######## block 1 ########
**Block 1: drive-strength map**

Scale: 4 px per um.
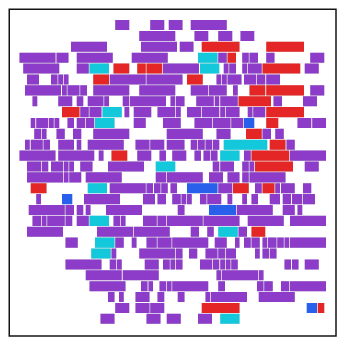

$ cat config.mk
export PLATFORM = sky130hd
export DESIGN_NAME = secded_result_display
export DESIGN_NICKNAME = d
export VERILOG_FILES = /design/src/rtl/secded_pkg.sv /design/src/rtl/seg7_hex_lut.sv /design/src/rtl/secded_result_display.sv
export SDC_FILE = /design/constraint.sdc
export NUM_CORES = 1
export LEC_CHECK = 0
export CAP_MARGIN = 20
export CORE_MARGIN = 2
export CORE_UTILIZATION = 50
export DETAILED_ROUTE_END_ITERATION = 10
export PLACE_DENSITY = 0.71
export SYNTH_ARGS = -nofsm -noshare
export SYNTH_HDL_FRONTEND = slang
export SYNTH_HIERARCHICAL = 1
export SYNTH_SLANG_ARGS = --single-unit
$ cat constraint.sdc
create_clock -name clk -period 5 [get_ports clk]
set_input_delay 0.75 -clock clk [delete_from_list [all_inputs] [get_ports clk]]
set_output_delay 0.75 -clock clk [all_outputs]
set_load 0.03 [all_outputs]
$ cat src/rtl/secded_pkg.sv
// rtl/secded_pkg.sv - shared constants and helpers for the SECDED result display
package secded_pkg;

    // Decoder error-type encoding
    localparam logic [1:0] ET_NONE   = 2'b00;
    localparam logic [1:0] ET_SINGLE = 2'b01;
    localparam logic [1:0] ET_DOUBLE = 2'b10;

    // Status nibble shown for an uncorrectable codeword
    localparam logic [3:0] STATUS_DBL = 4'hE;

    // Active-low {a,b,c,d,e,f,g} patterns
    localparam logic [6:0] SEG_BLANK = 7'h7F;
    localparam logic [6:0] SEG_DASH  = 7'b1111110;

    // Type 11 is not a legal decoder output; fold it onto the uncorrectable case
    function automatic logic [1:0] norm_err_type(input logic [1:0] t);
        return t[1] ? ET_DOUBLE : t;
    endfunction

endpackage

$ cat src/rtl/seg7_hex_lut.sv
// rtl/seg7_hex_lut.sv - combinational hex nibble to active-low seven-segment pattern
//
// Ports:
//   hex  in  4  nibble to display (0-F)
//   seg  out 7  {a,b,c,d,e,f,g}, active-low
module seg7_hex_lut
    import secded_pkg::*;
(
    input  logic [3:0] hex,
    output logic [6:0] seg
);

    always_comb begin
        seg = SEG_BLANK;
        case (hex)
            4'h0: seg = 7'b0000001;
            4'h1: seg = 7'b1001111;
            4'h2: seg = 7'b0010010;
            4'h3: seg = 7'b0000110;
            4'h4: seg = 7'b1001100;
            4'h5: seg = 7'b0100100;
            4'h6: seg = 7'b0100000;
            4'h7: seg = 7'b0001111;
            4'h8: seg = 7'b0000000;
            4'h9: seg = 7'b0000100;
            4'hA: seg = 7'b0001000;
            4'hB: seg = 7'b1100000;
            4'hC: seg = 7'b0110001;
            4'hD: seg = 7'b1000010;
            4'hE: seg = 7'b0110000;
            4'hF: seg = 7'b0111000;
            default: seg = SEG_BLANK;
        endcase
    end

endmodule

$ cat src/rtl/secded_result_display.sv
// rtl/secded_result_display.sv - captures SECDED decoder results and drives a 4-digit 7-seg display
//
// Parameters:
//   REFRESH_DIV  cycles each digit stays lit (>= 2)
//   CNT_W        width of each saturating error counter (<= 8)
// Ports:
//   clk, rst_n       clock, asynchronous active-low reset
//   res_valid        one-cycle strobe qualifying res_data/res_syndrome/res_error_type
//   res_data         corrected data nibble
//   res_syndrome     decoder syndrome {c2,c1,c0}
//   res_error_type   00 none, 01 corrected, 10/11 uncorrectable
//   cnt_sel          0 shows corrected count, 1 shows uncorrectable count
//   clr              synchronous clear of both counters and the sticky flag
//   dig              one-hot active-high digit enables, dig[3] leftmost
//   seg              active-low {a..g}
//   colon            active-low, lit while an uncorrectable result has been seen
//   led_err          last error type (11 folded to 10)
module secded_result_display
    import secded_pkg::*;
#(
    parameter int REFRESH_DIV = 50000,
    parameter int CNT_W       = 8
) (
    input  logic       clk,
    input  logic       rst_n,
    input  logic       res_valid,
    input  logic [3:0] res_data,
    input  logic [2:0] res_syndrome,
    input  logic [1:0] res_error_type,
    input  logic       cnt_sel,
    input  logic       clr,
    output logic [3:0] dig,
    output logic [6:0] seg,
    output logic       colon,
    output logic [1:0] led_err
);

    localparam int RW = (REFRESH_DIV > 2) ? $clog2(REFRESH_DIV) : 1;

    logic [RW-1:0]    ref_cnt;
    logic             ref_wrap;
    logic [1:0]       idx;
    logic [CNT_W-1:0] corr_cnt, dbl_cnt;
    logic [CNT_W-1:0] corr_base, dbl_base;
    logic [CNT_W-1:0] corr_next, dbl_next;
    logic             sticky_dbl;
    logic             have_result;
    logic [3:0]       data_q, status_q;
    logic [3:0]       status_next;
    logic [1:0]       et;
    logic             is_single, is_double;
    logic [7:0]       cnt8;
    logic [3:0]       nibble;
    logic [6:0]       lut_seg;
    logic [6:0]       seg_next;

    assign et        = norm_err_type(res_error_type);
    assign is_single = res_valid && (et == ET_SINGLE);
    assign is_double = res_valid && (et == ET_DOUBLE);
    assign ref_wrap  = (ref_cnt == RW'(REFRESH_DIV - 1));

    // clr acts before the same-cycle result, so a simultaneous result lands on zero
    always_comb begin
        corr_base = clr ? '0 : corr_cnt;
        dbl_base  = clr ? '0 : dbl_cnt;
        corr_next = corr_base;
        dbl_next  = dbl_base;
        if (is_single && (corr_base != '1)) corr_next = corr_base + CNT_W'(1);
        if (is_double && (dbl_base != '1))  dbl_next  = dbl_base + CNT_W'(1);
    end

    always_comb begin
        status_next = 4'h0;
        case (et)
            ET_NONE:   status_next = 4'h0;
            ET_SINGLE: status_next = {1'b0, res_syndrome};
            ET_DOUBLE: status_next = STATUS_DBL;
            default:   status_next = STATUS_DBL;
        endcase
    end

    // Nibble for the digit about to be registered; count is zero-extended to two hex digits
    always_comb begin
        cnt8   = 8'(cnt_sel ? dbl_cnt : corr_cnt);
        nibble = 4'h0;
        case (idx)
            2'd0: nibble = cnt8[3:0];
            2'd1: nibble = cnt8[7:4];
            2'd2: nibble = status_q;
            2'd3: nibble = data_q;
            default: nibble = 4'h0;
        endcase
    end

    seg7_hex_lut u_lut (
        .hex (nibble),
        .seg (lut_seg)
    );

    // Digits 3 and 2 carry no meaning until a result has been captured
    assign seg_next = (!have_result && idx[1]) ? SEG_DASH : lut_seg;

    always_ff @(posedge clk or negedge rst_n) begin
        if (!rst_n) begin
            ref_cnt     <= '0;
            idx         <= 2'd0;
            corr_cnt    <= '0;
            dbl_cnt     <= '0;
            sticky_dbl  <= 1'b0;
            have_result <= 1'b0;
            data_q      <= 4'h0;
            status_q    <= 4'h0;
            led_err     <= ET_NONE;
            dig         <= 4'b0000;
            seg         <= SEG_BLANK;
            colon       <= 1'b1;
        end else begin
            ref_cnt <= ref_wrap ? '0 : ref_cnt + RW'(1);
            if (ref_wrap) idx <= idx + 2'd1;

            corr_cnt <= corr_next;
            dbl_cnt  <= dbl_next;

            if (clr)       sticky_dbl <= 1'b0;
            if (is_double) sticky_dbl <= 1'b1;

            if (res_valid) begin
                data_q      <= res_data;
                status_q    <= status_next;
                have_result <= 1'b1;
                led_err     <= et;
            end

            // dig and seg load from the same idx on the same edge, so they never disagree
            dig   <= 4'b0001 << idx;
            seg   <= seg_next;
            colon <= ~sticky_dbl;
        end
    end

endmodule

######## block 2 ########
`src/rtl/adma_dm_wr_host.sv`:
```
// AXI DMA destination write host: queues AW descriptors, streams W with generated WLAST, retires B per channel.
// Latency: AW issues the cycle after accept; W is a combinational pass-through; done pulses the cycle after the B handshake.
// Backpressure: atx_rdy drops when the AW or length FIFO is full, the outstanding limit is reached, or the ID is in flight; W follows m_wready_i.
module adma_sync_fifo #(
  parameter int W     = 8,
  parameter int DEPTH = 2
) (
  input  logic         clk,
  input  logic         rst_n,
  input  logic         push,
  input  logic [W-1:0] push_dat,
  input  logic         pop,
  output logic [W-1:0] head_dat,
  output logic         full,
  output logic         empty
);
  localparam int PW = (DEPTH > 1) ? $clog2(DEPTH) : 1;
  localparam int CW = $clog2(DEPTH + 1);

  logic [W-1:0]  mem [DEPTH];
  logic [PW-1:0] wr_ptr, rd_ptr;
  logic [CW-1:0] cnt;

  function automatic logic [PW-1:0] nxt(input logic [PW-1:0] p);
    return (p == PW'(DEPTH - 1)) ? '0 : p + 1'b1;
  endfunction

  assign head_dat = mem[rd_ptr];
  assign full     = (cnt == CW'(DEPTH));
  assign empty    = (cnt == '0);

  // Callers never push when full nor pop when empty.
  always_ff @(posedge clk or negedge rst_n) begin
    if (!rst_n) begin
      wr_ptr <= '0;
      rd_ptr <= '0;
      cnt    <= '0;
      for (int i = 0; i < DEPTH; i++) mem[i] <= '0;
    end else begin
      if (push) begin
        mem[wr_ptr] <= push_dat;
        wr_ptr      <= nxt(wr_ptr);
      end
      if (pop) rd_ptr <= nxt(rd_ptr);
      case ({push, pop})
        2'b10:   cnt <= cnt + 1'b1;
        2'b01:   cnt <= cnt - 1'b1;
        default: cnt <= cnt;
      endcase
    end
  end
endmodule

module adma_dm_wr_host #(
  parameter int DMA_CHN_NUM      = 4,
  parameter int DST_ADDR_W       = 32,
  parameter int ATX_DST_DATA_W   = 256,
  parameter int ATX_DST_BYTE_AMT = ATX_DST_DATA_W / 8,
  parameter int MST_ID_W         = 5,
  parameter int ATX_LEN_W        = 8,
  parameter int ATX_RESP_W       = 2,
  parameter int ATX_NUM_OSTD     = DMA_CHN_NUM,
  localparam int DMA_CHN_NUM_W   = (DMA_CHN_NUM > 1) ? $clog2(DMA_CHN_NUM) : 1
) (
  input  logic                        clk,
  input  logic                        rst_n,
  input  logic [DMA_CHN_NUM_W-1:0]    atx_chn_id,
  input  logic [MST_ID_W-1:0]         atx_awid,
  input  logic [DST_ADDR_W-1:0]       atx_awaddr,
  input  logic [ATX_LEN_W-1:0]        atx_awlen,
  input  logic [1:0]                  atx_awburst,
  input  logic                        atx_vld,
  output logic                        atx_rdy,
  input  logic [ATX_DST_DATA_W-1:0]   atx_wdata,
  input  logic                        atx_wdata_vld,
  output logic                        atx_wdata_rdy,
  output logic [DMA_CHN_NUM-1:0]      atx_done,
  output logic [DMA_CHN_NUM-1:0]      atx_dst_err,
  input  logic [DMA_CHN_NUM-1:0]      atx_err_clr,
  output logic [MST_ID_W-1:0]         m_awid_o,
  output logic [DST_ADDR_W-1:0]       m_awaddr_o,
  output logic [ATX_LEN_W-1:0]        m_awlen_o,
  output logic [1:0]                  m_awburst_o,
  output logic                        m_awvalid_o,
  input  logic                        m_awready_i,
  output logic [ATX_DST_DATA_W-1:0]   m_wdata_o,
  output logic [ATX_DST_BYTE_AMT-1:0] m_wstrb_o,
  output logic                        m_wlast_o,
  output logic                        m_wvalid_o,
  input  logic                        m_wready_i,
  input  logic [MST_ID_W-1:0]         m_bid_i,
  input  logic [ATX_RESP_W-1:0]       m_bresp_i,
  input  logic                        m_bvalid_i,
  output logic                        m_bready_o
);
  localparam int TW  = (ATX_NUM_OSTD > 1) ? $clog2(ATX_NUM_OSTD) : 1;
  localparam int OCW = $clog2(ATX_NUM_OSTD + 1);

  typedef struct packed {
    logic [MST_ID_W-1:0]   id;
    logic [DST_ADDR_W-1:0] addr;
    logic [ATX_LEN_W-1:0]  len;
    logic [1:0]            burst;
  } aw_t;

  aw_t                     aw_in, aw_head;
  logic                    aw_full, aw_empty, len_full, len_empty;
  logic [ATX_LEN_W-1:0]    len_head, beat_cnt;
  logic                    run, acc, w_hs, b_hit, dup, hit;
  logic [OCW-1:0]          ostd_cnt;
  logic [ATX_NUM_OSTD-1:0] trk_vld;
  logic [MST_ID_W-1:0]     trk_id  [ATX_NUM_OSTD];
  logic [DMA_CHN_NUM_W-1:0] trk_chn [ATX_NUM_OSTD];
  logic [TW-1:0]           free_idx, hit_idx;
  logic [DMA_CHN_NUM-1:0]  hit_oh;

  // run holds back handshakes until the first clock after reset release.
  assign m_bready_o = run;
  assign atx_rdy    = run & ~aw_full & ~len_full & (ostd_cnt < OCW'(ATX_NUM_OSTD)) & ~dup;
  assign acc        = atx_vld & atx_rdy;
  assign aw_in      = '{id: atx_awid, addr: atx_awaddr, len: atx_awlen, burst: atx_awburst};

  adma_sync_fifo #(.W($bits(aw_t)), .DEPTH(2)) u_aw_buf (
    .clk(clk), .rst_n(rst_n), .push(acc), .push_dat(aw_in),
    .pop(m_awvalid_o & m_awready_i), .head_dat(aw_head), .full(aw_full), .empty(aw_empty)
  );

  adma_sync_fifo #(.W(ATX_LEN_W), .DEPTH(ATX_NUM_OSTD)) u_len_fifo (
    .clk(clk), .rst_n(rst_n), .push(acc), .push_dat(atx_awlen),
    .pop(w_hs & m_wlast_o), .head_dat(len_head), .full(len_full), .empty(len_empty)
  );

  assign m_awvalid_o = ~aw_empty;
  assign m_awid_o    = aw_head.id;
  assign m_awaddr_o  = aw_head.addr;
  assign m_awlen_o   = aw_head.len;
  assign m_awburst_o = aw_head.burst;

  // W runs off the length FIFO alone, so data may lead its AW.
  assign m_wvalid_o    = atx_wdata_vld & ~len_empty;
  assign atx_wdata_rdy = m_wready_i & ~len_empty;
  assign m_wdata_o     = atx_wdata;
  assign m_wstrb_o     = '1;
  assign m_wlast_o     = m_wvalid_o & (beat_cnt == len_head);
  assign w_hs          = m_wvalid_o & m_wready_i;

  // Lowest free slot is allocated; IDs are unique so at most one entry hits.
  always_comb begin
    free_idx = '0;
    hit_idx  = '0;
    dup      = 1'b0;
    hit      = 1'b0;
    for (int i = ATX_NUM_OSTD - 1; i >= 0; i--) begin
      if (!trk_vld[i]) free_idx = TW'(i);
      if (trk_vld[i] && trk_id[i] == atx_awid) dup = 1'b1;
      if (trk_vld[i] && trk_id[i] == m_bid_i) begin
        hit     = 1'b1;
        hit_idx = TW'(i);
      end
    end
  end

  assign b_hit  = m_bvalid_i & m_bready_o & hit;
  assign hit_oh = DMA_CHN_NUM'(1) << trk_chn[hit_idx];

  always_ff @(posedge clk or negedge rst_n) begin
    if (!rst_n) begin
      run         <= 1'b0;
      beat_cnt    <= '0;
      ostd_cnt    <= '0;
      trk_vld     <= '0;
      atx_done    <= '0;
      atx_dst_err <= '0;
      for (int i = 0; i < ATX_NUM_OSTD; i++) begin
        trk_id[i]  <= '0;
        trk_chn[i] <= '0;
      end
    end else begin
      run <= 1'b1;
      if (w_hs) beat_cnt <= m_wlast_o ? '0 : beat_cnt + 1'b1;
      if (b_hit) trk_vld[hit_idx] <= 1'b0;
      if (acc) begin
        trk_vld[free_idx] <= 1'b1;
        trk_id[free_idx]  <= atx_awid;
        trk_chn[free_idx] <= atx_chn_id;
      end
      case ({acc, b_hit})
        2'b10:   ostd_cnt <= ostd_cnt + 1'b1;
        2'b01:   ostd_cnt <= ostd_cnt - 1'b1;
        default: ostd_cnt <= ostd_cnt;
      endcase
      atx_done <= b_hit ? hit_oh : '0;
      // SLVERR/DECERR have the upper BRESP bit set; a set beats a same-cycle clear.
      atx_dst_err <= (atx_dst_err & ~atx_err_clr) |
                     ((b_hit && m_bresp_i >= ATX_RESP_W'(2)) ? hit_oh : '0);
    end
  end
endmodule

```
`config.mk`:
```
export PLATFORM = sky130hd
export DESIGN_NAME = adma_dm_wr_host
export DESIGN_NICKNAME = d
export VERILOG_FILES = /design/src/rtl/adma_dm_wr_host.sv
export SDC_FILE = /design/constraint.sdc
export NUM_CORES = 1
export LEC_CHECK = 0
export CAP_MARGIN = 15
export CORE_AREA = 5 5 256 258
export DETAILED_ROUTE_END_ITERATION = 8
export DIE_AREA = 0 0 261 263
export PLACE_DENSITY = 0.47
export SETUP_SLACK_MARGIN = 0.4
export SLEW_MARGIN = 20
export SYNTH_ARGS = -nofsm -noshare
export SYNTH_HDL_FRONTEND = slang
export SYNTH_SLANG_ARGS = --single-unit
```
`constraint.sdc`:
```
create_clock -name clk -period 8.3 [get_ports clk]
set_clock_uncertainty 0.15 [all_clocks]
set_input_delay 2.49 -clock clk [delete_from_list [all_inputs] [get_ports clk]]
set_output_delay 2.49 -clock clk [all_outputs]
set_load 0.02 [all_outputs]
```
######## block 3 ########
$ cat src/rtl/gshare_predictor.sv
// Parametrised gshare direction predictor: PC xor speculative global history indexes
// a table of saturating counters; separate lookup and late-resolution update ports.
module gshare_predictor #(
    parameter int INDEX_BITS = 8,
    parameter int CTR_BITS   = 2,
    parameter int HIST_BITS  = 8,
    parameter int CTR_INIT   = 1,
    parameter int STAT_BITS  = 16
) (
    input  logic                  clk,
    input  logic                  rst_n,
    output logic                  ready,
    input  logic                  pred_valid,
    input  logic [31:0]           pred_pc,
    output logic                  pred_resp_valid,
    output logic                  pred_taken,
    output logic [INDEX_BITS-1:0] pred_index,
    output logic [HIST_BITS-1:0]  pred_hist,
    input  logic                  upd_valid,
    input  logic [INDEX_BITS-1:0] upd_index,
    input  logic [HIST_BITS-1:0]  upd_hist,
    input  logic                  upd_taken,
    input  logic                  upd_mispred,
    input  logic                  clear_stats,
    output logic [STAT_BITS-1:0]  branch_count,
    output logic [STAT_BITS-1:0]  mispred_count
);

    localparam int ENTRIES = 1 << INDEX_BITS;

    typedef enum logic {S_INIT, S_RUN} state_t;

    state_t                state, state_next;
    logic [INDEX_BITS-1:0] ptr;
    logic [HIST_BITS-1:0]  ghr, ghr_next;
    logic [CTR_BITS-1:0]   table_q [ENTRIES];

    logic                  run;
    logic                  lookup_fire;
    logic                  upd_fire;
    logic [INDEX_BITS-1:0] lookup_idx;
    logic [CTR_BITS-1:0]   lookup_ctr;
    logic [CTR_BITS-1:0]   ctr_cur;
    logic [CTR_BITS-1:0]   ctr_new;

    logic unused_pc_bits;
    assign unused_pc_bits = ^{pred_pc[31:INDEX_BITS+2], pred_pc[1:0]};

    assign run         = (state == S_RUN);
    assign ready       = run;
    assign lookup_fire = run && pred_valid;
    assign upd_fire    = run && upd_valid;
    assign lookup_idx  = pred_pc[INDEX_BITS+1:2] ^ INDEX_BITS'(ghr);
    assign lookup_ctr  = table_q[lookup_idx];
    assign ctr_cur     = table_q[upd_index];

    always_ff @(posedge clk or negedge rst_n) begin
        if (!rst_n) begin
            state <= S_INIT;
            ptr   <= '0;
        end else begin
            state <= state_next;
            if (state == S_INIT)
                ptr <= ptr + INDEX_BITS'(1);
        end
    end

    always_comb begin
        state_next = state;
        if (state == S_INIT && ptr == '1)
            state_next = S_RUN;
    end

    // The {hist, bit} concatenation truncated to HIST_BITS also covers HIST_BITS == 1.
    always_comb begin
        ghr_next = ghr;
        if (lookup_fire)
            ghr_next = HIST_BITS'({ghr, lookup_ctr[CTR_BITS-1]});
        if (upd_fire && upd_mispred)
            ghr_next = HIST_BITS'({upd_hist, upd_taken});
    end

    always_comb begin
        ctr_new = ctr_cur;
        if (upd_taken && ctr_cur != '1)
            ctr_new = ctr_cur + CTR_BITS'(1);
        else if (!upd_taken && ctr_cur != '0)
            ctr_new = ctr_cur - CTR_BITS'(1);
    end

    // Table is not reset; the INIT sweep rewrites every entry after each reset.
    always_ff @(posedge clk) begin
        if (state == S_INIT)
            table_q[ptr] <= CTR_BITS'(CTR_INIT);
        else if (upd_fire)
            table_q[upd_index] <= ctr_new;
    end

    always_ff @(posedge clk or negedge rst_n) begin
        if (!rst_n) begin
            ghr             <= '0;
            pred_resp_valid <= 1'b0;
            pred_taken      <= 1'b0;
            pred_index      <= '0;
            pred_hist       <= '0;
        end else begin
            ghr             <= ghr_next;
            pred_resp_valid <= lookup_fire;
            if (lookup_fire) begin
                pred_taken <= lookup_ctr[CTR_BITS-1];
                pred_index <= lookup_idx;
                pred_hist  <= ghr;
            end
        end
    end

    always_ff @(posedge clk or negedge rst_n) begin
        if (!rst_n) begin
            branch_count  <= '0;
            mispred_count <= '0;
        end else if (run) begin
            if (clear_stats) begin
                branch_count  <= '0;
                mispred_count <= '0;
            end else if (upd_valid) begin
                if (branch_count != '1)
                    branch_count <= branch_count + STAT_BITS'(1);
                if (upd_mispred && mispred_count != '1)
                    mispred_count <= mispred_count + STAT_BITS'(1);
            end
        end
    end

endmodule

$ cat config.mk
export PLATFORM = sky130hd
export DESIGN_NAME = gshare_predictor
export DESIGN_NICKNAME = d
export VERILOG_FILES = /design/src/rtl/gshare_predictor.sv
export SDC_FILE = /design/constraint.sdc
export NUM_CORES = 1
export LEC_CHECK = 0
export CAP_MARGIN = 30
export CORE_ASPECT_RATIO = 1.2
export CORE_UTILIZATION = 55
export DETAILED_ROUTE_END_ITERATION = 8
export PLACE_DENSITY = 0.75
export REMOVE_ABC_BUFFERS = 1
export SLEW_MARGIN = 10
export SYNTH_ARGS = -nofsm -noshare
export SYNTH_HDL_FRONTEND = slang
export SYNTH_SLANG_ARGS = --single-unit
$ cat constraint.sdc
create_clock -name clk -period 14.9 [get_ports clk]
set_input_delay 1.49 -clock clk [delete_from_list [all_inputs] [get_ports clk]]
set_output_delay 1.49 -clock clk [all_outputs]
set_load 0.01 [all_outputs]
######## block 4 ########
<file path="src/rtl/sup_counter_sched_pkg.sv">
// Shared definitions for the two-requester counter scheduler: FSM encoding and requester IDs.
package sup_counter_sched_pkg;

    typedef enum logic [1:0] {
        IDLE  = 2'd0,
        GRANT = 2'd1,
        RUN   = 2'd2,
        DONE  = 2'd3
    } state_t;

    localparam logic REQ0 = 1'b0;
    localparam logic REQ1 = 1'b1;

endpackage

</file>
<file path="src/rtl/sup_counter_sched_if.sv">
// Request/grant/counter bundle between the requesters and sup_counter_sched.
// The abort/aborted pair exists only when SUP_COUNTER_SCHED_ABORT_EN is defined.
interface sup_counter_sched_if #(parameter int WIDTH = 4);

    logic             req0;
    logic [WIDTH-1:0] len0;
    logic             req1;
    logic [WIDTH-1:0] len1;
    logic             gnt0;
    logic             gnt1;
    logic             busy;
    logic [WIDTH-1:0] o;
    logic             done;
    logic             done_id;
`ifdef SUP_COUNTER_SCHED_ABORT_EN
    logic             abort;
    logic             aborted;

    modport slave (
        input  req0, len0, req1, len1, abort,
        output gnt0, gnt1, busy, o, done, done_id, aborted
    );

    modport master (
        output req0, len0, req1, len1, abort,
        input  gnt0, gnt1, busy, o, done, done_id, aborted
    );
`else
    modport slave (
        input  req0, len0, req1, len1,
        output gnt0, gnt1, busy, o, done, done_id
    );

    modport master (
        output req0, len0, req1, len1,
        input  gnt0, gnt1, busy, o, done, done_id
    );
`endif

endinterface

</file>
<file path="src/rtl/sup_counter_rr_arb.sv">
// Two-way round-robin pick with a last-grant pointer; pointer resets to REQ1 so REQ0 wins the first tie.
module sup_counter_rr_arb
    import sup_counter_sched_pkg::*;
(
    input  logic cl,
    input  logic r,
    input  logic req0,
    input  logic req1,
    input  logic take,
    output logic valid,
    output logic winner
);

    logic last;

    always_comb begin
        valid = req0 | req1;
        if (req0 && req1) begin
            winner = ~last;
        end else if (req0) begin
            winner = REQ0;
        end else begin
            winner = REQ1;
        end
    end

    // Pointer only moves when the scheduler actually accepts the pick.
    always_ff @(posedge cl or negedge r) begin
        if (!r) begin
            last <= REQ1;
        end else if (take && valid) begin
            last <= winner;
        end
    end

endmodule

</file>
<file path="src/rtl/sup_counter_sched.sv">
// Shares one up-counter between two requesters: arbitrate, count 0..len-1, pulse done, release.
// Optional abort support is enabled by defining SUP_COUNTER_SCHED_ABORT_EN.
module sup_counter_sched
    import sup_counter_sched_pkg::*;
#(
    parameter int WIDTH = 4
) (
    input logic                cl,
    input logic                r,
    sup_counter_sched_if.slave bus
);

    localparam logic [WIDTH-1:0] ONE = {{(WIDTH-1){1'b0}}, 1'b1};

    state_t           state;
    logic             owner;
    logic [WIDTH-1:0] len_lat;
    logic [WIDTH-1:0] owner_len;
    logic [WIDTH-1:0] o_q;
    logic             gnt0_q;
    logic             gnt1_q;
    logic             busy_q;
    logic             done_q;
    logic             done_id_q;
    logic             pick_valid;
    logic             pick_id;
    logic             abort_req;

    assign owner_len = (owner == REQ1) ? bus.len1 : bus.len0;

`ifdef SUP_COUNTER_SCHED_ABORT_EN
    logic aborted_q;

    assign abort_req = bus.abort;

    // High only during the DONE cycle that an abort produced.
    always_ff @(posedge cl or negedge r) begin
        if (!r) begin
            aborted_q <= 1'b0;
        end else begin
            aborted_q <= bus.abort && (state == GRANT || state == RUN);
        end
    end

    assign bus.aborted = aborted_q;
`else
    assign abort_req = 1'b0;
`endif

    sup_counter_rr_arb u_arb (
        .cl     (cl),
        .r      (r),
        .req0   (bus.req0),
        .req1   (bus.req1),
        .take   (state == IDLE),
        .valid  (pick_valid),
        .winner (pick_id)
    );

    always_ff @(posedge cl or negedge r) begin
        if (!r) begin
            state     <= IDLE;
            owner     <= REQ0;
            o_q       <= '0;
            gnt0_q    <= 1'b0;
            gnt1_q    <= 1'b0;
            busy_q    <= 1'b0;
            done_q    <= 1'b0;
            done_id_q <= REQ0;
        end else begin
            done_q <= 1'b0;
            case (state)
                IDLE: begin
                    if (pick_valid) begin
                        state  <= GRANT;
                        owner  <= pick_id;
                        gnt0_q <= (pick_id == REQ0);
                        gnt1_q <= (pick_id == REQ1);
                        busy_q <= 1'b1;
                        o_q    <= '0;
                    end
                end
                GRANT: begin
                    if (abort_req || owner_len == '0) begin
                        state     <= DONE;
                        done_q    <= 1'b1;
                        done_id_q <= owner;
                    end else begin
                        state <= RUN;
                    end
                end
                RUN: begin
                    // The last count is held through DONE, so o never wraps.
                    if (abort_req || o_q == len_lat - ONE) begin
                        state     <= DONE;
                        done_q    <= 1'b1;
                        done_id_q <= owner;
                    end else begin
                        o_q <= o_q + ONE;
                    end
                end
                DONE: begin
                    state  <= IDLE;
                    gnt0_q <= 1'b0;
                    gnt1_q <= 1'b0;
                    busy_q <= 1'b0;
                    o_q    <= '0;
                end
                default: state <= IDLE;
            endcase
        end
    end

    // Run length is captured once in GRANT; later len changes have no effect.
    always_ff @(posedge cl) begin
        if (state == GRANT) begin
            len_lat <= owner_len;
        end
    end

    assign bus.gnt0    = gnt0_q;
    assign bus.gnt1    = gnt1_q;
    assign bus.busy    = busy_q;
    assign bus.o       = o_q;
    assign bus.done    = done_q;
    assign bus.done_id = done_id_q;

endmodule

</file>
<file path="src/flat_wrapper.sv">
// flat-port wrapper written by rule: the top's interface ports become plain ports
module sup_counter_sched_flat import sup_counter_sched_pkg::*;
#(
    parameter int WIDTH = 4
)
  (cl, r, bus_req0, bus_len0, bus_req1, bus_len1, bus_gnt0, bus_gnt1, bus_busy, bus_o, bus_done, bus_done_id);
  sup_counter_sched_if #(.WIDTH(WIDTH)) bus_i ();
  input logic cl;
  input logic r;
  input wire logic [$bits(bus_i.req0)-1:0] bus_req0;
  input wire logic [$bits(bus_i.len0)-1:0] bus_len0;
  input wire logic [$bits(bus_i.req1)-1:0] bus_req1;
  input wire logic [$bits(bus_i.len1)-1:0] bus_len1;
  output wire logic [$bits(bus_i.gnt0)-1:0] bus_gnt0;
  output wire logic [$bits(bus_i.gnt1)-1:0] bus_gnt1;
  output wire logic [$bits(bus_i.busy)-1:0] bus_busy;
  output wire logic [$bits(bus_i.o)-1:0] bus_o;
  output wire logic [$bits(bus_i.done)-1:0] bus_done;
  output wire logic [$bits(bus_i.done_id)-1:0] bus_done_id;
  assign bus_i.req0 = bus_req0;
  assign bus_i.len0 = bus_len0;
  assign bus_i.req1 = bus_req1;
  assign bus_i.len1 = bus_len1;
  assign bus_gnt0 = bus_i.gnt0;
  assign bus_gnt1 = bus_i.gnt1;
  assign bus_busy = bus_i.busy;
  assign bus_o = bus_i.o;
  assign bus_done = bus_i.done;
  assign bus_done_id = bus_i.done_id;
  sup_counter_sched #(.WIDTH(WIDTH)) u_core (.cl(cl), .r(r), .bus(bus_i));
endmodule
</file>
<file path="config.mk">
export PLATFORM = sky130hd
export DESIGN_NAME = sup_counter_sched_flat
export DESIGN_NICKNAME = d
export VERILOG_FILES = /design/src/rtl/sup_counter_sched_pkg.sv /design/src/rtl/sup_counter_sched_if.sv /design/src/rtl/sup_counter_rr_arb.sv /design/src/rtl/sup_counter_sched.sv /design/src/flat_wrapper.sv
export SDC_FILE = /design/constraint.sdc
export NUM_CORES = 1
export LEC_CHECK = 0
export ABC_AREA = 0
export CAP_MARGIN = 10
export CORE_MARGIN = 8
export CORE_UTILIZATION = 56
export CTS_BUF_LIST = sky130_fd_sc_hd__clkbuf_8
export CTS_CLUSTER_DIAMETER = 80
export DETAILED_ROUTE_END_ITERATION = 16
export PLACE_DENSITY = 0.91
export SLEW_MARGIN = 30
export SYNTH_ARGS = -nofsm -noshare
export SYNTH_HDL_FRONTEND = slang
export SYNTH_HIERARCHICAL = 1
export SYNTH_SLANG_ARGS = --single-unit
</file>
<file path="constraint.sdc">
create_clock -name cl -period 4.91 [get_ports cl]
set_clock_uncertainty 0.05 [all_clocks]
set_input_delay 1.2275 -clock cl [delete_from_list [all_inputs] [get_ports cl]]
set_output_delay 1.2275 -clock cl [all_outputs]
set_load 0.05 [all_outputs]
</file>
**Block 1: track usage over the die**

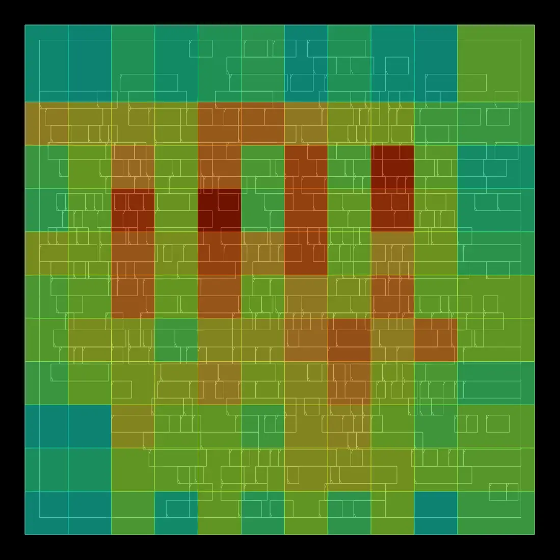
met1 track utilization from global routing: 24.18%
core occupancy in the finished layout: 60.03%
mean routed wirelength per cell: 14.55 um

About 'drive-strength map' of block 1:
[purple] x1 and smaller | cells: 271 | most used: dfrtp_1
[red] x2 | cells: 26 | most used: mux2_2
[blue] x3 and x4 | cells: 5 | most used: buf_4
[cyan] x6 and larger | cells: 14 | most used: clkbuf_8

==> reports/qor.csv, block 1 <==
metric,value,unit
status,finished clean,
busiest_layer,met2,
avgSynthCellArea,10.55,um2
layout.area.seq,0.001461,mm2
worstPathMaxFanout,9,
power_consumed_by_combinational_cells,0.0919,mW
internal_power,0.8136,mW
number_of_cells_on_the_worst_hold_path,1,
reg.largest.list,"ref_cnt (16), corr_cnt (8), dbl_cnt (8)",
cts_tree,done,
power.clock.total,0.459,mW
setup_violations,0,
place_worst_setup_slack,1.534,ns
clock_tree.buffer_depth,2,
drt-met1-wl,2.611,mm
buffers_outside_the_clock_class,30,
grt_util_all_layers,19.35,%
detailroute.via_count,2147,
design_area,0.003512,mm2
met2RoutedLength,2.816,mm
skew,0.004306,ns
power_top_consumer,registers,
critical-path-slowest-cell,sky130_fd_sc_hd__clkdlybuf4s50_1,
crit_path_leading_delay_family,buffers and inverters,
layout-drive-gt1-share,14.24,%
sequentialPower,0.498,mW
synth_largest_type_area_fraction,41.89,%
-- block 1: logic make-up (layout without fill, tap and decap cells) --
kind of cell / Yosys count / in the layout / share of synthesized area (%)
AOI/OAI and AO/OA: 52 / 52 / 10.81
xor gates and xnor gates: 14 / 14 / 4.105
adders and majority gates: 12 / 12 / 5.027
buffers and inverters: 27 / 60 / 4.189
DFF: 58 / 58 / 48.93
muxes: 20 / 20 / 7.541
and+or+nand+nor: 100 / 100 / 19.40
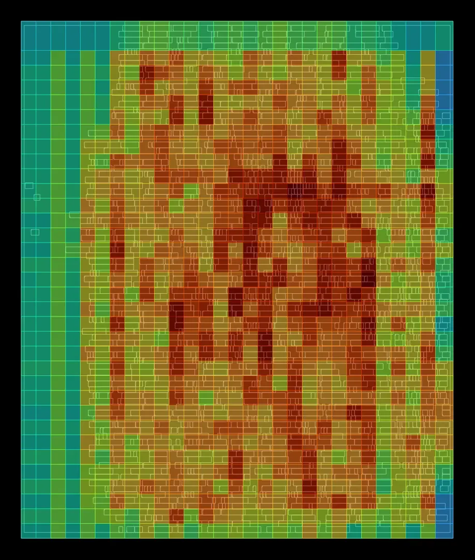
**Above:** block 3 (track usage over the die).
met1 track utilization from global routing: 35.30%
most used routing layer: met2
met3 usage: 6.255%
gr usage total: 28.13%
core occupancy in the finished layout: 63.23%

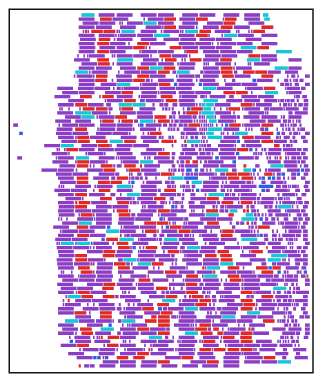
**Above:** block 3 (drive-strength map).
Scale: 1.5 px per um.
[blue] x3 and x4 | cells: 45 | most used: buf_4
[cyan] x6 and larger | cells: 80 | most used: clkbuf_16
[purple] x1 and smaller | cells: 1428 | most used: edfxtp_1
[red] x2 | cells: 237 | most used: mux4_2

==> reports/qor.csv, block 3 <==
metric,value,unit
non_clock_inverter_count,12,
status,finished clean,
vdd.ir_drop.worst,0.00007747,V
final_total_power,3.274,mW
post-route-period-util,46.99,%
synth-edff-count,512,
path_cells,buf_6 > buf_4 > mux4_2 > mux4_2 > mux4_2 > and3b_1 > a21oi_1 > o211ai_1 > ha_1 > mux2i_1 > xnor2_1 > nand2_4 > buf_12 > buf_4 > buf_16,
clkPwrFrac,43.0,%
cts_tree,done,
flip_flops,579,
drt-met1-wl,23.95,mm
die_width,201.4,um
synth.top_cells.by_area,"sky130_fd_sc_hd__edfxtp_1 59%, sky130_fd_sc_hd__mux4_2 18%, sky130_fd_sc_hd__dfrtp_1 6.4%",
critical-path-slowest-cell,sky130_fd_sc_hd__buf_4,
cpMostUsedCell,sky130_fd_sc_hd__mux4_2,
core.rowCount,87,
synth_largest_type_area_fraction,58.56,%
globalRoute.totalOverflow,0,
power_top_consumer,registers,
clock_tree.htree_level_count,2,
startpoint,upd_index[0],
detailroute.via_count,16170,
leading_cell_category_by_total_area,registers,
first_global_vias,16140,
worstReg2RegEnd,table_q[136][0]$_DFFE_PP_,
==> block 3: through the flow <==
step                instance area (um2)  utilization (%)
detailed placement                27850            59.23
finish                            29730            63.23
floorplan                         25750                -
global route                      29730            63.23
CTS                               29650            63.05
global placement                  27640            58.78
==> block 3: sequential cells by signal (all words and copies together) (netlist names) <==
name / cells
table_q: 512
branch_count: 16
mispred_count: 16
ghr: 8
pred_hist: 8
pred_index: 8
ptr: 8
pred_resp_valid: 1
pred_taken: 1
ready: 1
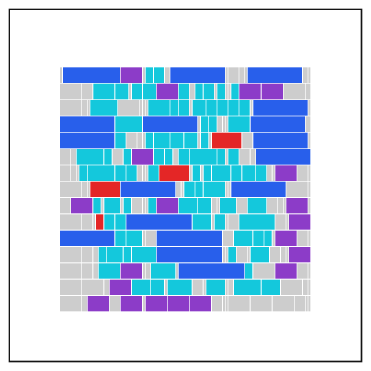
**Above:** block 4 (placed cells, one color a class).
Scale: 6 px per um. Fill, decap, tap and diode cells in gray.
[purple] remaining buffers and delay cells | cells: 20 | share of their area: 16%
[cyan] remaining logic cells | cells: 86 | share of their area: 45%
[red] clock drivers and dummy loads | cells: 4 | share of their area: 3.6%
[blue] registers | cells: 17 | share of their area: 36%

==> reports/qor.csv, block 4 <==
metric,value,unit
status,finished clean,
achievable-frequency,0.3498,GHz
met3_usage,4.783,%
path_cells,clkdlybuf4s50_1,
core-area,0.001708,mm2
timing.critical_path.slowest_cell_delay,0.85,ns
power_top_consumer,combinational cells,
gpl.final_weighted_congestion,0.8571,
worstPathMaxFanout,7,
clkPwrFrac,12.3,%
leakagePower,0.5458,nW
synth.top_cells.by_area,"sky130_fd_sc_hd__dfrtp_1 30%, sky130_fd_sc_hd__edfxtp_1 12%, sky130_fd_sc_hd__ha_1 7.4%",
drt-met1-wl,983,um
met2RoutedLength,1.142,mm
design_area,0.001279,mm2
finalCriticalPeriod,2.859,ns
post-synth-top-area-cell,sky130_fd_sc_hd__dfrtp_1,
power_switching_share,47.25,%
iteration_count_of_the_initial_detailed_routing_pass,4,
numCtsBuffers,3,
first_global_vias,847,
power.share.sequential,32.4,%
clkSlewWorstSetupHoldPaths,0.06,ns
globalRoute.totalOverflow,0,
grt_util_all_layers,14.89,%
synth-cells-yosys,105,
die_height,58.46,um
-- block 4: layout make-up --
cell class,count,area (um2)
clock inverters,1,3.754
repair buffers,20,200.2
well taps,25,31.28
fillers,113,429.2
flip-flops and latches,17,446.7
multi-input cells,76,518.0
inverters,10,37.54
clock buffers,3,41.29
-- block 4: kinds of logic (layout without fill, tap and decap cells) --
logic type | after synthesis | after routing | synth area share, %
simple gates | 35 | 35 | 18.96
compound gates | 23 | 23 | 13.38
flops | 17 | 17 | 44.24
buf+inv | 12 | 34 | 4.462
fa+ha+maj | 6 | 6 | 7.435
xor+xnor | 6 | 6 | 5.204
mux | 6 | 6 | 6.320
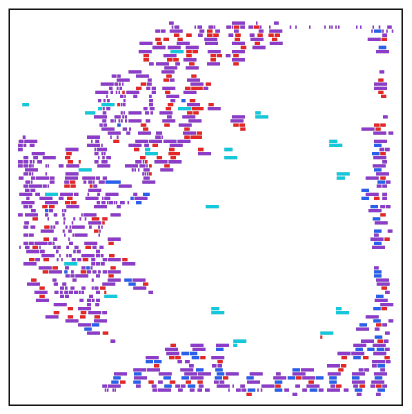
**Above:** block 2 (drive-strength map).
Scale: 1.5 px per um.
[red] x2 | cells: 160 | most used: mux2_2
[blue] x3 and x4 | cells: 69 | most used: mux2_4
[cyan] x6 and larger | cells: 28 | most used: clkbuf_16
[purple] x1 and smaller | cells: 569 | most used: dfrtp_1
buffers outside the clock class: 130
design area: 0.01207 mm2
area growth from synthesis to final layout: 5.999%
Worst Setup Slack, final: 0.8274 ns

==> reports/qor.csv, block 2 <==
metric,value,unit
drtIter0Drc,271,
critPathLaunchType,input pin,
r2r.worst_path.cells,11,
power.net_switching,1.539,mW
worst-path-buf-inv,2,
nClkBuffers,17,
yosys.area_share.adder,1.341,%
non_clock_inverter_count,17,
layout.area.seq,0.004733,mm2
power_switching_share,35.49,%
fill_cells,6826,
clkSlewWorstSetupHoldPaths,0.08,ns
drcViolationCount,0,
totalWireLength,39.37,mm
final_layout_top_logic_cells,"188 x sky130_fd_sc_hd__dfrtp_1, 142 x sky130_fd_sc_hd__mux2_2, 125 x sky130_fd_sc_hd__clkdlybuf4s50_1",
critical_path_arrival,4.83,ns
max_slew_headroom,23.87,%
worstHoldStart,ostd_cnt[2]$_DFFE_PN0P_,
detailroute.via_count,6214,
final_total_power,4.336,mW
status,finished clean,
grt_setup_unrepaired,no,
met3_length,8.138,mm
[block 2: metrics by stage]
stage | cells | hold slack, ns
3_5_place_dp | 1640 | 0.2997
3_3_place_gp | 1640 | 0.2981
4_1_cts | 1672 | 0.3194
6_report | 1673 | 0.3165
2_1_floorplan | 983 | 0.2831
5_1_grt | 1672 | 0.3453
[block 2: power by group through the flow]
stage               combinational [mW]  clock, mW  sequential, mW
floorplan                         1.52          0            1.53
global placement                  1.84          0            1.67
detailed placement                1.86          0            1.69
CTS                               1.87      0.887            1.67
global route                      1.97      0.922            1.72
finish                            1.84      0.833            1.67

######## block 5 ########
--- config.mk ---
export PLATFORM = sky130hd
export DESIGN_NAME = fun_sweep_ctrl
export DESIGN_NICKNAME = d
export VERILOG_FILES = /design/src/rtl/fun_sweep_ctrl.sv
export SDC_FILE = /design/constraint.sdc
export NUM_CORES = 1
export LEC_CHECK = 0
export CAP_MARGIN = 25
export CORE_MARGIN = 1
export CORE_UTILIZATION = 44
export CTS_BUF_LIST = sky130_fd_sc_hd__clkbuf_16
export DETAILED_ROUTE_END_ITERATION = 8
export GPL_TIMING_DRIVEN = 0
export PLACE_DENSITY = 0.7
export SLEW_MARGIN = 20
export SYNTH_ARGS = -nofsm -noshare
export SYNTH_HDL_FRONTEND = slang
export SYNTH_SLANG_ARGS = --single-unit
--- constraint.sdc ---
create_clock -name clk -period 2.2 [get_ports clk]
set_input_delay 0.66 -clock clk [delete_from_list [all_inputs] [get_ports clk]]
set_output_delay 0.66 -clock clk [all_outputs]
set_load 0.01 [all_outputs]
--- src/rtl/fun_sweep_ctrl.sv ---
// fun_sweep_ctrl: built-in self-test sequencer for the 3-input/2-output `fun` block.
//
// On an accepted start it walks {a,b,c} through all eight vectors. Each vector is held
// for SETTLE+1 cycles, and d/e are sampled on the last edge of that hold window. The
// samples are compared against the golden truth table and accumulated into the
// result registers.
//
// Parameters
//   SETTLE       cycles a vector is held before sampling (legal range 1..15)
//
// Ports
//   clk          rising-edge clock
//   rst          asynchronous active-high reset
//   start_i      request a sweep (accepted only when idle)
//   abort_i      cancel the sweep in progress (effective only while busy)
//   d_in_i       d output of the fun instance under test
//   e_in_i       e output of the fun instance under test
//   a_o/b_o/c_o  vector driven into fun; {a,b,c} equals the current vector index
//   busy_o       sweep in progress
//   done_o       one-cycle pulse when a sweep completes (not pulsed on abort)
//   pass_o       last completed sweep had zero mismatches
//   err_cnt_o    number of failing vectors (0..8)
//   fail_valid_o at least one mismatch seen in the current or last sweep
//   fail_idx_o   index of the first failing vector
//   d_sig_o      bit i holds the d_in sampled for vector i
//   e_sig_o      bit i holds the e_in sampled for vector i
module fun_sweep_ctrl #(
  parameter int unsigned SETTLE = 2
) (
  input  logic       clk,
  input  logic       rst,
  input  logic       start_i,
  input  logic       abort_i,
  input  logic       d_in_i,
  input  logic       e_in_i,
  output logic       a_o,
  output logic       b_o,
  output logic       c_o,
  output logic       busy_o,
  output logic       done_o,
  output logic       pass_o,
  output logic [3:0] err_cnt_o,
  output logic       fail_valid_o,
  output logic [2:0] fail_idx_o,
  output logic [7:0] d_sig_o,
  output logic [7:0] e_sig_o
);

  if (SETTLE < 1 || SETTLE > 15) begin : g_settle_range
    $error("fun_sweep_ctrl: SETTLE must be in 1..15");
  end

  // Golden responses, bit i for {a,b,c} = i.
  //   d = ~(a|b) | (b&c)
  //   e = (b&c) ^ c
  localparam logic [7:0] DExp    = 8'h8B;
  localparam logic [7:0] EExp    = 8'h22;
  localparam logic [3:0] CntLoad = 4'(SETTLE - 1);

  typedef enum logic [1:0] {
    StIdle,
    StSettle,
    StSample,
    StDone
  } state_e;

  state_e     state_q, state_d;
  logic [2:0] idx_q, idx_d;
  logic [3:0] cnt_q, cnt_d;
  logic [3:0] err_cnt_q, err_cnt_d;
  logic       fail_valid_q, fail_valid_d;
  logic [2:0] fail_idx_q, fail_idx_d;
  logic       pass_q, pass_d;
  logic [7:0] d_sig_q, d_sig_d;
  logic [7:0] e_sig_q, e_sig_d;
  logic       mismatch;

  // A vector counts once, even if both d and e disagree with the golden table.
  assign mismatch = (d_in_i != DExp[idx_q]) || (e_in_i != EExp[idx_q]);

  always_comb begin
    state_d      = state_q;
    idx_d        = idx_q;
    cnt_d        = cnt_q;
    err_cnt_d    = err_cnt_q;
    fail_valid_d = fail_valid_q;
    fail_idx_d   = fail_idx_q;
    pass_d       = pass_q;
    d_sig_d      = d_sig_q;
    e_sig_d      = e_sig_q;

    unique case (state_q)
      StIdle: begin
        // A start beats a simultaneous abort here, since abort only acts while busy.
        if (start_i) begin
          state_d      = StSettle;
          idx_d        = 3'd0;
          cnt_d        = CntLoad;
          err_cnt_d    = 4'd0;
          fail_valid_d = 1'b0;
          fail_idx_d   = 3'd0;
          pass_d       = 1'b0;
          d_sig_d      = 8'h00;
          e_sig_d      = 8'h00;
        end
      end

      StSettle: begin
        if (abort_i) begin
          state_d = StIdle;
          pass_d  = 1'b0;
        end else if (cnt_q == 4'd0) begin
          state_d = StSample;
        end else begin
          cnt_d = cnt_q - 4'd1;
        end
      end

      StSample: begin
        // Abort takes priority over the capture; partial results stay as they were.
        if (abort_i) begin
          state_d = StIdle;
          pass_d  = 1'b0;
        end else begin
          d_sig_d[idx_q] = d_in_i;
          e_sig_d[idx_q] = e_in_i;
          if (mismatch) begin
            err_cnt_d = err_cnt_q + 4'd1;
            if (!fail_valid_q) begin
              fail_valid_d = 1'b1;
              fail_idx_d   = idx_q;
            end
          end
          if (idx_q == 3'd7) begin
            state_d = StDone;
            pass_d  = (err_cnt_d == 4'd0);
          end else begin
            state_d = StSettle;
            idx_d   = idx_q + 3'd1;
            cnt_d   = CntLoad;
          end
        end
      end

      StDone: begin
        state_d = StIdle;
      end

      default: begin
        state_d = StIdle;
      end
    endcase
  end

  always_ff @(posedge clk or posedge rst) begin
    if (rst) begin
      state_q      <= StIdle;
      idx_q        <= 3'd0;
      cnt_q        <= 4'd0;
      err_cnt_q    <= 4'd0;
      fail_valid_q <= 1'b0;
      fail_idx_q   <= 3'd0;
      pass_q       <= 1'b0;
      d_sig_q      <= 8'h00;
      e_sig_q      <= 8'h00;
    end else begin
      state_q      <= state_d;
      idx_q        <= idx_d;
      cnt_q        <= cnt_d;
      err_cnt_q    <= err_cnt_d;
      fail_valid_q <= fail_valid_d;
      fail_idx_q   <= fail_idx_d;
      pass_q       <= pass_d;
      d_sig_q      <= d_sig_d;
      e_sig_q      <= e_sig_d;
    end
  end

  // Outputs decode registered state only; no input reaches an output combinationally.
  always_comb begin
    busy_o = (state_q == StSettle) || (state_q == StSample);
    done_o = (state_q == StDone);
    {a_o, b_o, c_o} = busy_o ? idx_q : 3'd0;
  end

  assign pass_o       = pass_q;
  assign err_cnt_o    = err_cnt_q;
  assign fail_valid_o = fail_valid_q;
  assign fail_idx_o   = fail_idx_q;
  assign d_sig_o      = d_sig_q;
  assign e_sig_o      = e_sig_q;

endmodule
######## block 6 ########
[src/rtl/param_seq_detector.sv]
// rtl/param_seq_detector.sv - Parametrised Mealy serial-pattern detector with loadable pattern.
// Optional saturating match counter built when MATCH_CNT_EN is defined.
module param_seq_detector #(
    parameter int                 SEQ_LEN = 3,
    parameter logic [SEQ_LEN-1:0] PATTERN = 3'b101,
    parameter int                 CNT_W   = 8
) (
    input  logic               clk,
    input  logic               reset,
    input  logic               d_in,
    input  logic               d_valid,
    input  logic               overlap,
    input  logic               pat_load,
    input  logic [SEQ_LEN-1:0] pat_in,
    input  logic               cnt_clr,
    output logic               q_out,
    output logic               q_reg,
    output logic [CNT_W-1:0]   match_cnt
);

    localparam int             FW   = $clog2(SEQ_LEN);
    localparam logic [FW-1:0]  FULL = FW'(SEQ_LEN - 1);

    logic [SEQ_LEN-1:0] pat_reg;
    logic [SEQ_LEN-2:0] hist;
    logic [FW-1:0]      fill;
    logic [SEQ_LEN-1:0] window;
    logic               match;

    // Candidate window: stored history followed by the bit arriving now.
    assign window = {hist, d_in};
    assign match  = d_valid & ~pat_load & (fill == FULL) & (window == pat_reg);
    assign q_out  = match;

    always_ff @(posedge clk or posedge reset) begin
        if (reset) begin
            pat_reg <= PATTERN;
            hist    <= '0;
            fill    <= '0;
        end else if (pat_load) begin
            pat_reg <= pat_in;
            hist    <= '0;
            fill    <= '0;
        end else if (d_valid) begin
            hist <= window[SEQ_LEN-2:0];
            if (match && !overlap) begin
                fill <= '0;
            end else if (fill != FULL) begin
                fill <= fill + 1'b1;
            end
        end
    end

    always_ff @(posedge clk or posedge reset) begin
        if (reset) begin
            q_reg <= 1'b0;
        end else begin
            q_reg <= match;
        end
    end

`ifdef MATCH_CNT_EN
    always_ff @(posedge clk or posedge reset) begin
        if (reset) begin
            match_cnt <= '0;
        end else if (cnt_clr) begin
            match_cnt <= '0;
        end else if (match && (match_cnt != {CNT_W{1'b1}})) begin
            match_cnt <= match_cnt + 1'b1;
        end
    end
`else
    // Clear input kept only so the port list is identical in both builds.
    logic unused_cnt_clr;
    assign unused_cnt_clr = cnt_clr;
    assign match_cnt      = '0;
`endif

endmodule
[config.mk]
export PLATFORM = sky130hd
export DESIGN_NAME = param_seq_detector
export DESIGN_NICKNAME = d
export VERILOG_FILES = /design/src/rtl/param_seq_detector.sv
export SDC_FILE = /design/constraint.sdc
export NUM_CORES = 1
export LEC_CHECK = 0
export CAP_MARGIN = 40
export CORE_AREA = 2 2 39 41
export DETAILED_ROUTE_END_ITERATION = 8
export DIE_AREA = 0 0 41 43
export PLACE_DENSITY = 0.73
export SYNTH_ARGS = -nofsm -noshare
export SYNTH_HDL_FRONTEND = slang
export SYNTH_SLANG_ARGS = --single-unit
[constraint.sdc]
create_clock -name clk -period 1.7 [get_ports clk]
set_input_delay 0.34 -clock clk [delete_from_list [all_inputs] [get_ports clk]]
set_output_delay 0.34 -clock clk [all_outputs]
set_load 0.02 [all_outputs]
**Block 5: M3 wires**

Scale: 8 px per um.
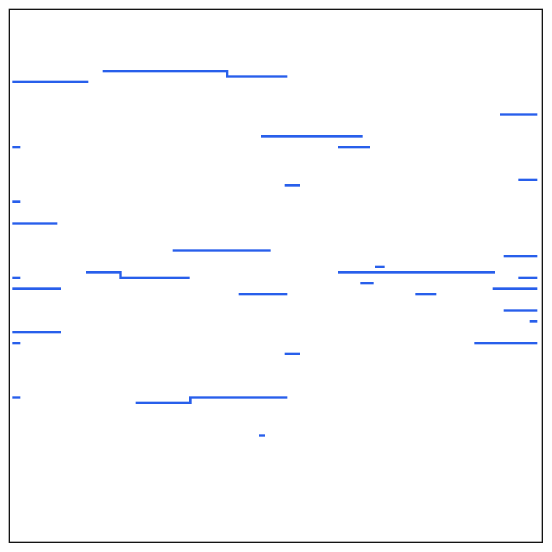
main direction: horizontal
longest straight run: 19.3 um
share of all routed wire: 4.3%
nets with wire on the layer: 25
Via Count: 1594
final wirelength: 4.073 mm
met3 usage: 5.137%

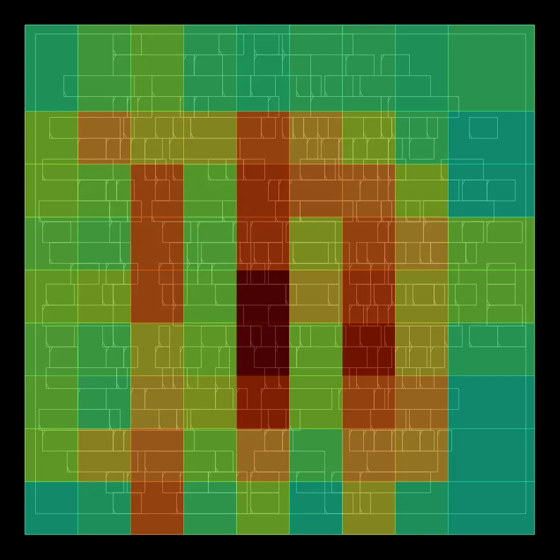
**Above:** block 5 (track usage over the die).
mean routed wirelength per cell: 13.76 um
most used routing layer: met2
gr usage total: 21.21%
met1 track utilization from global routing: 24.97%

==> reports/qor.csv, block 5 <==
metric,value,unit
status,finished clean,
power.clock.total,0.655,mW
floorplan.nets,217,
non_clock_inverter_count,24,
power_switching_share,38.66,%
post-route-period-util,97.24,%
synth.most_common_cell,sky130_fd_sc_hd__dfrtp_1,
min_path_type,register to register,
antennaDiodeCount,0,
drtIter0Drc,91,
comb_share,36.67,%
layout.area.comb,884.6,um2
final-clk-cell-share,5.654,%
route.antenna.remaining_nets,0,
number_of_cells_on_the_worst_hold_path,1,
grt_setup_unrepaired,yes,
crit_path_leading_delay_family,simple AND/OR/NAND/NOR gates,
placement.cell_area,0.002241,mm2
p_per_area,1071,mW/mm2
flip_flops,34,
synth_xor_xnor_area_share,0.9582,%
maxCapViolations,0,
grt_antenna_before_repair,0,
nClkBuffers,5,
post_cts_setup_repair_buffer_count,2,
clk-insertion-delay-late,0.28,ns
final_nets,261,
seqAreaFraction,35.27,%
die_width,66.46,um
==> block 5: sequential cells by signal, indices dropped and copies added, names as in the netlist <==
name,cells
err_cnt_o,4
idx_q,3
fail_valid_o,1
cnt_q,4
pass_o,1
d_sig_o,8
state_q,2
fail_idx_o,3
e_sig_o,8
==> block 5: per-layer routing <==
metal  track usage, %  vias to the layer above  routed length (um)
met1            24.97                      753                1807
met2            36.22                       37                2002
li1                 -                      795                   -
met4            9.840                        0                  87
met5                0                        -                   0
met3            5.137                        9                 176
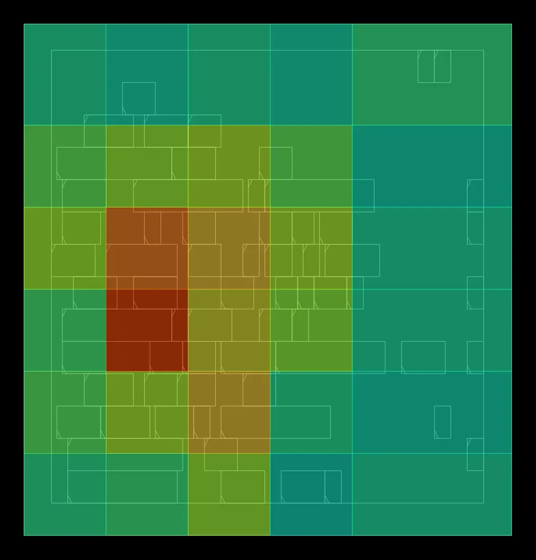
**Above:** block 6 (track usage over the die).
most used routing layer: met2
mean routed wirelength per cell: 10.06 um

==> reports/qor.csv, block 6 <==
metric,value,unit
worst_setup_path_end_kind,output port,
final_total_power,0.4872,mW
vdd.ir_drop.worst,0.0003790,V
dominant_logic_cell_type_in_the_layout,sky130_fd_sc_hd__buf_4,
synth-edff-count,0,
leakagePower,0.2994,nW
synth_largest_type_area_fraction,32.97,%
critPathCapture,q_out,
status,finished clean,
crit_path_leading_delay_family,flip-flops,
r2r.worst_path.cells,6,
syn-instance-count,45,
path_cells,xnor2_2 > nand3_2 > nor3_2 > buf_4,
use_met1,13.25,%
grt_setup_unrepaired,yes,
worstPathMaxFanout,2,
final_layout_top_logic_cells,"10 x sky130_fd_sc_hd__buf_4, 8 x sky130_fd_sc_hd__conb_1, 8 x sky130_fd_sc_hd__clkdlybuf4s50_1",
cts_tree,done,
final_cell_count_no_fill,81,
critPathLaunchType,register,
setup_total_negative_slack,0,ns
clock-root-buffer,sky130_fd_sc_hd__clkbuf_4,
layout.area.seq,202.7,um2
drcViolationCount,0,
gpl.final_weighted_congestion,0.6619,
route.antenna.remaining_nets,0,
block 6: logic make-up after synthesis:
kind of cell	after synthesis	synth area share, %
AND-OR/OR-AND	4	5.494
other	1	0.8234
flip-flops	8	44.50
adder cells (fa/ha/maj)	1	2.747
multiplexers	5	11.81
AND/OR/NAND/NOR	12	12.91
buffers and inverters	11	15.93
XOR/XNOR	3	5.770
block 6: where the power goes:
| part | switching, mW | internal [mW] |
|---|---|---|
| registers | 0.0101 | 0.209 |
| logic | 0.0555 | 0.0621 |
| clock network | 0.0695 | 0.0811 |
| total | 0.135 | 0.352 |

######## block 7 ########
**Block 7: placed cells, one color a class**

Scale: 6 px per um. Fill, decap, tap and diode cells in gray.
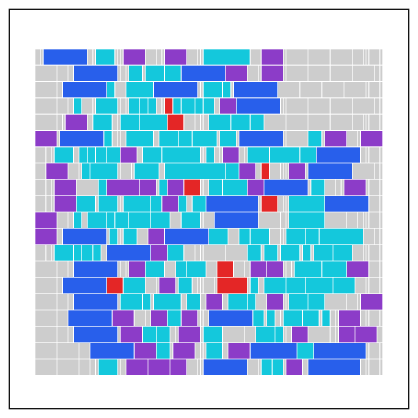

File: src/rtl/vga_timing_pkg.sv
// Shared timing definitions for the VGA raster generator.
//   axis_state_t : region of one raster axis (active, front porch, sync, back porch)
//   DEF_*        : default 640x480 @ 60 Hz timing (25 MHz pixel strobe)
//   DEF_CNT_W    : position counter width able to hold 799 and 524
//   axis_total() : total length of an axis from its four region lengths
package vga_timing_pkg;

    typedef enum logic [1:0] {
        ACT = 2'd0,
        FP  = 2'd1,
        SY  = 2'd2,
        BP  = 2'd3
    } axis_state_t;

    localparam int DEF_H_ACTIVE = 640;
    localparam int DEF_H_FRONT  = 16;
    localparam int DEF_H_SYNC   = 96;
    localparam int DEF_H_BACK   = 48;
    localparam int DEF_V_ACTIVE = 480;
    localparam int DEF_V_FRONT  = 10;
    localparam int DEF_V_SYNC   = 2;
    localparam int DEF_V_BACK   = 33;
    localparam int DEF_CNT_W    = 10;

    function automatic int axis_total(input int active, input int front,
                                      input int sync, input int back);
        return active + front + sync + back;
    endfunction

endpackage

File: src/rtl/vga_sync_controller_axis.sv
// One raster axis: position counter, four-region FSM and registered sync level.
// Ports:
//   clk, rst     : clock, synchronous active-high reset
//   step         : advance the axis by one position this clk
//   count        : current position, 0..TOTAL-1 (registered)
//   sync         : SYNC_ACTIVE while the axis is in the sync region (registered)
//   wrap         : current position is the last one (TOTAL-1)
//   active_next  : the axis will be in its active region after this clk edge,
//                  so the parent can register a level aligned with count
module sync_axis_counter
    import vga_timing_pkg::*;
#(
    parameter int   ACTIVE      = DEF_H_ACTIVE,
    parameter int   FRONT       = DEF_H_FRONT,
    parameter int   SYNC        = DEF_H_SYNC,
    parameter int   BACK        = DEF_H_BACK,
    parameter logic SYNC_ACTIVE = 1'b0,
    parameter int   CNT_W       = DEF_CNT_W
) (
    input  logic             clk,
    input  logic             rst,
    input  logic             step,
    output logic [CNT_W-1:0] count,
    output logic             sync,
    output logic             wrap,
    output logic             active_next
);

    localparam int TOTAL = axis_total(ACTIVE, FRONT, SYNC, BACK);

    // Last position of each region; the FSM leaves a region on the step taken there.
    localparam logic [CNT_W-1:0] LAST_ACT = CNT_W'(ACTIVE - 1);
    localparam logic [CNT_W-1:0] LAST_FP  = CNT_W'(ACTIVE + FRONT - 1);
    localparam logic [CNT_W-1:0] LAST_SY  = CNT_W'(ACTIVE + FRONT + SYNC - 1);
    localparam logic [CNT_W-1:0] LAST_POS = CNT_W'(TOTAL - 1);

    axis_state_t      state, state_next;
    logic [CNT_W-1:0] count_next;
    logic             sync_next;

    assign wrap = (count == LAST_POS);

    always_comb begin
        state_next = state;
        count_next = count;
        case (state)
            ACT: if (step && count == LAST_ACT) state_next = FP;
            FP:  if (step && count == LAST_FP)  state_next = SY;
            SY:  if (step && count == LAST_SY)  state_next = BP;
            BP:  if (step && wrap)              state_next = ACT;
            default: state_next = BP;
        endcase
        if (step) begin
            count_next = wrap ? '0 : count + 1'b1;
        end
        sync_next   = (state_next == SY) ? SYNC_ACTIVE : ~SYNC_ACTIVE;
        active_next = (state_next == ACT);
    end

    // Reset parks the axis on its last back-porch position so the first step lands on 0.
    always_ff @(posedge clk) begin
        if (rst) begin
            state <= BP;
            count <= LAST_POS;
            sync  <= ~SYNC_ACTIVE;
        end else begin
            state <= state_next;
            count <= count_next;
            sync  <= sync_next;
        end
    end

endmodule

File: src/rtl/vga_sync_controller.sv
// VGA raster sequencer. Advances the horizontal position on every pixel strobe
// and the vertical position on the strobe that wraps a line.
// Ports:
//   clk, rst     : system clock, synchronous active-high reset (wins over pixel_en)
//   pixel_en     : one-clk pixel strobe
//   pixel_x/y    : current raster position
//   video_on     : position is inside the visible area
//   hsync/vsync  : sync levels, SYNC_ACTIVE during the sync regions
//   line_start   : one-clk pulse when pixel_x has just become 0
//   frame_start  : one-clk pulse when (pixel_x, pixel_y) has just become (0,0)
// Every output is a flop; pixel_en only reaches flop inputs.
module vga_sync_controller
    import vga_timing_pkg::*;
#(
    parameter int   H_ACTIVE    = DEF_H_ACTIVE,
    parameter int   H_FRONT     = DEF_H_FRONT,
    parameter int   H_SYNC      = DEF_H_SYNC,
    parameter int   H_BACK      = DEF_H_BACK,
    parameter int   V_ACTIVE    = DEF_V_ACTIVE,
    parameter int   V_FRONT     = DEF_V_FRONT,
    parameter int   V_SYNC      = DEF_V_SYNC,
    parameter int   V_BACK      = DEF_V_BACK,
    parameter logic SYNC_ACTIVE = 1'b0,
    parameter int   CNT_W       = DEF_CNT_W
) (
    input  logic             clk,
    input  logic             rst,
    input  logic             pixel_en,
    output logic [CNT_W-1:0] pixel_x,
    output logic [CNT_W-1:0] pixel_y,
    output logic             video_on,
    output logic             hsync,
    output logic             vsync,
    output logic             line_start,
    output logic             frame_start
);

    logic h_wrap, v_wrap;
    logic h_active_next, v_active_next;
    logic v_step;

    // The vertical axis only moves on the strobe that ends a line.
    assign v_step = pixel_en & h_wrap;

    sync_axis_counter #(
        .ACTIVE(H_ACTIVE), .FRONT(H_FRONT), .SYNC(H_SYNC), .BACK(H_BACK),
        .SYNC_ACTIVE(SYNC_ACTIVE), .CNT_W(CNT_W)
    ) u_h_axis (
        .clk(clk), .rst(rst), .step(pixel_en),
        .count(pixel_x), .sync(hsync), .wrap(h_wrap), .active_next(h_active_next)
    );

    sync_axis_counter #(
        .ACTIVE(V_ACTIVE), .FRONT(V_FRONT), .SYNC(V_SYNC), .BACK(V_BACK),
        .SYNC_ACTIVE(SYNC_ACTIVE), .CNT_W(CNT_W)
    ) u_v_axis (
        .clk(clk), .rst(rst), .step(v_step),
        .count(pixel_y), .sync(vsync), .wrap(v_wrap), .active_next(v_active_next)
    );

    // Pulses are raised on the edge that moves the counters to 0, so they sit
    // alongside the new position for exactly one clk.
    always_ff @(posedge clk) begin
        if (rst) begin
            video_on    <= 1'b0;
            line_start  <= 1'b0;
            frame_start <= 1'b0;
        end else begin
            video_on    <= h_active_next & v_active_next;
            line_start  <= v_step;
            frame_start <= v_step & v_wrap;
        end
    end

endmodule
File: config.mk
export PLATFORM = sky130hd
export DESIGN_NAME = vga_sync_controller
export DESIGN_NICKNAME = d
export VERILOG_FILES = /design/src/rtl/vga_timing_pkg.sv /design/src/rtl/vga_sync_controller_axis.sv /design/src/rtl/vga_sync_controller.sv
export SDC_FILE = /design/constraint.sdc
export NUM_CORES = 1
export LEC_CHECK = 0
export CORE_MARGIN = 4
export CORE_UTILIZATION = 45
export CTS_CLUSTER_DIAMETER = 150
export CTS_CLUSTER_SIZE = 40
export DETAILED_ROUTE_END_ITERATION = 16
export HOLD_SLACK_MARGIN = 0.03
export PLACE_DENSITY = 0.7
export SETUP_SLACK_MARGIN = 0.2
export SYNTH_ARGS = -nofsm -noshare
export SYNTH_HDL_FRONTEND = slang
export SYNTH_HIERARCHICAL = 1
export SYNTH_SLANG_ARGS = --single-unit
export TNS_END_PERCENT = 30
File: constraint.sdc
create_clock -name clk -period 2.4 [get_ports clk]
set_input_delay 0.48 -clock clk [delete_from_list [all_inputs] [get_ports clk]]
set_output_delay 0.48 -clock clk [all_outputs]
set_load 0.03 [all_outputs]
######## block 8 ########
[config.mk]
export PLATFORM = sky130hd
export DESIGN_NAME = shift_add_mult
export DESIGN_NICKNAME = d
export VERILOG_FILES = /design/src/rtl/shift_add_mult_pkg.sv /design/src/rtl/shift_add_mult_add16_cout.sv /design/src/rtl/shift_add_mult.sv
export SDC_FILE = /design/constraint.sdc
export NUM_CORES = 1
export LEC_CHECK = 0
export CAP_MARGIN = 20
export CORE_MARGIN = 2
export CORE_UTILIZATION = 48
export CTS_CLUSTER_DIAMETER = 40
export DETAILED_ROUTE_END_ITERATION = 10
export PLACE_DENSITY = 0.74
export SYNTH_ARGS = -nofsm -noshare
export SYNTH_HDL_FRONTEND = slang
export SYNTH_HIERARCHICAL = 1
export SYNTH_SLANG_ARGS = --single-unit
[constraint.sdc]
create_clock -name clk -period 6.23 [get_ports clk]
set_input_delay 1.246 -clock clk [delete_from_list [all_inputs] [get_ports clk]]
set_output_delay 1.246 -clock clk [all_outputs]
set_load 0.01 [all_outputs]
[src/rtl/shift_add_mult_pkg.sv]
// ---------------------------------------------------------------------------
// mult_pkg
// Shared definitions for the sequential shift-and-add multiplier.
//   MULT_WIDTH : default operand width (product is 2*MULT_WIDTH)
//   CNT_W      : width of the iteration counter for MULT_WIDTH
//   state_t    : multiplier FSM states
// ---------------------------------------------------------------------------
package mult_pkg;

   localparam int MULT_WIDTH = 16;
   localparam int CNT_W      = $clog2(MULT_WIDTH);

   typedef enum logic {
      IDLE = 1'b0,
      RUN  = 1'b1
   } state_t;

endpackage : mult_pkg

[src/rtl/shift_add_mult_add16_cout.sv]
// ---------------------------------------------------------------------------
// add16_cout
// Combinational WIDTH-bit ripple-carry adder with carry-out.
// Ports:
//   A, B      : input  [WIDTH-1:0] addends
//   cin       : input             carry-in
//   sum       : output [WIDTH-1:0] A + B + cin (low WIDTH bits)
//   carry_out : output            carry out of the MSB
// ---------------------------------------------------------------------------
module add16_cout #(
   parameter int WIDTH = 16
) (
   input  logic [WIDTH-1:0] A,
   input  logic [WIDTH-1:0] B,
   input  logic             cin,
   output logic [WIDTH-1:0] sum,
   output logic             carry_out
);

   logic [WIDTH-1:0] p;
   logic [WIDTH-1:0] g;
   logic [WIDTH:0]   c;

   assign c[0] = cin;

   genvar gi;
   generate
      for (gi = 0; gi < WIDTH; gi++) begin : g_bit
         assign p[gi]    = A[gi] ^ B[gi];
         assign g[gi]    = A[gi] & B[gi];
         assign sum[gi]  = p[gi] ^ c[gi];
         assign c[gi+1]  = g[gi] | (p[gi] & c[gi]);
      end
   endgenerate

   assign carry_out = c[WIDTH];

endmodule : add16_cout

[src/rtl/shift_add_mult.sv]
// ---------------------------------------------------------------------------
// shift_add_mult
// Sequential unsigned WIDTH x WIDTH multiplier: one WIDTH-bit add and a
// one-bit right shift of a 2*WIDTH accumulator per cycle, WIDTH cycles.
// Ports:
//   clk     : input              rising-edge clock
//   rst_n   : input              asynchronous active-low reset
//   start   : input              request, accepted only while busy=0
//   a       : input  [WIDTH-1:0] multiplicand, sampled on the accepting edge
//   b       : input  [WIDTH-1:0] multiplier, sampled on the accepting edge
//   busy    : output             operation in progress
//   done    : output             one-cycle pulse, product just updated
//   product : output [2W-1:0]    registered a*b, held until the next done
// ---------------------------------------------------------------------------
module shift_add_mult
   import mult_pkg::*;
#(
   parameter int WIDTH = MULT_WIDTH
) (
   input  logic               clk,
   input  logic               rst_n,
   input  logic               start,
   input  logic [WIDTH-1:0]   a,
   input  logic [WIDTH-1:0]   b,
   output logic               busy,
   output logic               done,
   output logic [2*WIDTH-1:0] product
);

   localparam int CW = (WIDTH > 1) ? $clog2(WIDTH) : 1;
   localparam logic [CW-1:0] CNT_LAST = CW'(WIDTH - 1);

   state_t             state_q;
   logic [WIDTH-1:0]   mcand_q;
   logic [2*WIDTH-1:0] acc_q;
   logic [2*WIDTH-1:0] acc_d;
   logic [CW-1:0]      count_q;
   logic               busy_q;
   logic               done_q;
   logic [2*WIDTH-1:0] product_q;

   logic [WIDTH-1:0]   add_sum;
   logic               add_cout;

   // Upper half of the accumulator plus the multiplicand; the carry-out
   // becomes the new MSB so no product bit is ever lost.
   add16_cout #(
      .WIDTH (WIDTH)
   ) u_add (
      .A         (acc_q[2*WIDTH-1:WIDTH]),
      .B         (mcand_q),
      .cin       (1'b0),
      .sum       (add_sum),
      .carry_out (add_cout)
   );

   // Low half of acc initially holds the multiplier; its LSB selects
   // add-then-shift versus plain shift, and product bits fill in from the top.
   always_comb begin
      acc_d = {1'b0, acc_q[2*WIDTH-1:1]};
      if (acc_q[0]) begin
         acc_d = {add_cout, add_sum, acc_q[WIDTH-1:1]};
      end
   end

   always_ff @(posedge clk or negedge rst_n) begin
      if (!rst_n) begin
         state_q   <= IDLE;
         mcand_q   <= '0;
         acc_q     <= '0;
         count_q   <= '0;
         busy_q    <= 1'b0;
         done_q    <= 1'b0;
         product_q <= '0;
      end else begin
         // done is a single-cycle pulse regardless of state.
         done_q <= 1'b0;
         case (state_q)
            IDLE: begin
               if (start) begin
                  mcand_q <= a;
                  acc_q   <= {{WIDTH{1'b0}}, b};
                  count_q <= '0;
                  busy_q  <= 1'b1;
                  state_q <= RUN;
               end
            end
            RUN: begin
               acc_q   <= acc_d;
               count_q <= count_q + 1'b1;
               if (count_q == CNT_LAST) begin
                  product_q <= acc_d;
                  done_q    <= 1'b1;
                  busy_q    <= 1'b0;
                  state_q   <= IDLE;
               end
            end
            default: begin
               state_q <= IDLE;
               busy_q  <= 1'b0;
            end
         endcase
      end
   end

   assign busy    = busy_q;
   assign done    = done_q;
   assign product = product_q;

endmodule : shift_add_mult

**Block 7: drive-strength map**

Scale: 6 px per um.
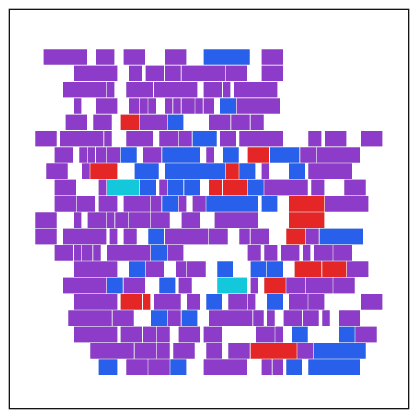
[red] x2 | cells: 15
[cyan] x6 and larger | cells: 2
[blue] x3 and x4 | cells: 39 | most used: buf_4
[purple] x1 and smaller | cells: 155 | most used: clkdlybuf4s50_1

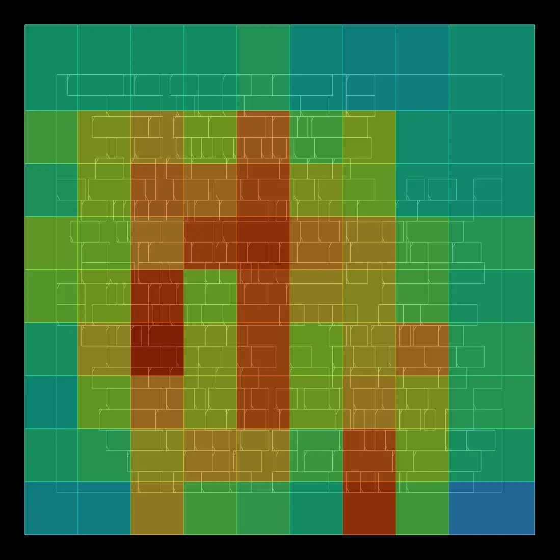
**Above:** block 7 (track usage over the die).
mean routed wirelength per cell: 14.98 um
met3 usage: 5.272%
core occupancy in the finished layout: 67.50%
met1 track utilization from global routing: 23.14%
GR Layer Usage met2: 31.85%

Notes on 'placed cells, one color a class' of block 7 above:
[blue] registers | cells: 29 | share of their area: 29%
[red] clock drivers and dummy loads | cells: 8 | share of their area: 2.8%
[purple] remaining buffers and delay cells | cells: 51 | share of their area: 22%
[cyan] remaining logic cells | cells: 123 | share of their area: 46%
Floorplan Core Area: 0.003153 mm2
design area: 0.002128 mm2
sequential share of cell area: 27.87%

==> reports/qor.csv, block 7 <==
metric,value,unit
clkPwrFrac,18.8,%
power.share.sequential,39.0,%
nClkBuffers,8,
achievable-frequency,0.4514,GHz
core.rowCount,20,
tool_warnings,31,
synth_async_sr_flop_share,0,%
dominant_logic_cell_type_in_the_layout,sky130_fd_sc_hd__clkdlybuf4s50_1,
numClockSinks,29,
p_per_area,741.0,mW/mm2
status,finished clean,
postSynthSeqShare,37.94,%
power.net_switching,0.5509,mW
grt_antenna_before_repair,0,
drtIter0Drc,135,
yosys.area_share.adder,3.271,%
final_nets,217,
met3_length,155,um
[block 7: tightest hold or removal path, stage by stage (launching register included)]
cell and delay [ns]:
sky130_fd_sc_hd__dfxtp_1 0.35, sky130_fd_sc_hd__a21oi_1 0.13, sky130_fd_sc_hd__o21bai_1 0.06
[block 7: repair_timing]
action / in CTS / in global routing
gates cloned: 0 / 0
setup endpoints to repair: 3 / 6
gates resized: 9 / 6
endpoints found under the hold margin: 0 / 0
hold buffers: 0 / 0
buffers inserted: 14 / 3
pin swaps: 4 / 6
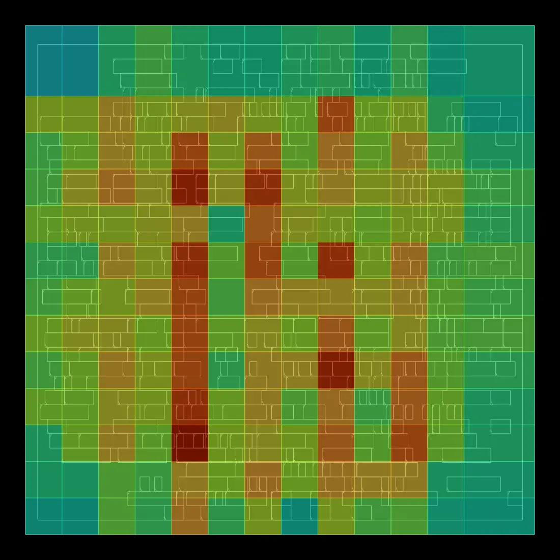
**Above:** block 8 (track usage over the die).
met1 track utilization from global routing: 26.32%
mean routed wirelength per cell: 14.06 um
gr usage total: 18.47%

==> reports/qor.csv, block 8 <==
metric,value,unit
setup_violations,2,
final_cell_count_no_fill,531,
route.antenna.remaining_nets,0,
power_consumed_by_combinational_cells,1.15,mW
antennaDiodeCount,0,
grt_setup_unrepaired,yes,
r2r.worst_path.cells,22,
iteration_count_of_the_initial_detailed_routing_pass,7,
first_global_vias,2724,
dp.cells,513,
violations_in_the_final_reports,negative setup slack,
status,"finished, violations left",
internal_power,1.667,mW
place.detailed.hpwl,4.850,mm
floorplan.die_area,0.009235,mm2
hold-worst-slack,0.4754,ns
topRoutingLayerUsed,met4,
ys_types,26,
area_growth_from_synthesis_to_final_layout,23.85,%
met3_length,280,um
finalWorstSetupSlack,-0.1296,ns
tool_warnings,28,
clock_tree.htree_level_count,3,
power_switching_share,36.21,%
yosys-top-cells-count,"97 x sky130_fd_sc_hd__nand2_1, 87 x sky130_fd_sc_hd__dfrtp_1, 35 x sky130_fd_sc_hd__mux2i_1",
## block 8: cell type report
type | count | area, um2
clock buffers | 11 | 131.4
clock inverters | 5 | 58.81
fillers | 678 | 3174
inverters | 11 | 41.29
multi-input cells | 239 | 1758
flip-flops and latches | 87 | 2178
well taps | 105 | 131.4
repair buffers | 73 | 743.2
## block 8: critical path: cells and delay by family, from the launching register on
| kind | cells | cell delay (ns) |
|---|---|---|
| adders and majority gates | 16 | 5.41 |
| DFF | 1 | 0.39 |
| muxes | 2 | 0.24 |
| buffers and inverters | 4 | 0.23 |

==> gallery <==
Selected gate families.
shot_01.png
Scale: 4 px per um.
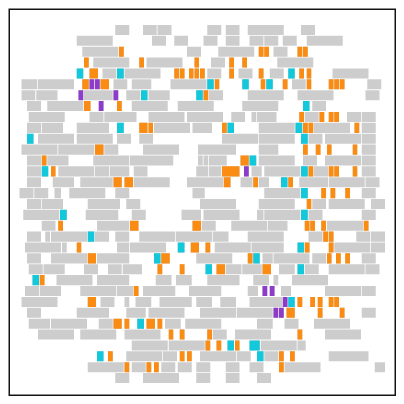
shot_02.png
Scale: 6 px per um.
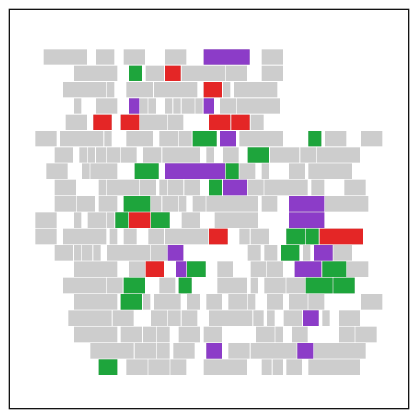
| from | picture |
|---|---|
| block 8 | shot_01.png |
| block 7 | shot_02.png |
Of these, largest die: shot_01.png

Key to shot_02.png:
[green] and/or cells | cells: 21 | most used: and4_1
[red] non-inverting ao/oa cells | cells: 10 | most used: a211o_1
[purple] aoi and oai cells | cells: 15 | most used: o21bai_1


######## block 9 ########
**Block 9: track usage over the die**

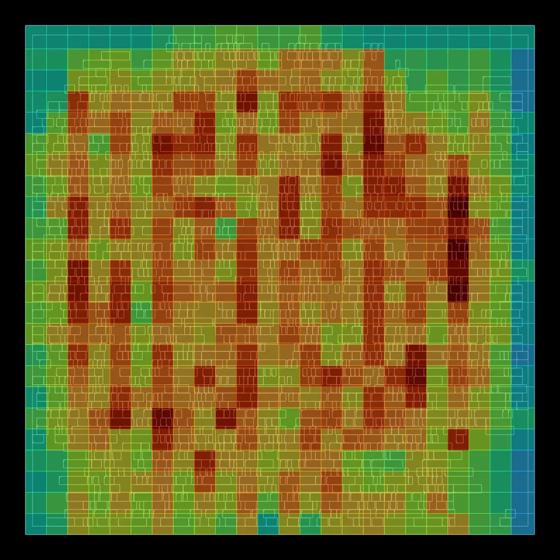

<file path="src/rtl/ex_muldiv_if.sv">
// Handshake/operand bundle between the ID/EX pipeline register and the EX-stage mul/div unit.
// The pipeline side drives the operation request; the unit returns HI/LO, status and stall.
interface ex_muldiv_if #(
    parameter int WIDTH = 32
);
    logic             start;
    logic [4:0]       alu_code;
    logic [WIDTH-1:0] data_1_in;
    logic [WIDTH-1:0] data_2_in;
    logic             flush;
    logic [WIDTH-1:0] hi_out;
    logic [WIDTH-1:0] lo_out;
    logic             busy;
    logic             done;
    logic             stall;

    modport master (
        output start, alu_code, data_1_in, data_2_in, flush,
        input  hi_out, lo_out, busy, done, stall
    );

    modport slave (
        input  start, alu_code, data_1_in, data_2_in, flush,
        output hi_out, lo_out, busy, done, stall
    );
endinterface

</file>
<file path="src/rtl/ex_muldiv.sv">
// Iterative 32x32 signed/unsigned multiply (shift-add) and divide (restoring) unit with HI/LO.
// One iteration per cycle over 32 cycles, then a sign-fix cycle, then a one-cycle done pulse.
module ex_muldiv #(
    parameter int WIDTH = 32
) (
    input  logic       clk,
    input  logic       rst,
    ex_muldiv_if.slave bus
);
    typedef enum logic [1:0] {IDLE, CALC, FIX, DONE} state_t;

    state_t             state, state_next;
    logic               valid_code, accept, sgn;
    logic [WIDTH-1:0]   a_mag, b_mag;
    logic               op_div, neg_res, neg_rem, div_zero;
    logic [5:0]         cnt;
    logic [2*WIDTH-1:0] acc, mul_step, div_step, product;
    logic [WIDTH-1:0]   opb, hi_q, lo_q, hi_fix, lo_fix;
    logic [WIDTH:0]     mul_sum, rem_sh;
    logic [WIDTH+1:0]   rem_diff;
    logic               q_bit;

    assign valid_code = (bus.alu_code[4:2] == 3'b110);
    assign accept     = bus.start && valid_code && !bus.flush;
    assign sgn        = !bus.alu_code[0];

    // NOTE: sequential state uses non-blocking assignments so every register samples pre-edge values.
    always_ff @(posedge clk or posedge rst) begin
        if (rst) state <= IDLE;
        else     state <= state_next;
    end

    // NOTE: every always_comb output gets a default first so no path can infer a latch.
    always_comb begin
        state_next = state;
        case (state)
            IDLE:    if (accept) state_next = CALC;
            CALC:    if (bus.flush) state_next = IDLE;
                     else if (cnt == 6'd31) state_next = FIX;
            FIX:     state_next = bus.flush ? IDLE : DONE;
            DONE:    state_next = IDLE;
            default: state_next = IDLE;
        endcase
    end

    always_comb begin
        bus.busy  = (state != IDLE);
        bus.done  = (state == DONE);
        bus.stall = ((state == IDLE) && accept) || (state == CALC) || (state == FIX);
    end

    // Operand magnitudes for signed ops; unsigned ops pass the raw values through.
    always_comb begin
        a_mag = (sgn && bus.data_1_in[WIDTH-1]) ? -bus.data_1_in : bus.data_1_in;
        b_mag = (sgn && bus.data_2_in[WIDTH-1]) ? -bus.data_2_in : bus.data_2_in;
    end

    // One iteration of each algorithm; acc low half holds the multiplier / dividend bits.
    always_comb begin
        mul_sum  = {1'b0, acc[2*WIDTH-1:WIDTH]} + {1'b0, (acc[0] ? opb : {WIDTH{1'b0}})};
        mul_step = {mul_sum, acc[WIDTH-1:1]};
        rem_sh   = {acc[2*WIDTH-1:WIDTH], acc[WIDTH-1]};
        rem_diff = {1'b0, rem_sh} - {2'b00, opb};
        q_bit    = !rem_diff[WIDTH+1];
        div_step = {(q_bit ? rem_diff[WIDTH-1:0] : rem_sh[WIDTH-1:0]), acc[WIDTH-2:0], q_bit};
    end

    // Sign fix; a zero divisor leaves the dividend magnitude as remainder, so only LO needs forcing.
    always_comb begin
        product = neg_res ? -acc : acc;
        hi_fix  = product[2*WIDTH-1:WIDTH];
        lo_fix  = product[WIDTH-1:0];
        if (op_div) begin
            hi_fix = neg_rem ? -acc[2*WIDTH-1:WIDTH] : acc[2*WIDTH-1:WIDTH];
            lo_fix = div_zero ? {WIDTH{1'b1}} : (neg_res ? -acc[WIDTH-1:0] : acc[WIDTH-1:0]);
        end
    end

    always_ff @(posedge clk or posedge rst) begin
        if (rst) begin
            op_div   <= 1'b0;
            neg_res  <= 1'b0;
            neg_rem  <= 1'b0;
            div_zero <= 1'b0;
            cnt      <= '0;
            acc      <= '0;
            opb      <= '0;
            hi_q     <= '0;
            lo_q     <= '0;
        end else begin
            case (state)
                IDLE: if (accept) begin
                    op_div   <= bus.alu_code[1];
                    neg_res  <= sgn && (bus.data_1_in[WIDTH-1] ^ bus.data_2_in[WIDTH-1]);
                    neg_rem  <= sgn && bus.data_1_in[WIDTH-1];
                    div_zero <= (bus.data_2_in == '0);
                    cnt      <= '0;
                    acc      <= {{WIDTH{1'b0}}, (bus.alu_code[1] ? a_mag : b_mag)};
                    opb      <= bus.alu_code[1] ? b_mag : a_mag;
                end
                CALC: begin
                    cnt <= cnt + 6'd1;
                    acc <= op_div ? div_step : mul_step;
                end
                FIX: if (!bus.flush) begin
                    hi_q <= hi_fix;
                    lo_q <= lo_fix;
                end
                default: ;
            endcase
        end
    end

    assign bus.hi_out = hi_q;
    assign bus.lo_out = lo_q;
endmodule

</file>
<file path="src/flat_wrapper.sv">
// flat-port wrapper written by rule: the top's interface ports become plain ports
module ex_muldiv_flat 
#(
    parameter int WIDTH = 32
)
  (clk, rst, bus_start, bus_alu_code, bus_data_1_in, bus_data_2_in, bus_flush, bus_hi_out, bus_lo_out, bus_busy, bus_done, bus_stall);
  ex_muldiv_if #(.WIDTH(WIDTH)) bus_i ();
  input  logic clk;
  input  logic rst;
  input wire logic [$bits(bus_i.start)-1:0] bus_start;
  input wire logic [$bits(bus_i.alu_code)-1:0] bus_alu_code;
  input wire logic [$bits(bus_i.data_1_in)-1:0] bus_data_1_in;
  input wire logic [$bits(bus_i.data_2_in)-1:0] bus_data_2_in;
  input wire logic [$bits(bus_i.flush)-1:0] bus_flush;
  output wire logic [$bits(bus_i.hi_out)-1:0] bus_hi_out;
  output wire logic [$bits(bus_i.lo_out)-1:0] bus_lo_out;
  output wire logic [$bits(bus_i.busy)-1:0] bus_busy;
  output wire logic [$bits(bus_i.done)-1:0] bus_done;
  output wire logic [$bits(bus_i.stall)-1:0] bus_stall;
  assign bus_i.start = bus_start;
  assign bus_i.alu_code = bus_alu_code;
  assign bus_i.data_1_in = bus_data_1_in;
  assign bus_i.data_2_in = bus_data_2_in;
  assign bus_i.flush = bus_flush;
  assign bus_hi_out = bus_i.hi_out;
  assign bus_lo_out = bus_i.lo_out;
  assign bus_busy = bus_i.busy;
  assign bus_done = bus_i.done;
  assign bus_stall = bus_i.stall;
  ex_muldiv #(.WIDTH(WIDTH)) u_core (.clk(clk), .rst(rst), .bus(bus_i));
endmodule
</file>
<file path="config.mk">
export PLATFORM = sky130hd
export DESIGN_NAME = ex_muldiv_flat
export DESIGN_NICKNAME = d
export VERILOG_FILES = /design/src/rtl/ex_muldiv_if.sv /design/src/rtl/ex_muldiv.sv /design/src/flat_wrapper.sv
export SDC_FILE = /design/constraint.sdc
export NUM_CORES = 1
export LEC_CHECK = 0
export CAP_MARGIN = 30
export CORE_MARGIN = 2
export CORE_UTILIZATION = 55
export DETAILED_ROUTE_END_ITERATION = 6
export PLACE_DENSITY = 0.77
export SYNTH_ARGS = -nofsm -noshare
export SYNTH_HDL_FRONTEND = slang
export SYNTH_SLANG_ARGS = --single-unit
</file>
<file path="constraint.sdc">
create_clock -name clk -period 14.05 [get_ports clk]
set_clock_uncertainty 0.1 [all_clocks]
set_input_delay 2.1075 -clock clk [delete_from_list [all_inputs] [get_ports clk]]
set_output_delay 2.1075 -clock clk [all_outputs]
set_load 0.01 [all_outputs]
</file>
######## block 10 ########
[src/rtl/serial_add_pkg.sv]
// Shared types and helpers for the bit-serial adder sequencer.
package serial_add_pkg;

  typedef enum logic [1:0] {
    IDLE = 2'd0,
    RUN  = 2'd1,
    DONE = 2'd2
  } state_t;

  // Bit-counter width that can hold the value WIDTH
  function automatic int unsigned cnt_width(input int unsigned width);
    return $clog2(width + 1);
  endfunction

endpackage

[src/rtl/fa.sv]
// One-bit full-adder primitive.
module fa (
  input  logic A,
  input  logic B,
  input  logic CI,
  output logic S,
  output logic CO
);

  assign S  = A ^ B ^ CI;
  assign CO = (A & B) | (CI & (A ^ B));

endmodule

[src/rtl/serial_add_seq.sv]
// Bit-serial adder: one fa reused LSB-first, one bit per clock, valid/ready on both sides.
// Optional subtract mode (SUB port) is enabled by defining SERIAL_ADD_SUB_EN.
module serial_add_seq
  import serial_add_pkg::*;
#(
  parameter int unsigned WIDTH = 8
) (
  input  logic             C,
  input  logic             R,
  input  logic             IN_VALID,
  output logic             IN_READY,
  input  logic [WIDTH-1:0] A,
  input  logic [WIDTH-1:0] B,
  input  logic             CI,
`ifdef SERIAL_ADD_SUB_EN
  input  logic             SUB,
`endif
  output logic             OUT_VALID,
  input  logic             OUT_READY,
  output logic [WIDTH-1:0] S,
  output logic             CO
);

  localparam int unsigned CNT_W = cnt_width(WIDTH);

  state_t             state;
  state_t             state_nxt;
  logic [WIDTH-1:0]   a_sh;
  logic [WIDTH-1:0]   b_sh;
  logic [WIDTH-1:0]   sum;
  logic [WIDTH-1:0]   sum_shift;
  logic [CNT_W-1:0]   cnt;
  logic               carry;
  logic               co_q;
  logic               fa_s;
  logic               fa_co;
  logic               load;
  logic               step;
  logic               last;
  logic [WIDTH-1:0]   b_load;
  logic               carry_load;

  fa u_fa (
    .A  (a_sh[0]),
    .B  (b_sh[0]),
    .CI (carry),
    .S  (fa_s),
    .CO (fa_co)
  );

  // Operand capture: subtract inverts B on the way in and forces carry-in to 1
`ifdef SERIAL_ADD_SUB_EN
  assign b_load     = B ^ {WIDTH{SUB}};
  assign carry_load = SUB | CI;
`else
  assign b_load     = B;
  assign carry_load = CI;
`endif

  always_ff @(posedge C or posedge R) begin
    if (R) state <= IDLE;
    else   state <= state_nxt;
  end

  always_comb begin
    state_nxt = state;
    load      = 1'b0;
    step      = 1'b0;
    last      = (cnt == CNT_W'(WIDTH - 1));
    sum_shift = sum >> 1;
    sum_shift[WIDTH-1] = fa_s;
    case (state)
      IDLE: begin
        load = IN_VALID;
        if (IN_VALID) state_nxt = RUN;
      end
      RUN: begin
        step = 1'b1;
        if (last) state_nxt = DONE;
      end
      DONE: begin
        if (OUT_READY) state_nxt = IDLE;
      end
      default: state_nxt = IDLE;
    endcase
  end

  // Serial datapath: shift operands out, sum bits in at the MSB
  always_ff @(posedge C or posedge R) begin
    if (R) begin
      a_sh  <= '0;
      b_sh  <= '0;
      sum   <= '0;
      cnt   <= '0;
      carry <= 1'b0;
      co_q  <= 1'b0;
    end else if (load) begin
      a_sh  <= A;
      b_sh  <= b_load;
      carry <= carry_load;
      cnt   <= '0;
    end else if (step) begin
      a_sh  <= a_sh >> 1;
      b_sh  <= b_sh >> 1;
      sum   <= sum_shift;
      carry <= fa_co;
      cnt   <= cnt + CNT_W'(1);
      if (last) co_q <= fa_co;
    end
  end

  assign IN_READY  = (state == IDLE);
  assign OUT_VALID = (state == DONE);
  assign S         = sum;
  assign CO        = co_q;

endmodule

[config.mk]
export PLATFORM = sky130hd
export DESIGN_NAME = serial_add_seq
export DESIGN_NICKNAME = d
export VERILOG_FILES = /design/src/rtl/serial_add_pkg.sv /design/src/rtl/fa.sv /design/src/rtl/serial_add_seq.sv
export SDC_FILE = /design/constraint.sdc
export NUM_CORES = 1
export LEC_CHECK = 0
export ABC_AREA = 1
export CAP_MARGIN = 20
export CORE_MARGIN = 3
export CORE_UTILIZATION = 53
export DETAILED_ROUTE_END_ITERATION = 6
export PLACE_DENSITY = 0.87
export SYNTH_ARGS = -nofsm -noshare
export SYNTH_HDL_FRONTEND = slang
export SYNTH_SLANG_ARGS = --single-unit
[constraint.sdc]
create_clock -name C -period 1.7 [get_ports C]
set_input_delay 0.425 -clock C [delete_from_list [all_inputs] [get_ports C]]
set_output_delay 0.425 -clock C [all_outputs]
set_load 0.02 [all_outputs]

==> gallery <==
Placed cells, one color a class.
panel A
Scale: 6 px per um. Fill, decap, tap and diode cells in gray.
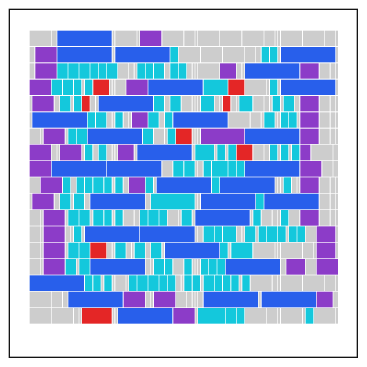
panel B
Scale: 2 px per um. Fill, decap, tap and diode cells in gray.
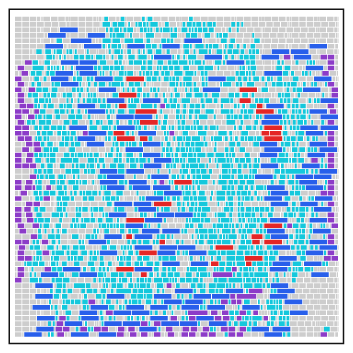
Of these, most sequential cells: panel B
Of these, largest die: panel B
| from | picture |
|---|---|
| block 10 | panel A |
| block 9 | panel B |

**Block 10: selected gate families**

Scale: 6 px per um.
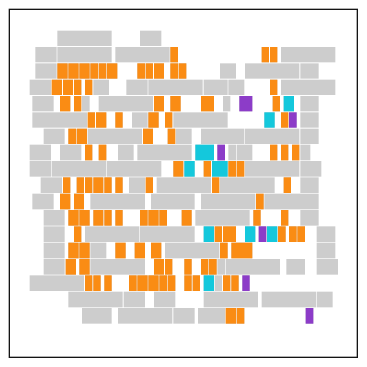
[cyan] aoi and oai cells | cells: 9 | most used: o21ai_1 | where: center
[orange] nand cells | cells: 101 | most used: nand2_1
[purple] inv cells | cells: 6 | most used: inv_1
fraction of standard cell area in multi-input logic: 29.74%
dominant logic cell type in the layout: sky130_fd_sc_hd__nand2_1

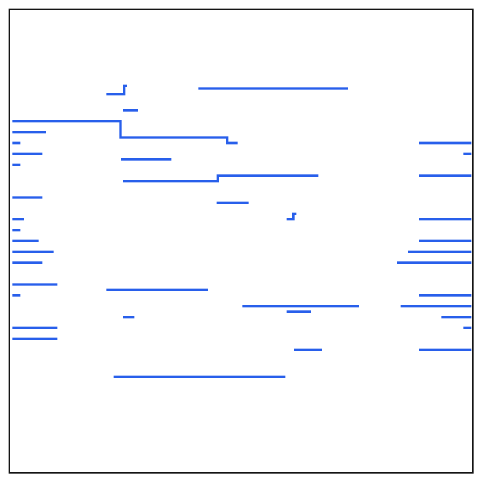
**Above:** block 10 (M3 wires).
Scale: 8 px per um.
share of all routed wire: 8.6%
longest straight run: 21.2 um

==> reports/qor.csv, block 10 <==
metric,value,unit
max_slew_headroom,73.81,%
final_layout_top_logic_cells,"64 x sky130_fd_sc_hd__nand2_1, 34 x sky130_fd_sc_hd__nand3_1, 32 x sky130_fd_sc_hd__dfrtp_1",
area_growth_from_synthesis_to_final_layout,27.67,%
grt_max_degree,33,
status,finished clean,
synth.yosys.chip_area,0.001420,mm2
iteration_count_of_the_initial_detailed_routing_pass,4,
io_buffer_count,31,
worst_setup_path_end_kind,output port,
finalWorstSetupSlack,0.06681,ns
hold-worst-slack,0.4822,ns
power_consumed_by_combinational_cells,1.23,mW
place_worst_setup_slack,0.08025,ns
setup_violations,0,
numCtsBuffers,5,
dp.cells,221,
power.clock.total,0.439,mW
worst-path-stages,2,
synth_largest_type_area_fraction,56.39,%
grt_util_all_layers,20.81,%
final_cell_count_no_fill,229,
post-synth-top-area-cell,sky130_fd_sc_hd__dfrtp_1,
power.share.sequential,43.3,%
-- block 10: area by class of cell --
cell class              count  area (um2)
flip-flops and latches     32       800.8
fillers                   212       709.4
multi-input cells         116       539.3
repair buffers             37       351.6
clock buffers               8       58.81
well taps                  30       37.54
inverters                   6       25.02
-- block 10: what timing repair did --
action,CTS,global route
endpoints found under the hold margin,0,0
gates cloned,0,0
endpoints found under the setup margin,11,2
gates resized,12,2
-- block 10: worst reg2reg max path: cells and delay by family, from the launching register on --
family,cells,cell delay (ns)
buf+inv,2,0.44
flops,1,0.42
simple gates,4,0.42
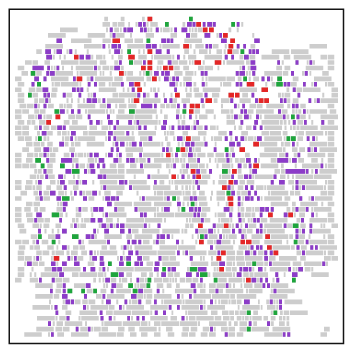
**Above:** block 9 (selected gate families).
Scale: 2 px per um.
[red] non-inverting ao/oa cells | cells: 68 | most used: a21o_1
[green] and/or cells | cells: 59 | most used: or3_1 | where: all over the die
[purple] aoi and oai cells | cells: 547 | most used: a21oi_1 | where: all over the die
post-route non-filler standard cell count: 2260
dominant logic cell type in the layout: sky130_fd_sc_hd__a21oi_1
fraction of standard cell area in multi-input logic: 56.83%

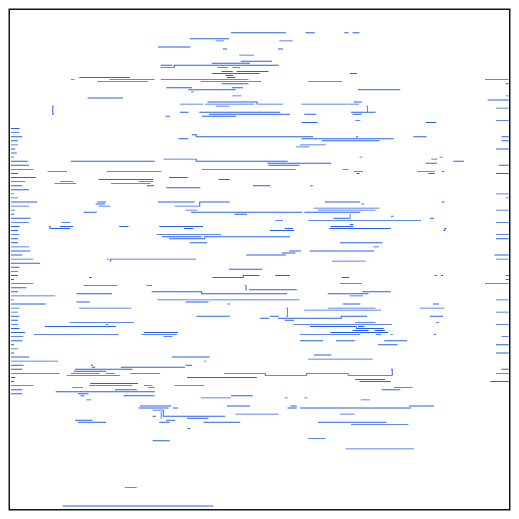
**Above:** block 9 (M3 wires).
Scale: 3 px per um.
share of all routed wire: 7.0%
wire length on this layer: 2960 um
nets with wire on the layer: 270
main direction: horizontal
longest straight run: 49.9 um
final wirelength: 42.28 mm
met3 usage: 3.408%
Via Count: 14090

## Picture notes: 'track usage over the die' of block 9
core occupancy in the finished layout: 64.40%
met1 track utilization from global routing: 43.02%
mean routed wirelength per cell: 18.71 um
GR Layer Usage met2: 49.00%
gr usage total: 30.47%

==> reports/qor.csv, block 9 <==
metric,value,unit
floorplan.nets,1991,
hold_buffers,0,
r2r.worst_path.cells,13,
place_worst_setup_slack,8.035,ns
globalRoute.totalOverflow,0,
min_path_type,register to register,
pwr-share-comb,57.1,%
synth-cells-yosys,1847,
synth_xor_xnor_area_share,10.03,%
status,finished clean,
setup_total_negative_slack,0,ns
top_register,u_core.acc,
busiest_layer,met2,
grt_setup_unrepaired,no,
yosys-top-cells-count,"191 x sky130_fd_sc_hd__a21oi_1, 189 x sky130_fd_sc_hd__nor2_1, 178 x sky130_fd_sc_hd__o21ai_0",
synth.most_common_cell,sky130_fd_sc_hd__a21oi_1,
synth_largest_type_area_fraction,29.69,%
finalCriticalPeriod,6.004,ns
post_synthesis_share_of_cell_area_spent_on_and_or_and_or_and_gates,26.02,%
route.antenna.remaining_nets,0,
drt-met1-wl,18.79,mm
drt-vias-per-instance,6.234,
critical_path_arrival,3.80,ns
==> block 9: placed cells by master, fill, tap and decap left out, drive strengths merged, types with 34 or more instances in the layout <==
master           n
a211oi          37
a21o            34
a21oi          192
clkdlybuf4s50  138
dfrtp          172
ha              69
inv             80
mux2i           49
nand2          176
nor2           189
nor3            38
o21ai          186
xnor2           83
xor2            83
==> block 9: cell type report <==
cell class                 count  area [um2]
multi-input combinational   1491        9509
fill                        2243        9251
sequential                   172        4308
timing repair buffer         158        1602
clock buffer                  17       425.4
tap                          335       419.2
inverter                      72       275.3
clock inverter                15       195.2

######## block 11 ########
**Block 11: drive-strength map**

Scale: 4 px per um.
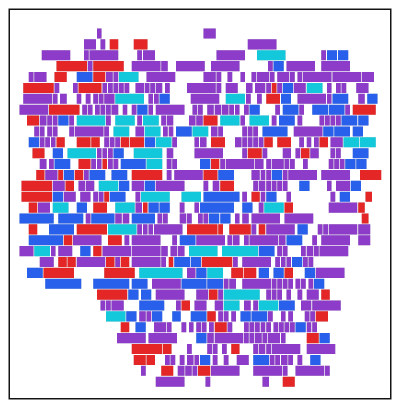

File: src/rtl/stopwatch_ctrl.sv
`timescale 1ns/1ps
// Stopwatch control: debounced start/stop and lap/clear keys drive a 4-state FSM and count-tick prescaler.
// Latency: key edge to STATE change is 2 (sync) + DEB_CYC (debounce) + 2 (event, FSM) cycles; all outputs registered.
// Backpressure: none; CNT_EN/CNT_CLR are fire-and-forget single-cycle pulses.

module sw_debounce #(
  parameter int unsigned DEB_CYC = 1_000_000
) (
  input  logic CLK,
  input  logic RST,
  input  logic key_n,
  output logic press
);

  localparam int DW = (DEB_CYC > 1) ? $clog2(DEB_CYC) : 1;

  logic          sync1;
  logic          sync2;
  logic          deb;
  logic          deb_d;
  logic [DW-1:0] cnt;

  // Two-flop synchronizer; idles high so a released key reads as released.
  always_ff @(posedge CLK) begin
    if (RST) begin
      sync1 <= 1'b1;
      sync2 <= 1'b1;
    end else begin
      sync1 <= key_n;
      sync2 <= sync1;
    end
  end

  // Debounced level (1 = pressed) flips only after DEB_CYC consecutive differing cycles.
  always_ff @(posedge CLK) begin
    if (RST) begin
      deb <= 1'b0;
      cnt <= '0;
    end else if (~sync2 != deb) begin
      if (cnt == DW'(DEB_CYC - 1)) begin
        deb <= ~deb;
        cnt <= '0;
      end else begin
        cnt <= cnt + 1'b1;
      end
    end else begin
      cnt <= '0;
    end
  end

  // Registered one-cycle pulse on the press edge only; releases are silent.
  always_ff @(posedge CLK) begin
    if (RST) begin
      deb_d <= 1'b0;
      press <= 1'b0;
    end else begin
      deb_d <= deb;
      press <= deb & ~deb_d;
    end
  end

endmodule

module stopwatch_ctrl #(
  parameter int unsigned TICK_DIV = 500_000,
  parameter int unsigned DEB_CYC  = 1_000_000
) (
  input  logic       CLK,
  input  logic       RST,
  input  logic       KEY_SS_N,
  input  logic       KEY_LAP_N,
  output logic       CNT_EN,
  output logic       CNT_CLR,
  output logic       DISP_HOLD,
  output logic       LED_RUN,
  output logic [1:0] STATE
);

  localparam int PW = (TICK_DIV > 1) ? $clog2(TICK_DIV) : 1;

  typedef enum logic [1:0] {
    S_IDLE = 2'b00,
    S_RUN  = 2'b01,
    S_STOP = 2'b10,
    S_LAP  = 2'b11
  } state_t;

  state_t        state;
  state_t        next_state;
  logic          ev_ss;
  logic          ev_lap;
  logic [PW-1:0] presc;
  logic          count_ok;
  logic          wrap;
  logic          clr_next;
  logic          hold_next;
  logic          run_next;

  sw_debounce #(.DEB_CYC(DEB_CYC)) u_deb_ss (
    .CLK   (CLK),
    .RST   (RST),
    .key_n (KEY_SS_N),
    .press (ev_ss)
  );

  sw_debounce #(.DEB_CYC(DEB_CYC)) u_deb_lap (
    .CLK   (CLK),
    .RST   (RST),
    .key_n (KEY_LAP_N),
    .press (ev_lap)
  );

  // State register.
  always_ff @(posedge CLK) begin
    if (RST) begin
      state <= S_IDLE;
    end else begin
      state <= next_state;
    end
  end

  // Next-state decode (start/stop beats lap on a tie) plus the qualifiers derived from it.
  always_comb begin
    next_state = state;
    case (state)
      S_IDLE: if (ev_ss) next_state = S_RUN;
      S_RUN: begin
        if (ev_ss)       next_state = S_STOP;
        else if (ev_lap) next_state = S_LAP;
      end
      S_LAP: begin
        if (ev_ss)       next_state = S_STOP;
        else if (ev_lap) next_state = S_RUN;
      end
      S_STOP: begin
        if (ev_ss)       next_state = S_RUN;
        else if (ev_lap) next_state = S_IDLE;
      end
      default: next_state = S_IDLE;
    endcase
    // Count only across edges that stay within RUN/LAP, so entering or leaving STOP neither
    // advances the prescaler nor emits a tick, and a resume continues from the held value.
    count_ok  = ((state == S_RUN) || (state == S_LAP)) &&
                ((next_state == S_RUN) || (next_state == S_LAP));
    wrap      = (presc == PW'(TICK_DIV - 1));
    clr_next  = (state == S_STOP) && (next_state == S_IDLE);
    hold_next = (next_state == S_LAP) || (next_state == S_STOP);
    run_next  = (next_state == S_RUN) || (next_state == S_LAP);
  end

  // Prescaler: zero whenever heading to IDLE, counts while running, holds otherwise.
  always_ff @(posedge CLK) begin
    if (RST) begin
      presc <= '0;
    end else if (next_state == S_IDLE) begin
      presc <= '0;
    end else if (count_ok) begin
      presc <= wrap ? '0 : presc + 1'b1;
    end
  end

  // Output registers, timed to line up with the STATE they describe.
  always_ff @(posedge CLK) begin
    if (RST) begin
      CNT_EN    <= 1'b0;
      CNT_CLR   <= 1'b0;
      DISP_HOLD <= 1'b0;
      LED_RUN   <= 1'b0;
    end else begin
      CNT_EN    <= count_ok & wrap;
      CNT_CLR   <= clr_next;
      DISP_HOLD <= hold_next;
      LED_RUN   <= run_next;
    end
  end

  assign STATE = state;

endmodule

File: config.mk
export PLATFORM = sky130hd
export DESIGN_NAME = stopwatch_ctrl
export DESIGN_NICKNAME = d
export VERILOG_FILES = /design/src/rtl/stopwatch_ctrl.sv
export SDC_FILE = /design/constraint.sdc
export NUM_CORES = 1
export LEC_CHECK = 0
export ABC_AREA = 1
export ABC_CLOCK_PERIOD_IN_PS = 1300
export CAP_MARGIN = 30
export CORE_AREA = 2 2 93 95
export CTS_CLUSTER_SIZE = 40
export DETAILED_ROUTE_END_ITERATION = 10
export DIE_AREA = 0 0 95 97
export PLACE_DENSITY = 0.66
export SLEW_MARGIN = 20
export SYNTH_ARGS = -nofsm -noshare
export SYNTH_HDL_FRONTEND = slang
export SYNTH_SLANG_ARGS = --single-unit
File: constraint.sdc
create_clock -name CLK -period 1.3 [get_ports CLK]
set_input_delay 0.195 -clock CLK [delete_from_list [all_inputs] [get_ports CLK]]
set_output_delay 0.195 -clock CLK [all_outputs]
set_load 0.02 [all_outputs]
######## block 12 ########
--- src/rtl/speck_key_schedule.sv ---
// SPECK key-schedule engine: steps the key state forward or backward by a
// programmable number of rounds, one round per clock, in a single
// start/done transaction.
//
// Ports:
//   clk, rst_n            clock, asynchronous active-low reset
//   start                 request a run (sampled only in IDLE)
//   mode                  0 = forward step, 1 = inverse step (captured at start)
//   key_in / key_out      packed state: [WORD_W-1:0] = k, then l_0 .. l_{m-2} upward
//   round_in / round_out  schedule index of key_in / key_out
//   num_rounds            number of steps to perform
//   busy                  high from the cycle after acceptance through the done cycle
//   done                  one-cycle completion pulse; results held until next acceptance
//   err                   inverse run tried to step below index 0
//   subkey_valid, subkey  per-step k word stream
//
// Build option: define SPECK_KS_SUBKEY_STREAM_EN to stream each step's k word
// on subkey/subkey_valid; otherwise both ports are tied to 0.
module speck_key_schedule #(
  parameter int unsigned WORD_W    = 64,
  parameter int unsigned KEY_WORDS = 2,
  parameter int unsigned ALPHA     = 8,
  parameter int unsigned BETA      = 3,
  parameter int unsigned CNT_W     = 8
) (
  input  logic                          clk,
  input  logic                          rst_n,
  input  logic                          start,
  input  logic                          mode,
  input  logic [KEY_WORDS*WORD_W-1:0]   key_in,
  input  logic [CNT_W-1:0]              round_in,
  input  logic [CNT_W-1:0]              num_rounds,
  output logic                          busy,
  output logic                          done,
  output logic                          err,
  output logic [KEY_WORDS*WORD_W-1:0]   key_out,
  output logic [CNT_W-1:0]              round_out,
  output logic                          subkey_valid,
  output logic [WORD_W-1:0]             subkey
);

  localparam int unsigned LW    = KEY_WORDS - 1;
  localparam int unsigned KEY_W = KEY_WORDS * WORD_W;

  typedef enum logic [1:0] {S_IDLE, S_RUN, S_DONE} state_e;

  function automatic logic [WORD_W-1:0] rotr(input logic [WORD_W-1:0] x, input int unsigned a);
    return (x >> a) | (x << (WORD_W - a));
  endfunction

  function automatic logic [WORD_W-1:0] rotl(input logic [WORD_W-1:0] x, input int unsigned a);
    return (x << a) | (x >> (WORD_W - a));
  endfunction

  state_e                  state_q, state_d;
  logic [WORD_W-1:0]       k_q, k_d;
  logic [LW-1:0][WORD_W-1:0] l_q, l_d;
  logic [CNT_W-1:0]        idx_q, idx_d;
  logic [CNT_W-1:0]        rem_q, rem_d;
  logic                    mode_q, mode_d;
  logic                    err_q, err_d;
  logic                    busy_q, busy_d;
  logic                    done_q, done_d;
  logic [KEY_W-1:0]        key_out_q, key_out_d;
  logic [CNT_W-1:0]        round_out_q, round_out_d;
  logic                    step_c;

  // One-round datapath, both directions computed from the current state
  logic [CNT_W-1:0]          idx_m1;
  logic [WORD_W-1:0]         idx_w, idx_m1_w, l_new, k_fwd, l_last, k_inv, l_old;
  logic [LW-1:0][WORD_W-1:0] l_fwd, l_inv;

  always_comb begin
    idx_m1   = idx_q - CNT_W'(1);
    idx_w    = WORD_W'(idx_q);
    idx_m1_w = WORD_W'(idx_m1);
    l_new    = (k_q + rotr(l_q[0], ALPHA)) ^ idx_w;
    k_fwd    = rotl(k_q, BETA) ^ l_new;
    l_last   = l_q[LW-1];
    k_inv    = rotr(k_q ^ l_last, BETA);
    l_old    = rotl((l_last ^ idx_m1_w) - k_inv, ALPHA);
    l_fwd    = l_q;
    l_inv    = l_q;
    // Forward shifts the l queue down, inverse shifts it up
    for (int j = 0; j < int'(LW) - 1; j++) begin
      l_fwd[j]   = l_q[j+1];
      l_inv[j+1] = l_q[j];
    end
    l_fwd[LW-1] = l_new;
    l_inv[0]    = l_old;
  end

  // Next-state and registered-output logic
  always_comb begin
    state_d     = state_q;
    k_d         = k_q;
    l_d         = l_q;
    idx_d       = idx_q;
    rem_d       = rem_q;
    mode_d      = mode_q;
    err_d       = err_q;
    busy_d      = busy_q;
    done_d      = 1'b0;
    key_out_d   = key_out_q;
    round_out_d = round_out_q;
    step_c      = 1'b0;

    // busy drops the cycle after the done pulse unless a new run is accepted
    if (done_q) busy_d = 1'b0;

    case (state_q)
      S_IDLE: begin
        if (start) begin
          k_d     = key_in[WORD_W-1:0];
          l_d     = key_in[KEY_W-1:WORD_W];
          idx_d   = round_in;
          rem_d   = num_rounds;
          mode_d  = mode;
          err_d   = 1'b0;
          busy_d  = 1'b1;
          state_d = (num_rounds == '0) ? S_DONE : S_RUN;
        end
      end
      S_RUN: begin
        // Inverse from index 0 would underflow: stop without stepping
        if (mode_q && (idx_q == '0)) begin
          err_d   = 1'b1;
          state_d = S_DONE;
        end else begin
          step_c = 1'b1;
          if (rem_q == CNT_W'(1)) state_d = S_DONE;
        end
      end
      S_DONE: begin
        done_d      = 1'b1;
        key_out_d   = {l_q, k_q};
        round_out_d = idx_q;
        state_d     = S_IDLE;
      end
      default: state_d = S_IDLE;
    endcase

    if (step_c) begin
      k_d   = mode_q ? k_inv : k_fwd;
      l_d   = mode_q ? l_inv : l_fwd;
      idx_d = mode_q ? idx_m1 : (idx_q + CNT_W'(1));
      rem_d = rem_q - CNT_W'(1);
    end
  end

  always_ff @(posedge clk or negedge rst_n) begin
    if (!rst_n) begin
      state_q     <= S_IDLE;
      k_q         <= '0;
      l_q         <= '0;
      idx_q       <= '0;
      rem_q       <= '0;
      mode_q      <= 1'b0;
      err_q       <= 1'b0;
      busy_q      <= 1'b0;
      done_q      <= 1'b0;
      key_out_q   <= '0;
      round_out_q <= '0;
    end else begin
      state_q     <= state_d;
      k_q         <= k_d;
      l_q         <= l_d;
      idx_q       <= idx_d;
      rem_q       <= rem_d;
      mode_q      <= mode_d;
      err_q       <= err_d;
      busy_q      <= busy_d;
      done_q      <= done_d;
      key_out_q   <= key_out_d;
      round_out_q <= round_out_d;
    end
  end

  assign busy      = busy_q;
  assign done      = done_q;
  assign err       = err_q;
  assign key_out   = key_out_q;
  assign round_out = round_out_q;

`ifdef SPECK_KS_SUBKEY_STREAM_EN
  // Per-step k word, valid in the cycle after each step's edge
  logic              subkey_valid_q;
  logic [WORD_W-1:0] subkey_q;

  always_ff @(posedge clk or negedge rst_n) begin
    if (!rst_n) begin
      subkey_valid_q <= 1'b0;
      subkey_q       <= '0;
    end else begin
      subkey_valid_q <= step_c;
      if (step_c) subkey_q <= k_d;
    end
  end

  assign subkey_valid = subkey_valid_q;
  assign subkey       = subkey_q;
`else
  assign subkey_valid = 1'b0;
  assign subkey       = '0;
`endif

endmodule

--- config.mk ---
export PLATFORM = sky130hd
export DESIGN_NAME = speck_key_schedule
export DESIGN_NICKNAME = d
export VERILOG_FILES = /design/src/rtl/speck_key_schedule.sv
export SDC_FILE = /design/constraint.sdc
export NUM_CORES = 1
export LEC_CHECK = 0
export ABC_AREA = 1
export ABC_CLOCK_PERIOD_IN_PS = 3690
export CAP_MARGIN = 20
export CORE_UTILIZATION = 45
export CTS_BUF_LIST = sky130_fd_sc_hd__clkbuf_16
export DETAILED_ROUTE_END_ITERATION = 16
export HOLD_SLACK_MARGIN = 0.05
export MAX_ROUTING_LAYER = met4
export PLACE_DENSITY = 0.67
export SYNTH_ARGS = -nofsm -noshare
export SYNTH_HDL_FRONTEND = slang
export SYNTH_SLANG_ARGS = --single-unit
--- constraint.sdc ---
create_clock -name clk -period 3.69 [get_ports clk]
set_clock_uncertainty 0.15 [all_clocks]
set_input_delay 0.738 -clock clk [delete_from_list [all_inputs] [get_ports clk]]
set_output_delay 0.738 -clock clk [all_outputs]
set_load 0.01 [all_outputs]
**Block 11: placed cells, one color a class**

Scale: 4 px per um. Fill, decap, tap and diode cells in gray.
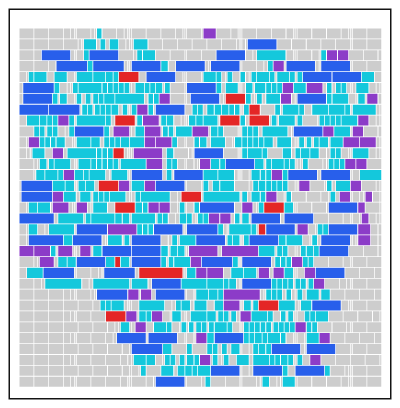
[blue] registers | cells: 74 | share of their area: 30%
[purple] remaining buffers and delay cells | cells: 80 | share of their area: 14%
[red] clock drivers and dummy loads | cells: 16 | share of their area: 4.1%
[cyan] remaining logic cells | cells: 435 | share of their area: 51%

About 'drive-strength map' of block 11:
[blue] x3 and x4 | cells: 96 | most used: buf_4
[purple] x1 and smaller | cells: 389 | most used: nand2_1
[cyan] x6 and larger | cells: 35 | most used: buf_6
[red] x2 | cells: 85 | most used: nor2_2
buffers outside the clock class: 80
Worst Setup Slack, final: -0.1104 ns
design area: 0.005142 mm2
area growth from synthesis to final layout: 42.12%

==> reports/qor.csv, block 11 <==
metric,value,unit
die_height,97,um
hold_buffers,0,
setup_violations,46,
postSynthSeqShare,40.94,%
core.rowCount,33,
min_path_type,register to register,
grt_util_all_layers,18.40,%
finalWorstSetupSlack,-0.1104,ns
yosys-top-cells-count,"113 x sky130_fd_sc_hd__nor2_1, 112 x sky130_fd_sc_hd__nand2_1, 74 x sky130_fd_sc_hd__dfxtp_1",
violations_in_the_final_reports,negative setup slack,
met2RoutedLength,4.125,mm
iteration_count_of_the_initial_detailed_routing_pass,5,
status,"finished, violations left",
min_delay_worst_endpoint,u_deb_ss.press$_SDFF_PP0_,
startpoint,u_deb_ss.cnt[1]$_SDFF_PP0_,
place.detailed.hpwl,5.463,mm
use_met2,29.08,%
synth-main-ff-cell,sky130_fd_sc_hd__dfxtp_1,
setup_total_negative_slack,-2.370,ns
detailroute.via_count,3503,
drt-vias-per-instance,4.934,
totalWireLength,8.660,mm
==> block 11: cells by family (layout without fill, tap and decap cells) <==
kind of cell    after synthesis  count (layout)  share of synthesized area, %
flops                        74              74                         40.94
fa+ha+maj                     4               4                         1.383
xor+xnor                     26              26                         6.293
mux                           1               1                        0.2766
buf+inv                      61             152                         7.088
compound gates               30              30                         4.323
simple gates                315             318                         39.70
==> block 11: area by class of cell <==
class                   instances  area, um2
flip-flops and latches         74       1510
clock inverters                 4      50.05
well taps                     105      131.4
multi-input cells             379       2357
clock buffers                  12      155.1
repair buffers                 80      725.7
inverters                      56      212.7
fillers                       634       2992
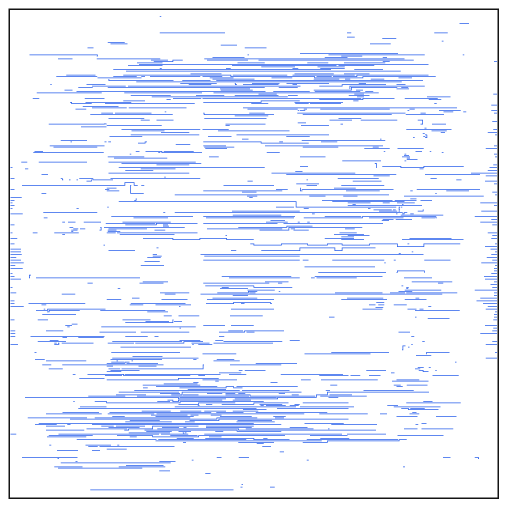
**Above:** block 12 (M3 wires).
Scale: 2 px per um.
nets with wire on the layer: 576
share of all routed wire: 12%
longest straight run: 144 um
main direction: horizontal
met3 usage: 10.16%
final wirelength: 125.7 mm
Via Count: 30140

==> reports/qor.csv, block 12 <==
metric,value,unit
status,finished clean,
post-route-util,54.87,%
fill_cells,6054,
busiest_layer,met2,
worst-path-buf-inv,1,
hold_buffers,1,
number_of_cells_on_the_worst_hold_path,1,
synth-main-ff-cell,sky130_fd_sc_hd__dfrtp_1,
worst_setup_path_end_kind,register,
final_layout_top_logic_cells,"1478 x sky130_fd_sc_hd__nand2_1, 581 x sky130_fd_sc_hd__inv_1, 411 x sky130_fd_sc_hd__nor2_1",
grt_antenna_before_repair,7,
achievable-frequency,0.2779,GHz
final_nets,4867,
gpl.final_weighted_congestion,1.113,
max_slew_headroom,28.52,%
block 12: logic make-up after synthesis:
family,synth area share [%]
AOI/OAI and AO/OA,13.66
xor gates and xnor gates,4.583
adders and majority gates,6.339
buffers and inverters,12.48
DFF,27.22
other,0.01426
and+or+nand+nor,35.70
block 12: per-stage QoR:
step	std cells	hold slack, ns
floorplan	4333	0.2924
global placement	5310	0.2952
detailed placement	5310	0.3124
CTS	5375	0.3180
global route	5382	0.3427
finish	5383	0.3185

######## block 13 ########
<file path="config.mk">
export PLATFORM = sky130hd
export DESIGN_NAME = seq_restoring_divider
export DESIGN_NICKNAME = d
export VERILOG_FILES = /design/src/rtl/seq_restoring_divider.sv
export SDC_FILE = /design/constraint.sdc
export NUM_CORES = 1
export LEC_CHECK = 0
export ABC_AREA = 0
export CORE_MARGIN = 4
export CORE_UTILIZATION = 58
export CTS_CLUSTER_SIZE = 40
export DETAILED_ROUTE_END_ITERATION = 12
export MAX_ROUTING_LAYER = met4
export PLACE_DENSITY = 0.85
export SLEW_MARGIN = 20
export SYNTH_ARGS = -nofsm -noshare
export SYNTH_HDL_FRONTEND = slang
export SYNTH_SLANG_ARGS = --single-unit
export TNS_END_PERCENT = 30
</file>
<file path="constraint.sdc">
create_clock -name clk -period 3.8 [get_ports clk]
set_clock_uncertainty 0.05 [all_clocks]
set_input_delay 0.57 -clock clk [delete_from_list [all_inputs] [get_ports clk]]
set_output_delay 0.57 -clock clk [all_outputs]
set_load 0.03 [all_outputs]
</file>
<file path="src/rtl/seq_restoring_divider.sv">
// seq_restoring_divider: multi-cycle unsigned restoring divider, one quotient bit per clock
module seq_restoring_divider #(
  parameter int DW = 16,
  parameter int VW = 8
) (
  input  logic          clk,
  input  logic          rst,
  input  logic          start,
  input  logic [DW-1:0] dividend,
  input  logic [VW-1:0] divisor,
  output logic          ready,
  output logic          done,
  output logic [DW-1:0] quotient,
  output logic [VW-1:0] remainder,
  output logic          div_by_zero
);
  localparam int CW = $clog2(DW) + 1;
  typedef enum logic [1:0] {IDLE, CALC, DONE} state_t;
  state_t        r_state, w_next;
  logic [DW-1:0] r_dvd, r_q, w_q_n;
  logic [VW-1:0] r_dvs, r_rem, w_rem_n;
  logic [CW-1:0] r_cnt;
  logic [VW:0]   w_p;
  logic          w_ge, w_last, w_zero;
  // One restoring step: shift in the next dividend bit, subtract the divisor if it fits.
  // The held remainder is always below the divisor, so only the trial value needs VW+1 bits.
  always_comb begin
    w_p     = {r_rem, r_dvd[DW-1]};
    w_ge    = w_p >= {1'b0, r_dvs};
    w_rem_n = w_ge ? VW'(w_p - {1'b0, r_dvs}) : w_p[VW-1:0];
    w_q_n   = {r_q[DW-2:0], w_ge};
    w_last  = r_cnt == CW'(DW - 1);
    w_zero  = divisor == '0;
    w_next  = (r_state == IDLE) ? (start ? (w_zero ? DONE : CALC) : IDLE) :
              (r_state == CALC) ? (w_last ? DONE : CALC) : IDLE;
    ready   = r_state == IDLE;
    done    = r_state == DONE;
  end
  // State, datapath and result registers; results change only when entering DONE.
  always_ff @(posedge clk) begin
    if (rst) begin
      r_state     <= IDLE;
      r_dvd       <= '0;
      r_dvs       <= '0;
      r_rem       <= '0;
      r_q         <= '0;
      r_cnt       <= '0;
      quotient    <= '0;
      remainder   <= '0;
      div_by_zero <= 1'b0;
    end else begin
      r_state <= w_next;
      if (r_state == IDLE && start) begin
        r_dvd       <= dividend;
        r_dvs       <= divisor;
        r_rem       <= '0;
        r_q         <= '0;
        r_cnt       <= '0;
        div_by_zero <= w_zero;
        if (w_zero) begin
          quotient  <= '1;
          remainder <= dividend[VW-1:0];
        end
      end else if (r_state == CALC) begin
        r_dvd <= {r_dvd[DW-2:0], 1'b0};
        r_rem <= w_rem_n;
        r_q   <= w_q_n;
        r_cnt <= r_cnt + 1'b1;
        if (w_last) begin
          quotient  <= w_q_n;
          remainder <= w_rem_n;
        end
      end
    end
  end
endmodule
</file>
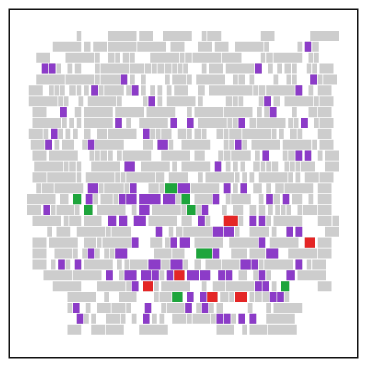
**Above:** block 13 (selected gate families).
Scale: 4 px per um.
[purple] aoi and oai cells | cells: 99 | most used: a21oi_1
[green] and/or cells | cells: 8 | most used: or3_1 | where: center
[red] non-inverting ao/oa cells | cells: 6 | most used: o21a_1
post-route non-filler standard cell count: 607
dominant logic cell type in the layout: sky130_fd_sc_hd__nor2_1

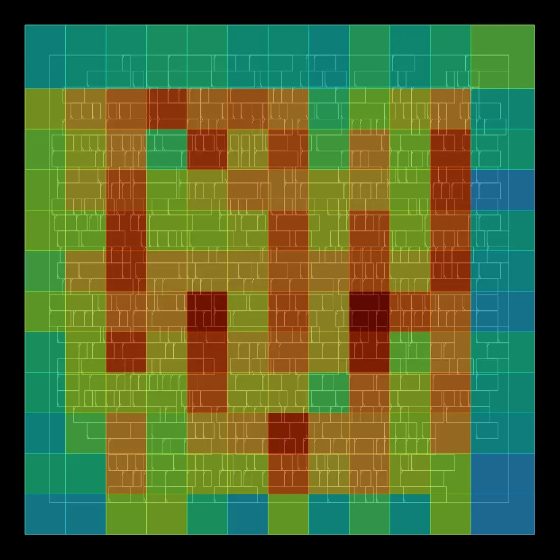
**Above:** block 13 (track usage over the die).
GR Layer Usage met2: 37.76%
most used routing layer: met2

==> metrics by stage <==
step           instance area, um2  std cells  utilization [%]  power, mW
6_report                     4374        607            73.45      1.918
5_1_grt                      4374        607            73.45      2.012
4_1_cts                      4374        607            73.45      1.919
3_5_place_dp                 4164        591            69.92      1.269
3_3_place_gp                 4164        591            69.92      1.259
2_1_floorplan                3595        481                -      1.162
==> worst max-delay path, delay by kind of cell, from the launching register on <==
family / cells / cell delay, ns
buffers and inverters: 1 / 0.67
AND/OR/NAND/NOR: 1 / 0.21
flip-flops: 1 / 0.84
==> reports/qor.csv <==
metric,value,unit
reg.largest.list,"quotient (16), r_dvd (16), r_q (15)",
maxCapViolations,0,
die_height,86.73,um
final_nets,565,
met3_length,710,um
tightestPinTransition,0.7783,ns
route.antenna.remaining_nets,0,
non_clock_inverter_count,28,
power.clock.total,0.660,mW
layout.area.comb,0.001805,mm2
synth-edff-count,0,
synth_async_sr_flop_share,0,%
status,finished clean,
io_pins,54,
drtIter0Drc,285,
slew_violations,0,


==> gallery <==
Selected gate families.
(a)
Scale: 1.5 px per um.
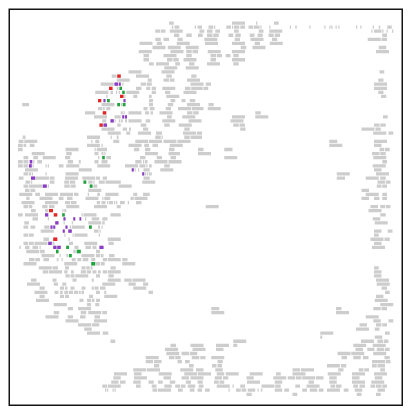
(b)
Scale: 8 px per um.
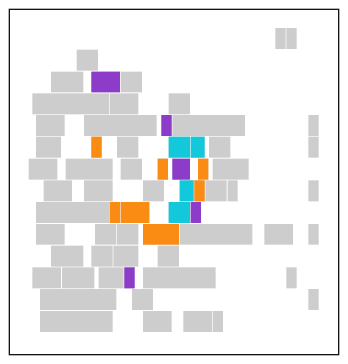
(c)
Scale: 6 px per um.
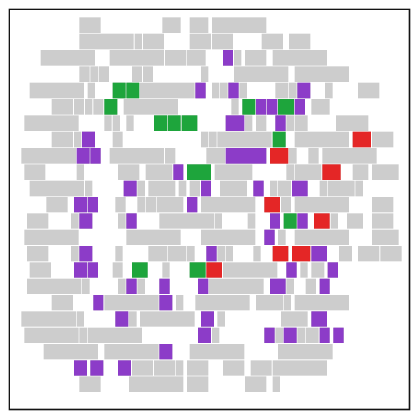
(d)
Scale: 4 px per um.
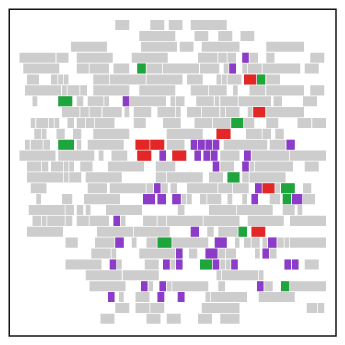
(e)
Scale: 1.5 px per um.
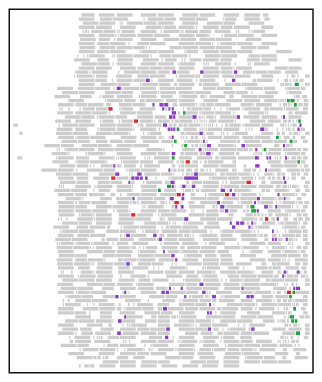
(f)
Scale: 6 px per um.
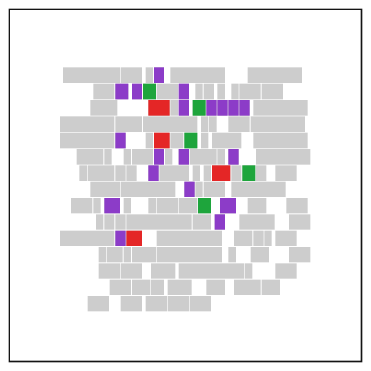
Block 3 is (e).
Block 5 is (c).
Block 6 is (b).
Block 4 is (f).
Block 1 is (d).
Block 2 is (a).
Of these, smallest die: (b)
Of these, largest die: (a)

Key to (c):
[purple] aoi and oai cells | cells: 52 | most used: o22ai_1
[green] and/or cells | cells: 13 | most used: or3_1
[red] non-inverting ao/oa cells | cells: 8 | most used: a21o_1


==> gallery <==
Track usage over the die.
image #1
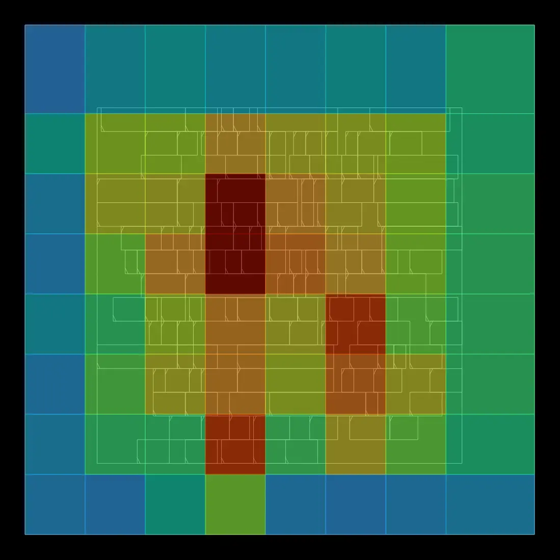
image #2
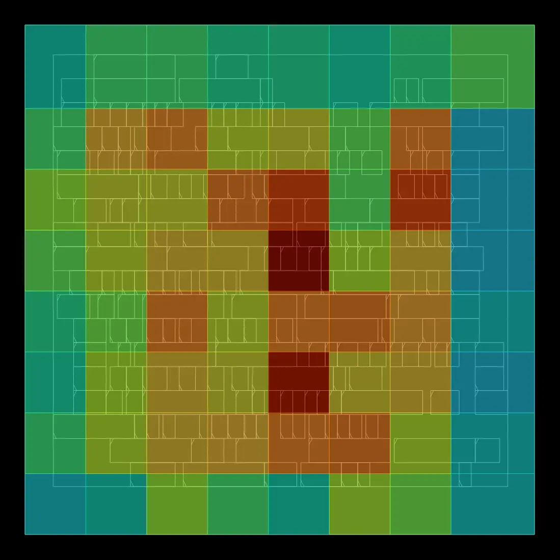
image #3
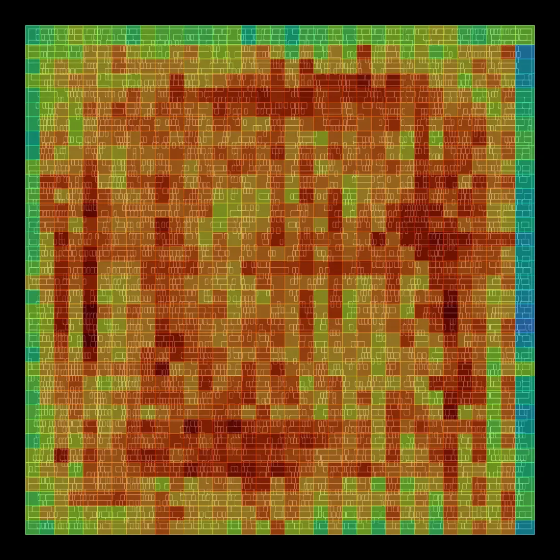
image #4
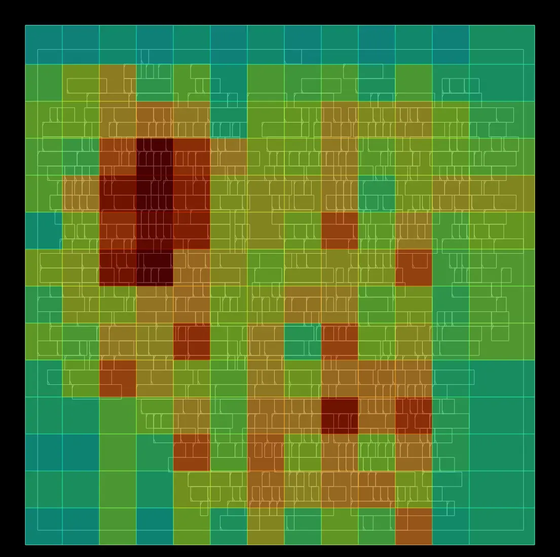
image #5
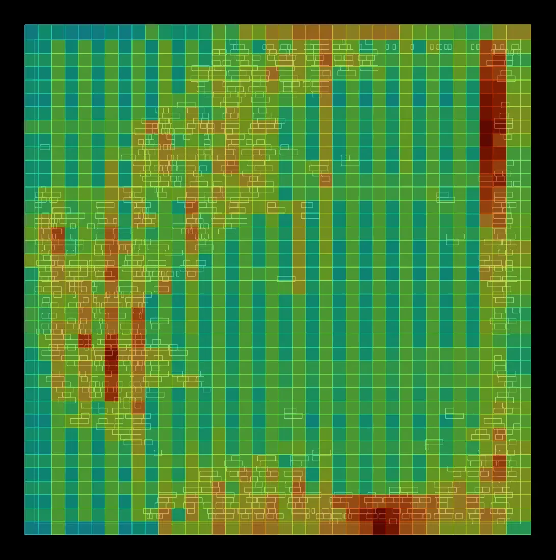
Block 12 is image #3.
Block 10 is image #2.
Block 11 is image #4.
Block 2 is image #5.
Block 4 is image #1.
Of these, highest track usage: image #3
Of these, lowest utilization: image #5

Power figures rest on the tool's default switching activity, not on a simulated workload.
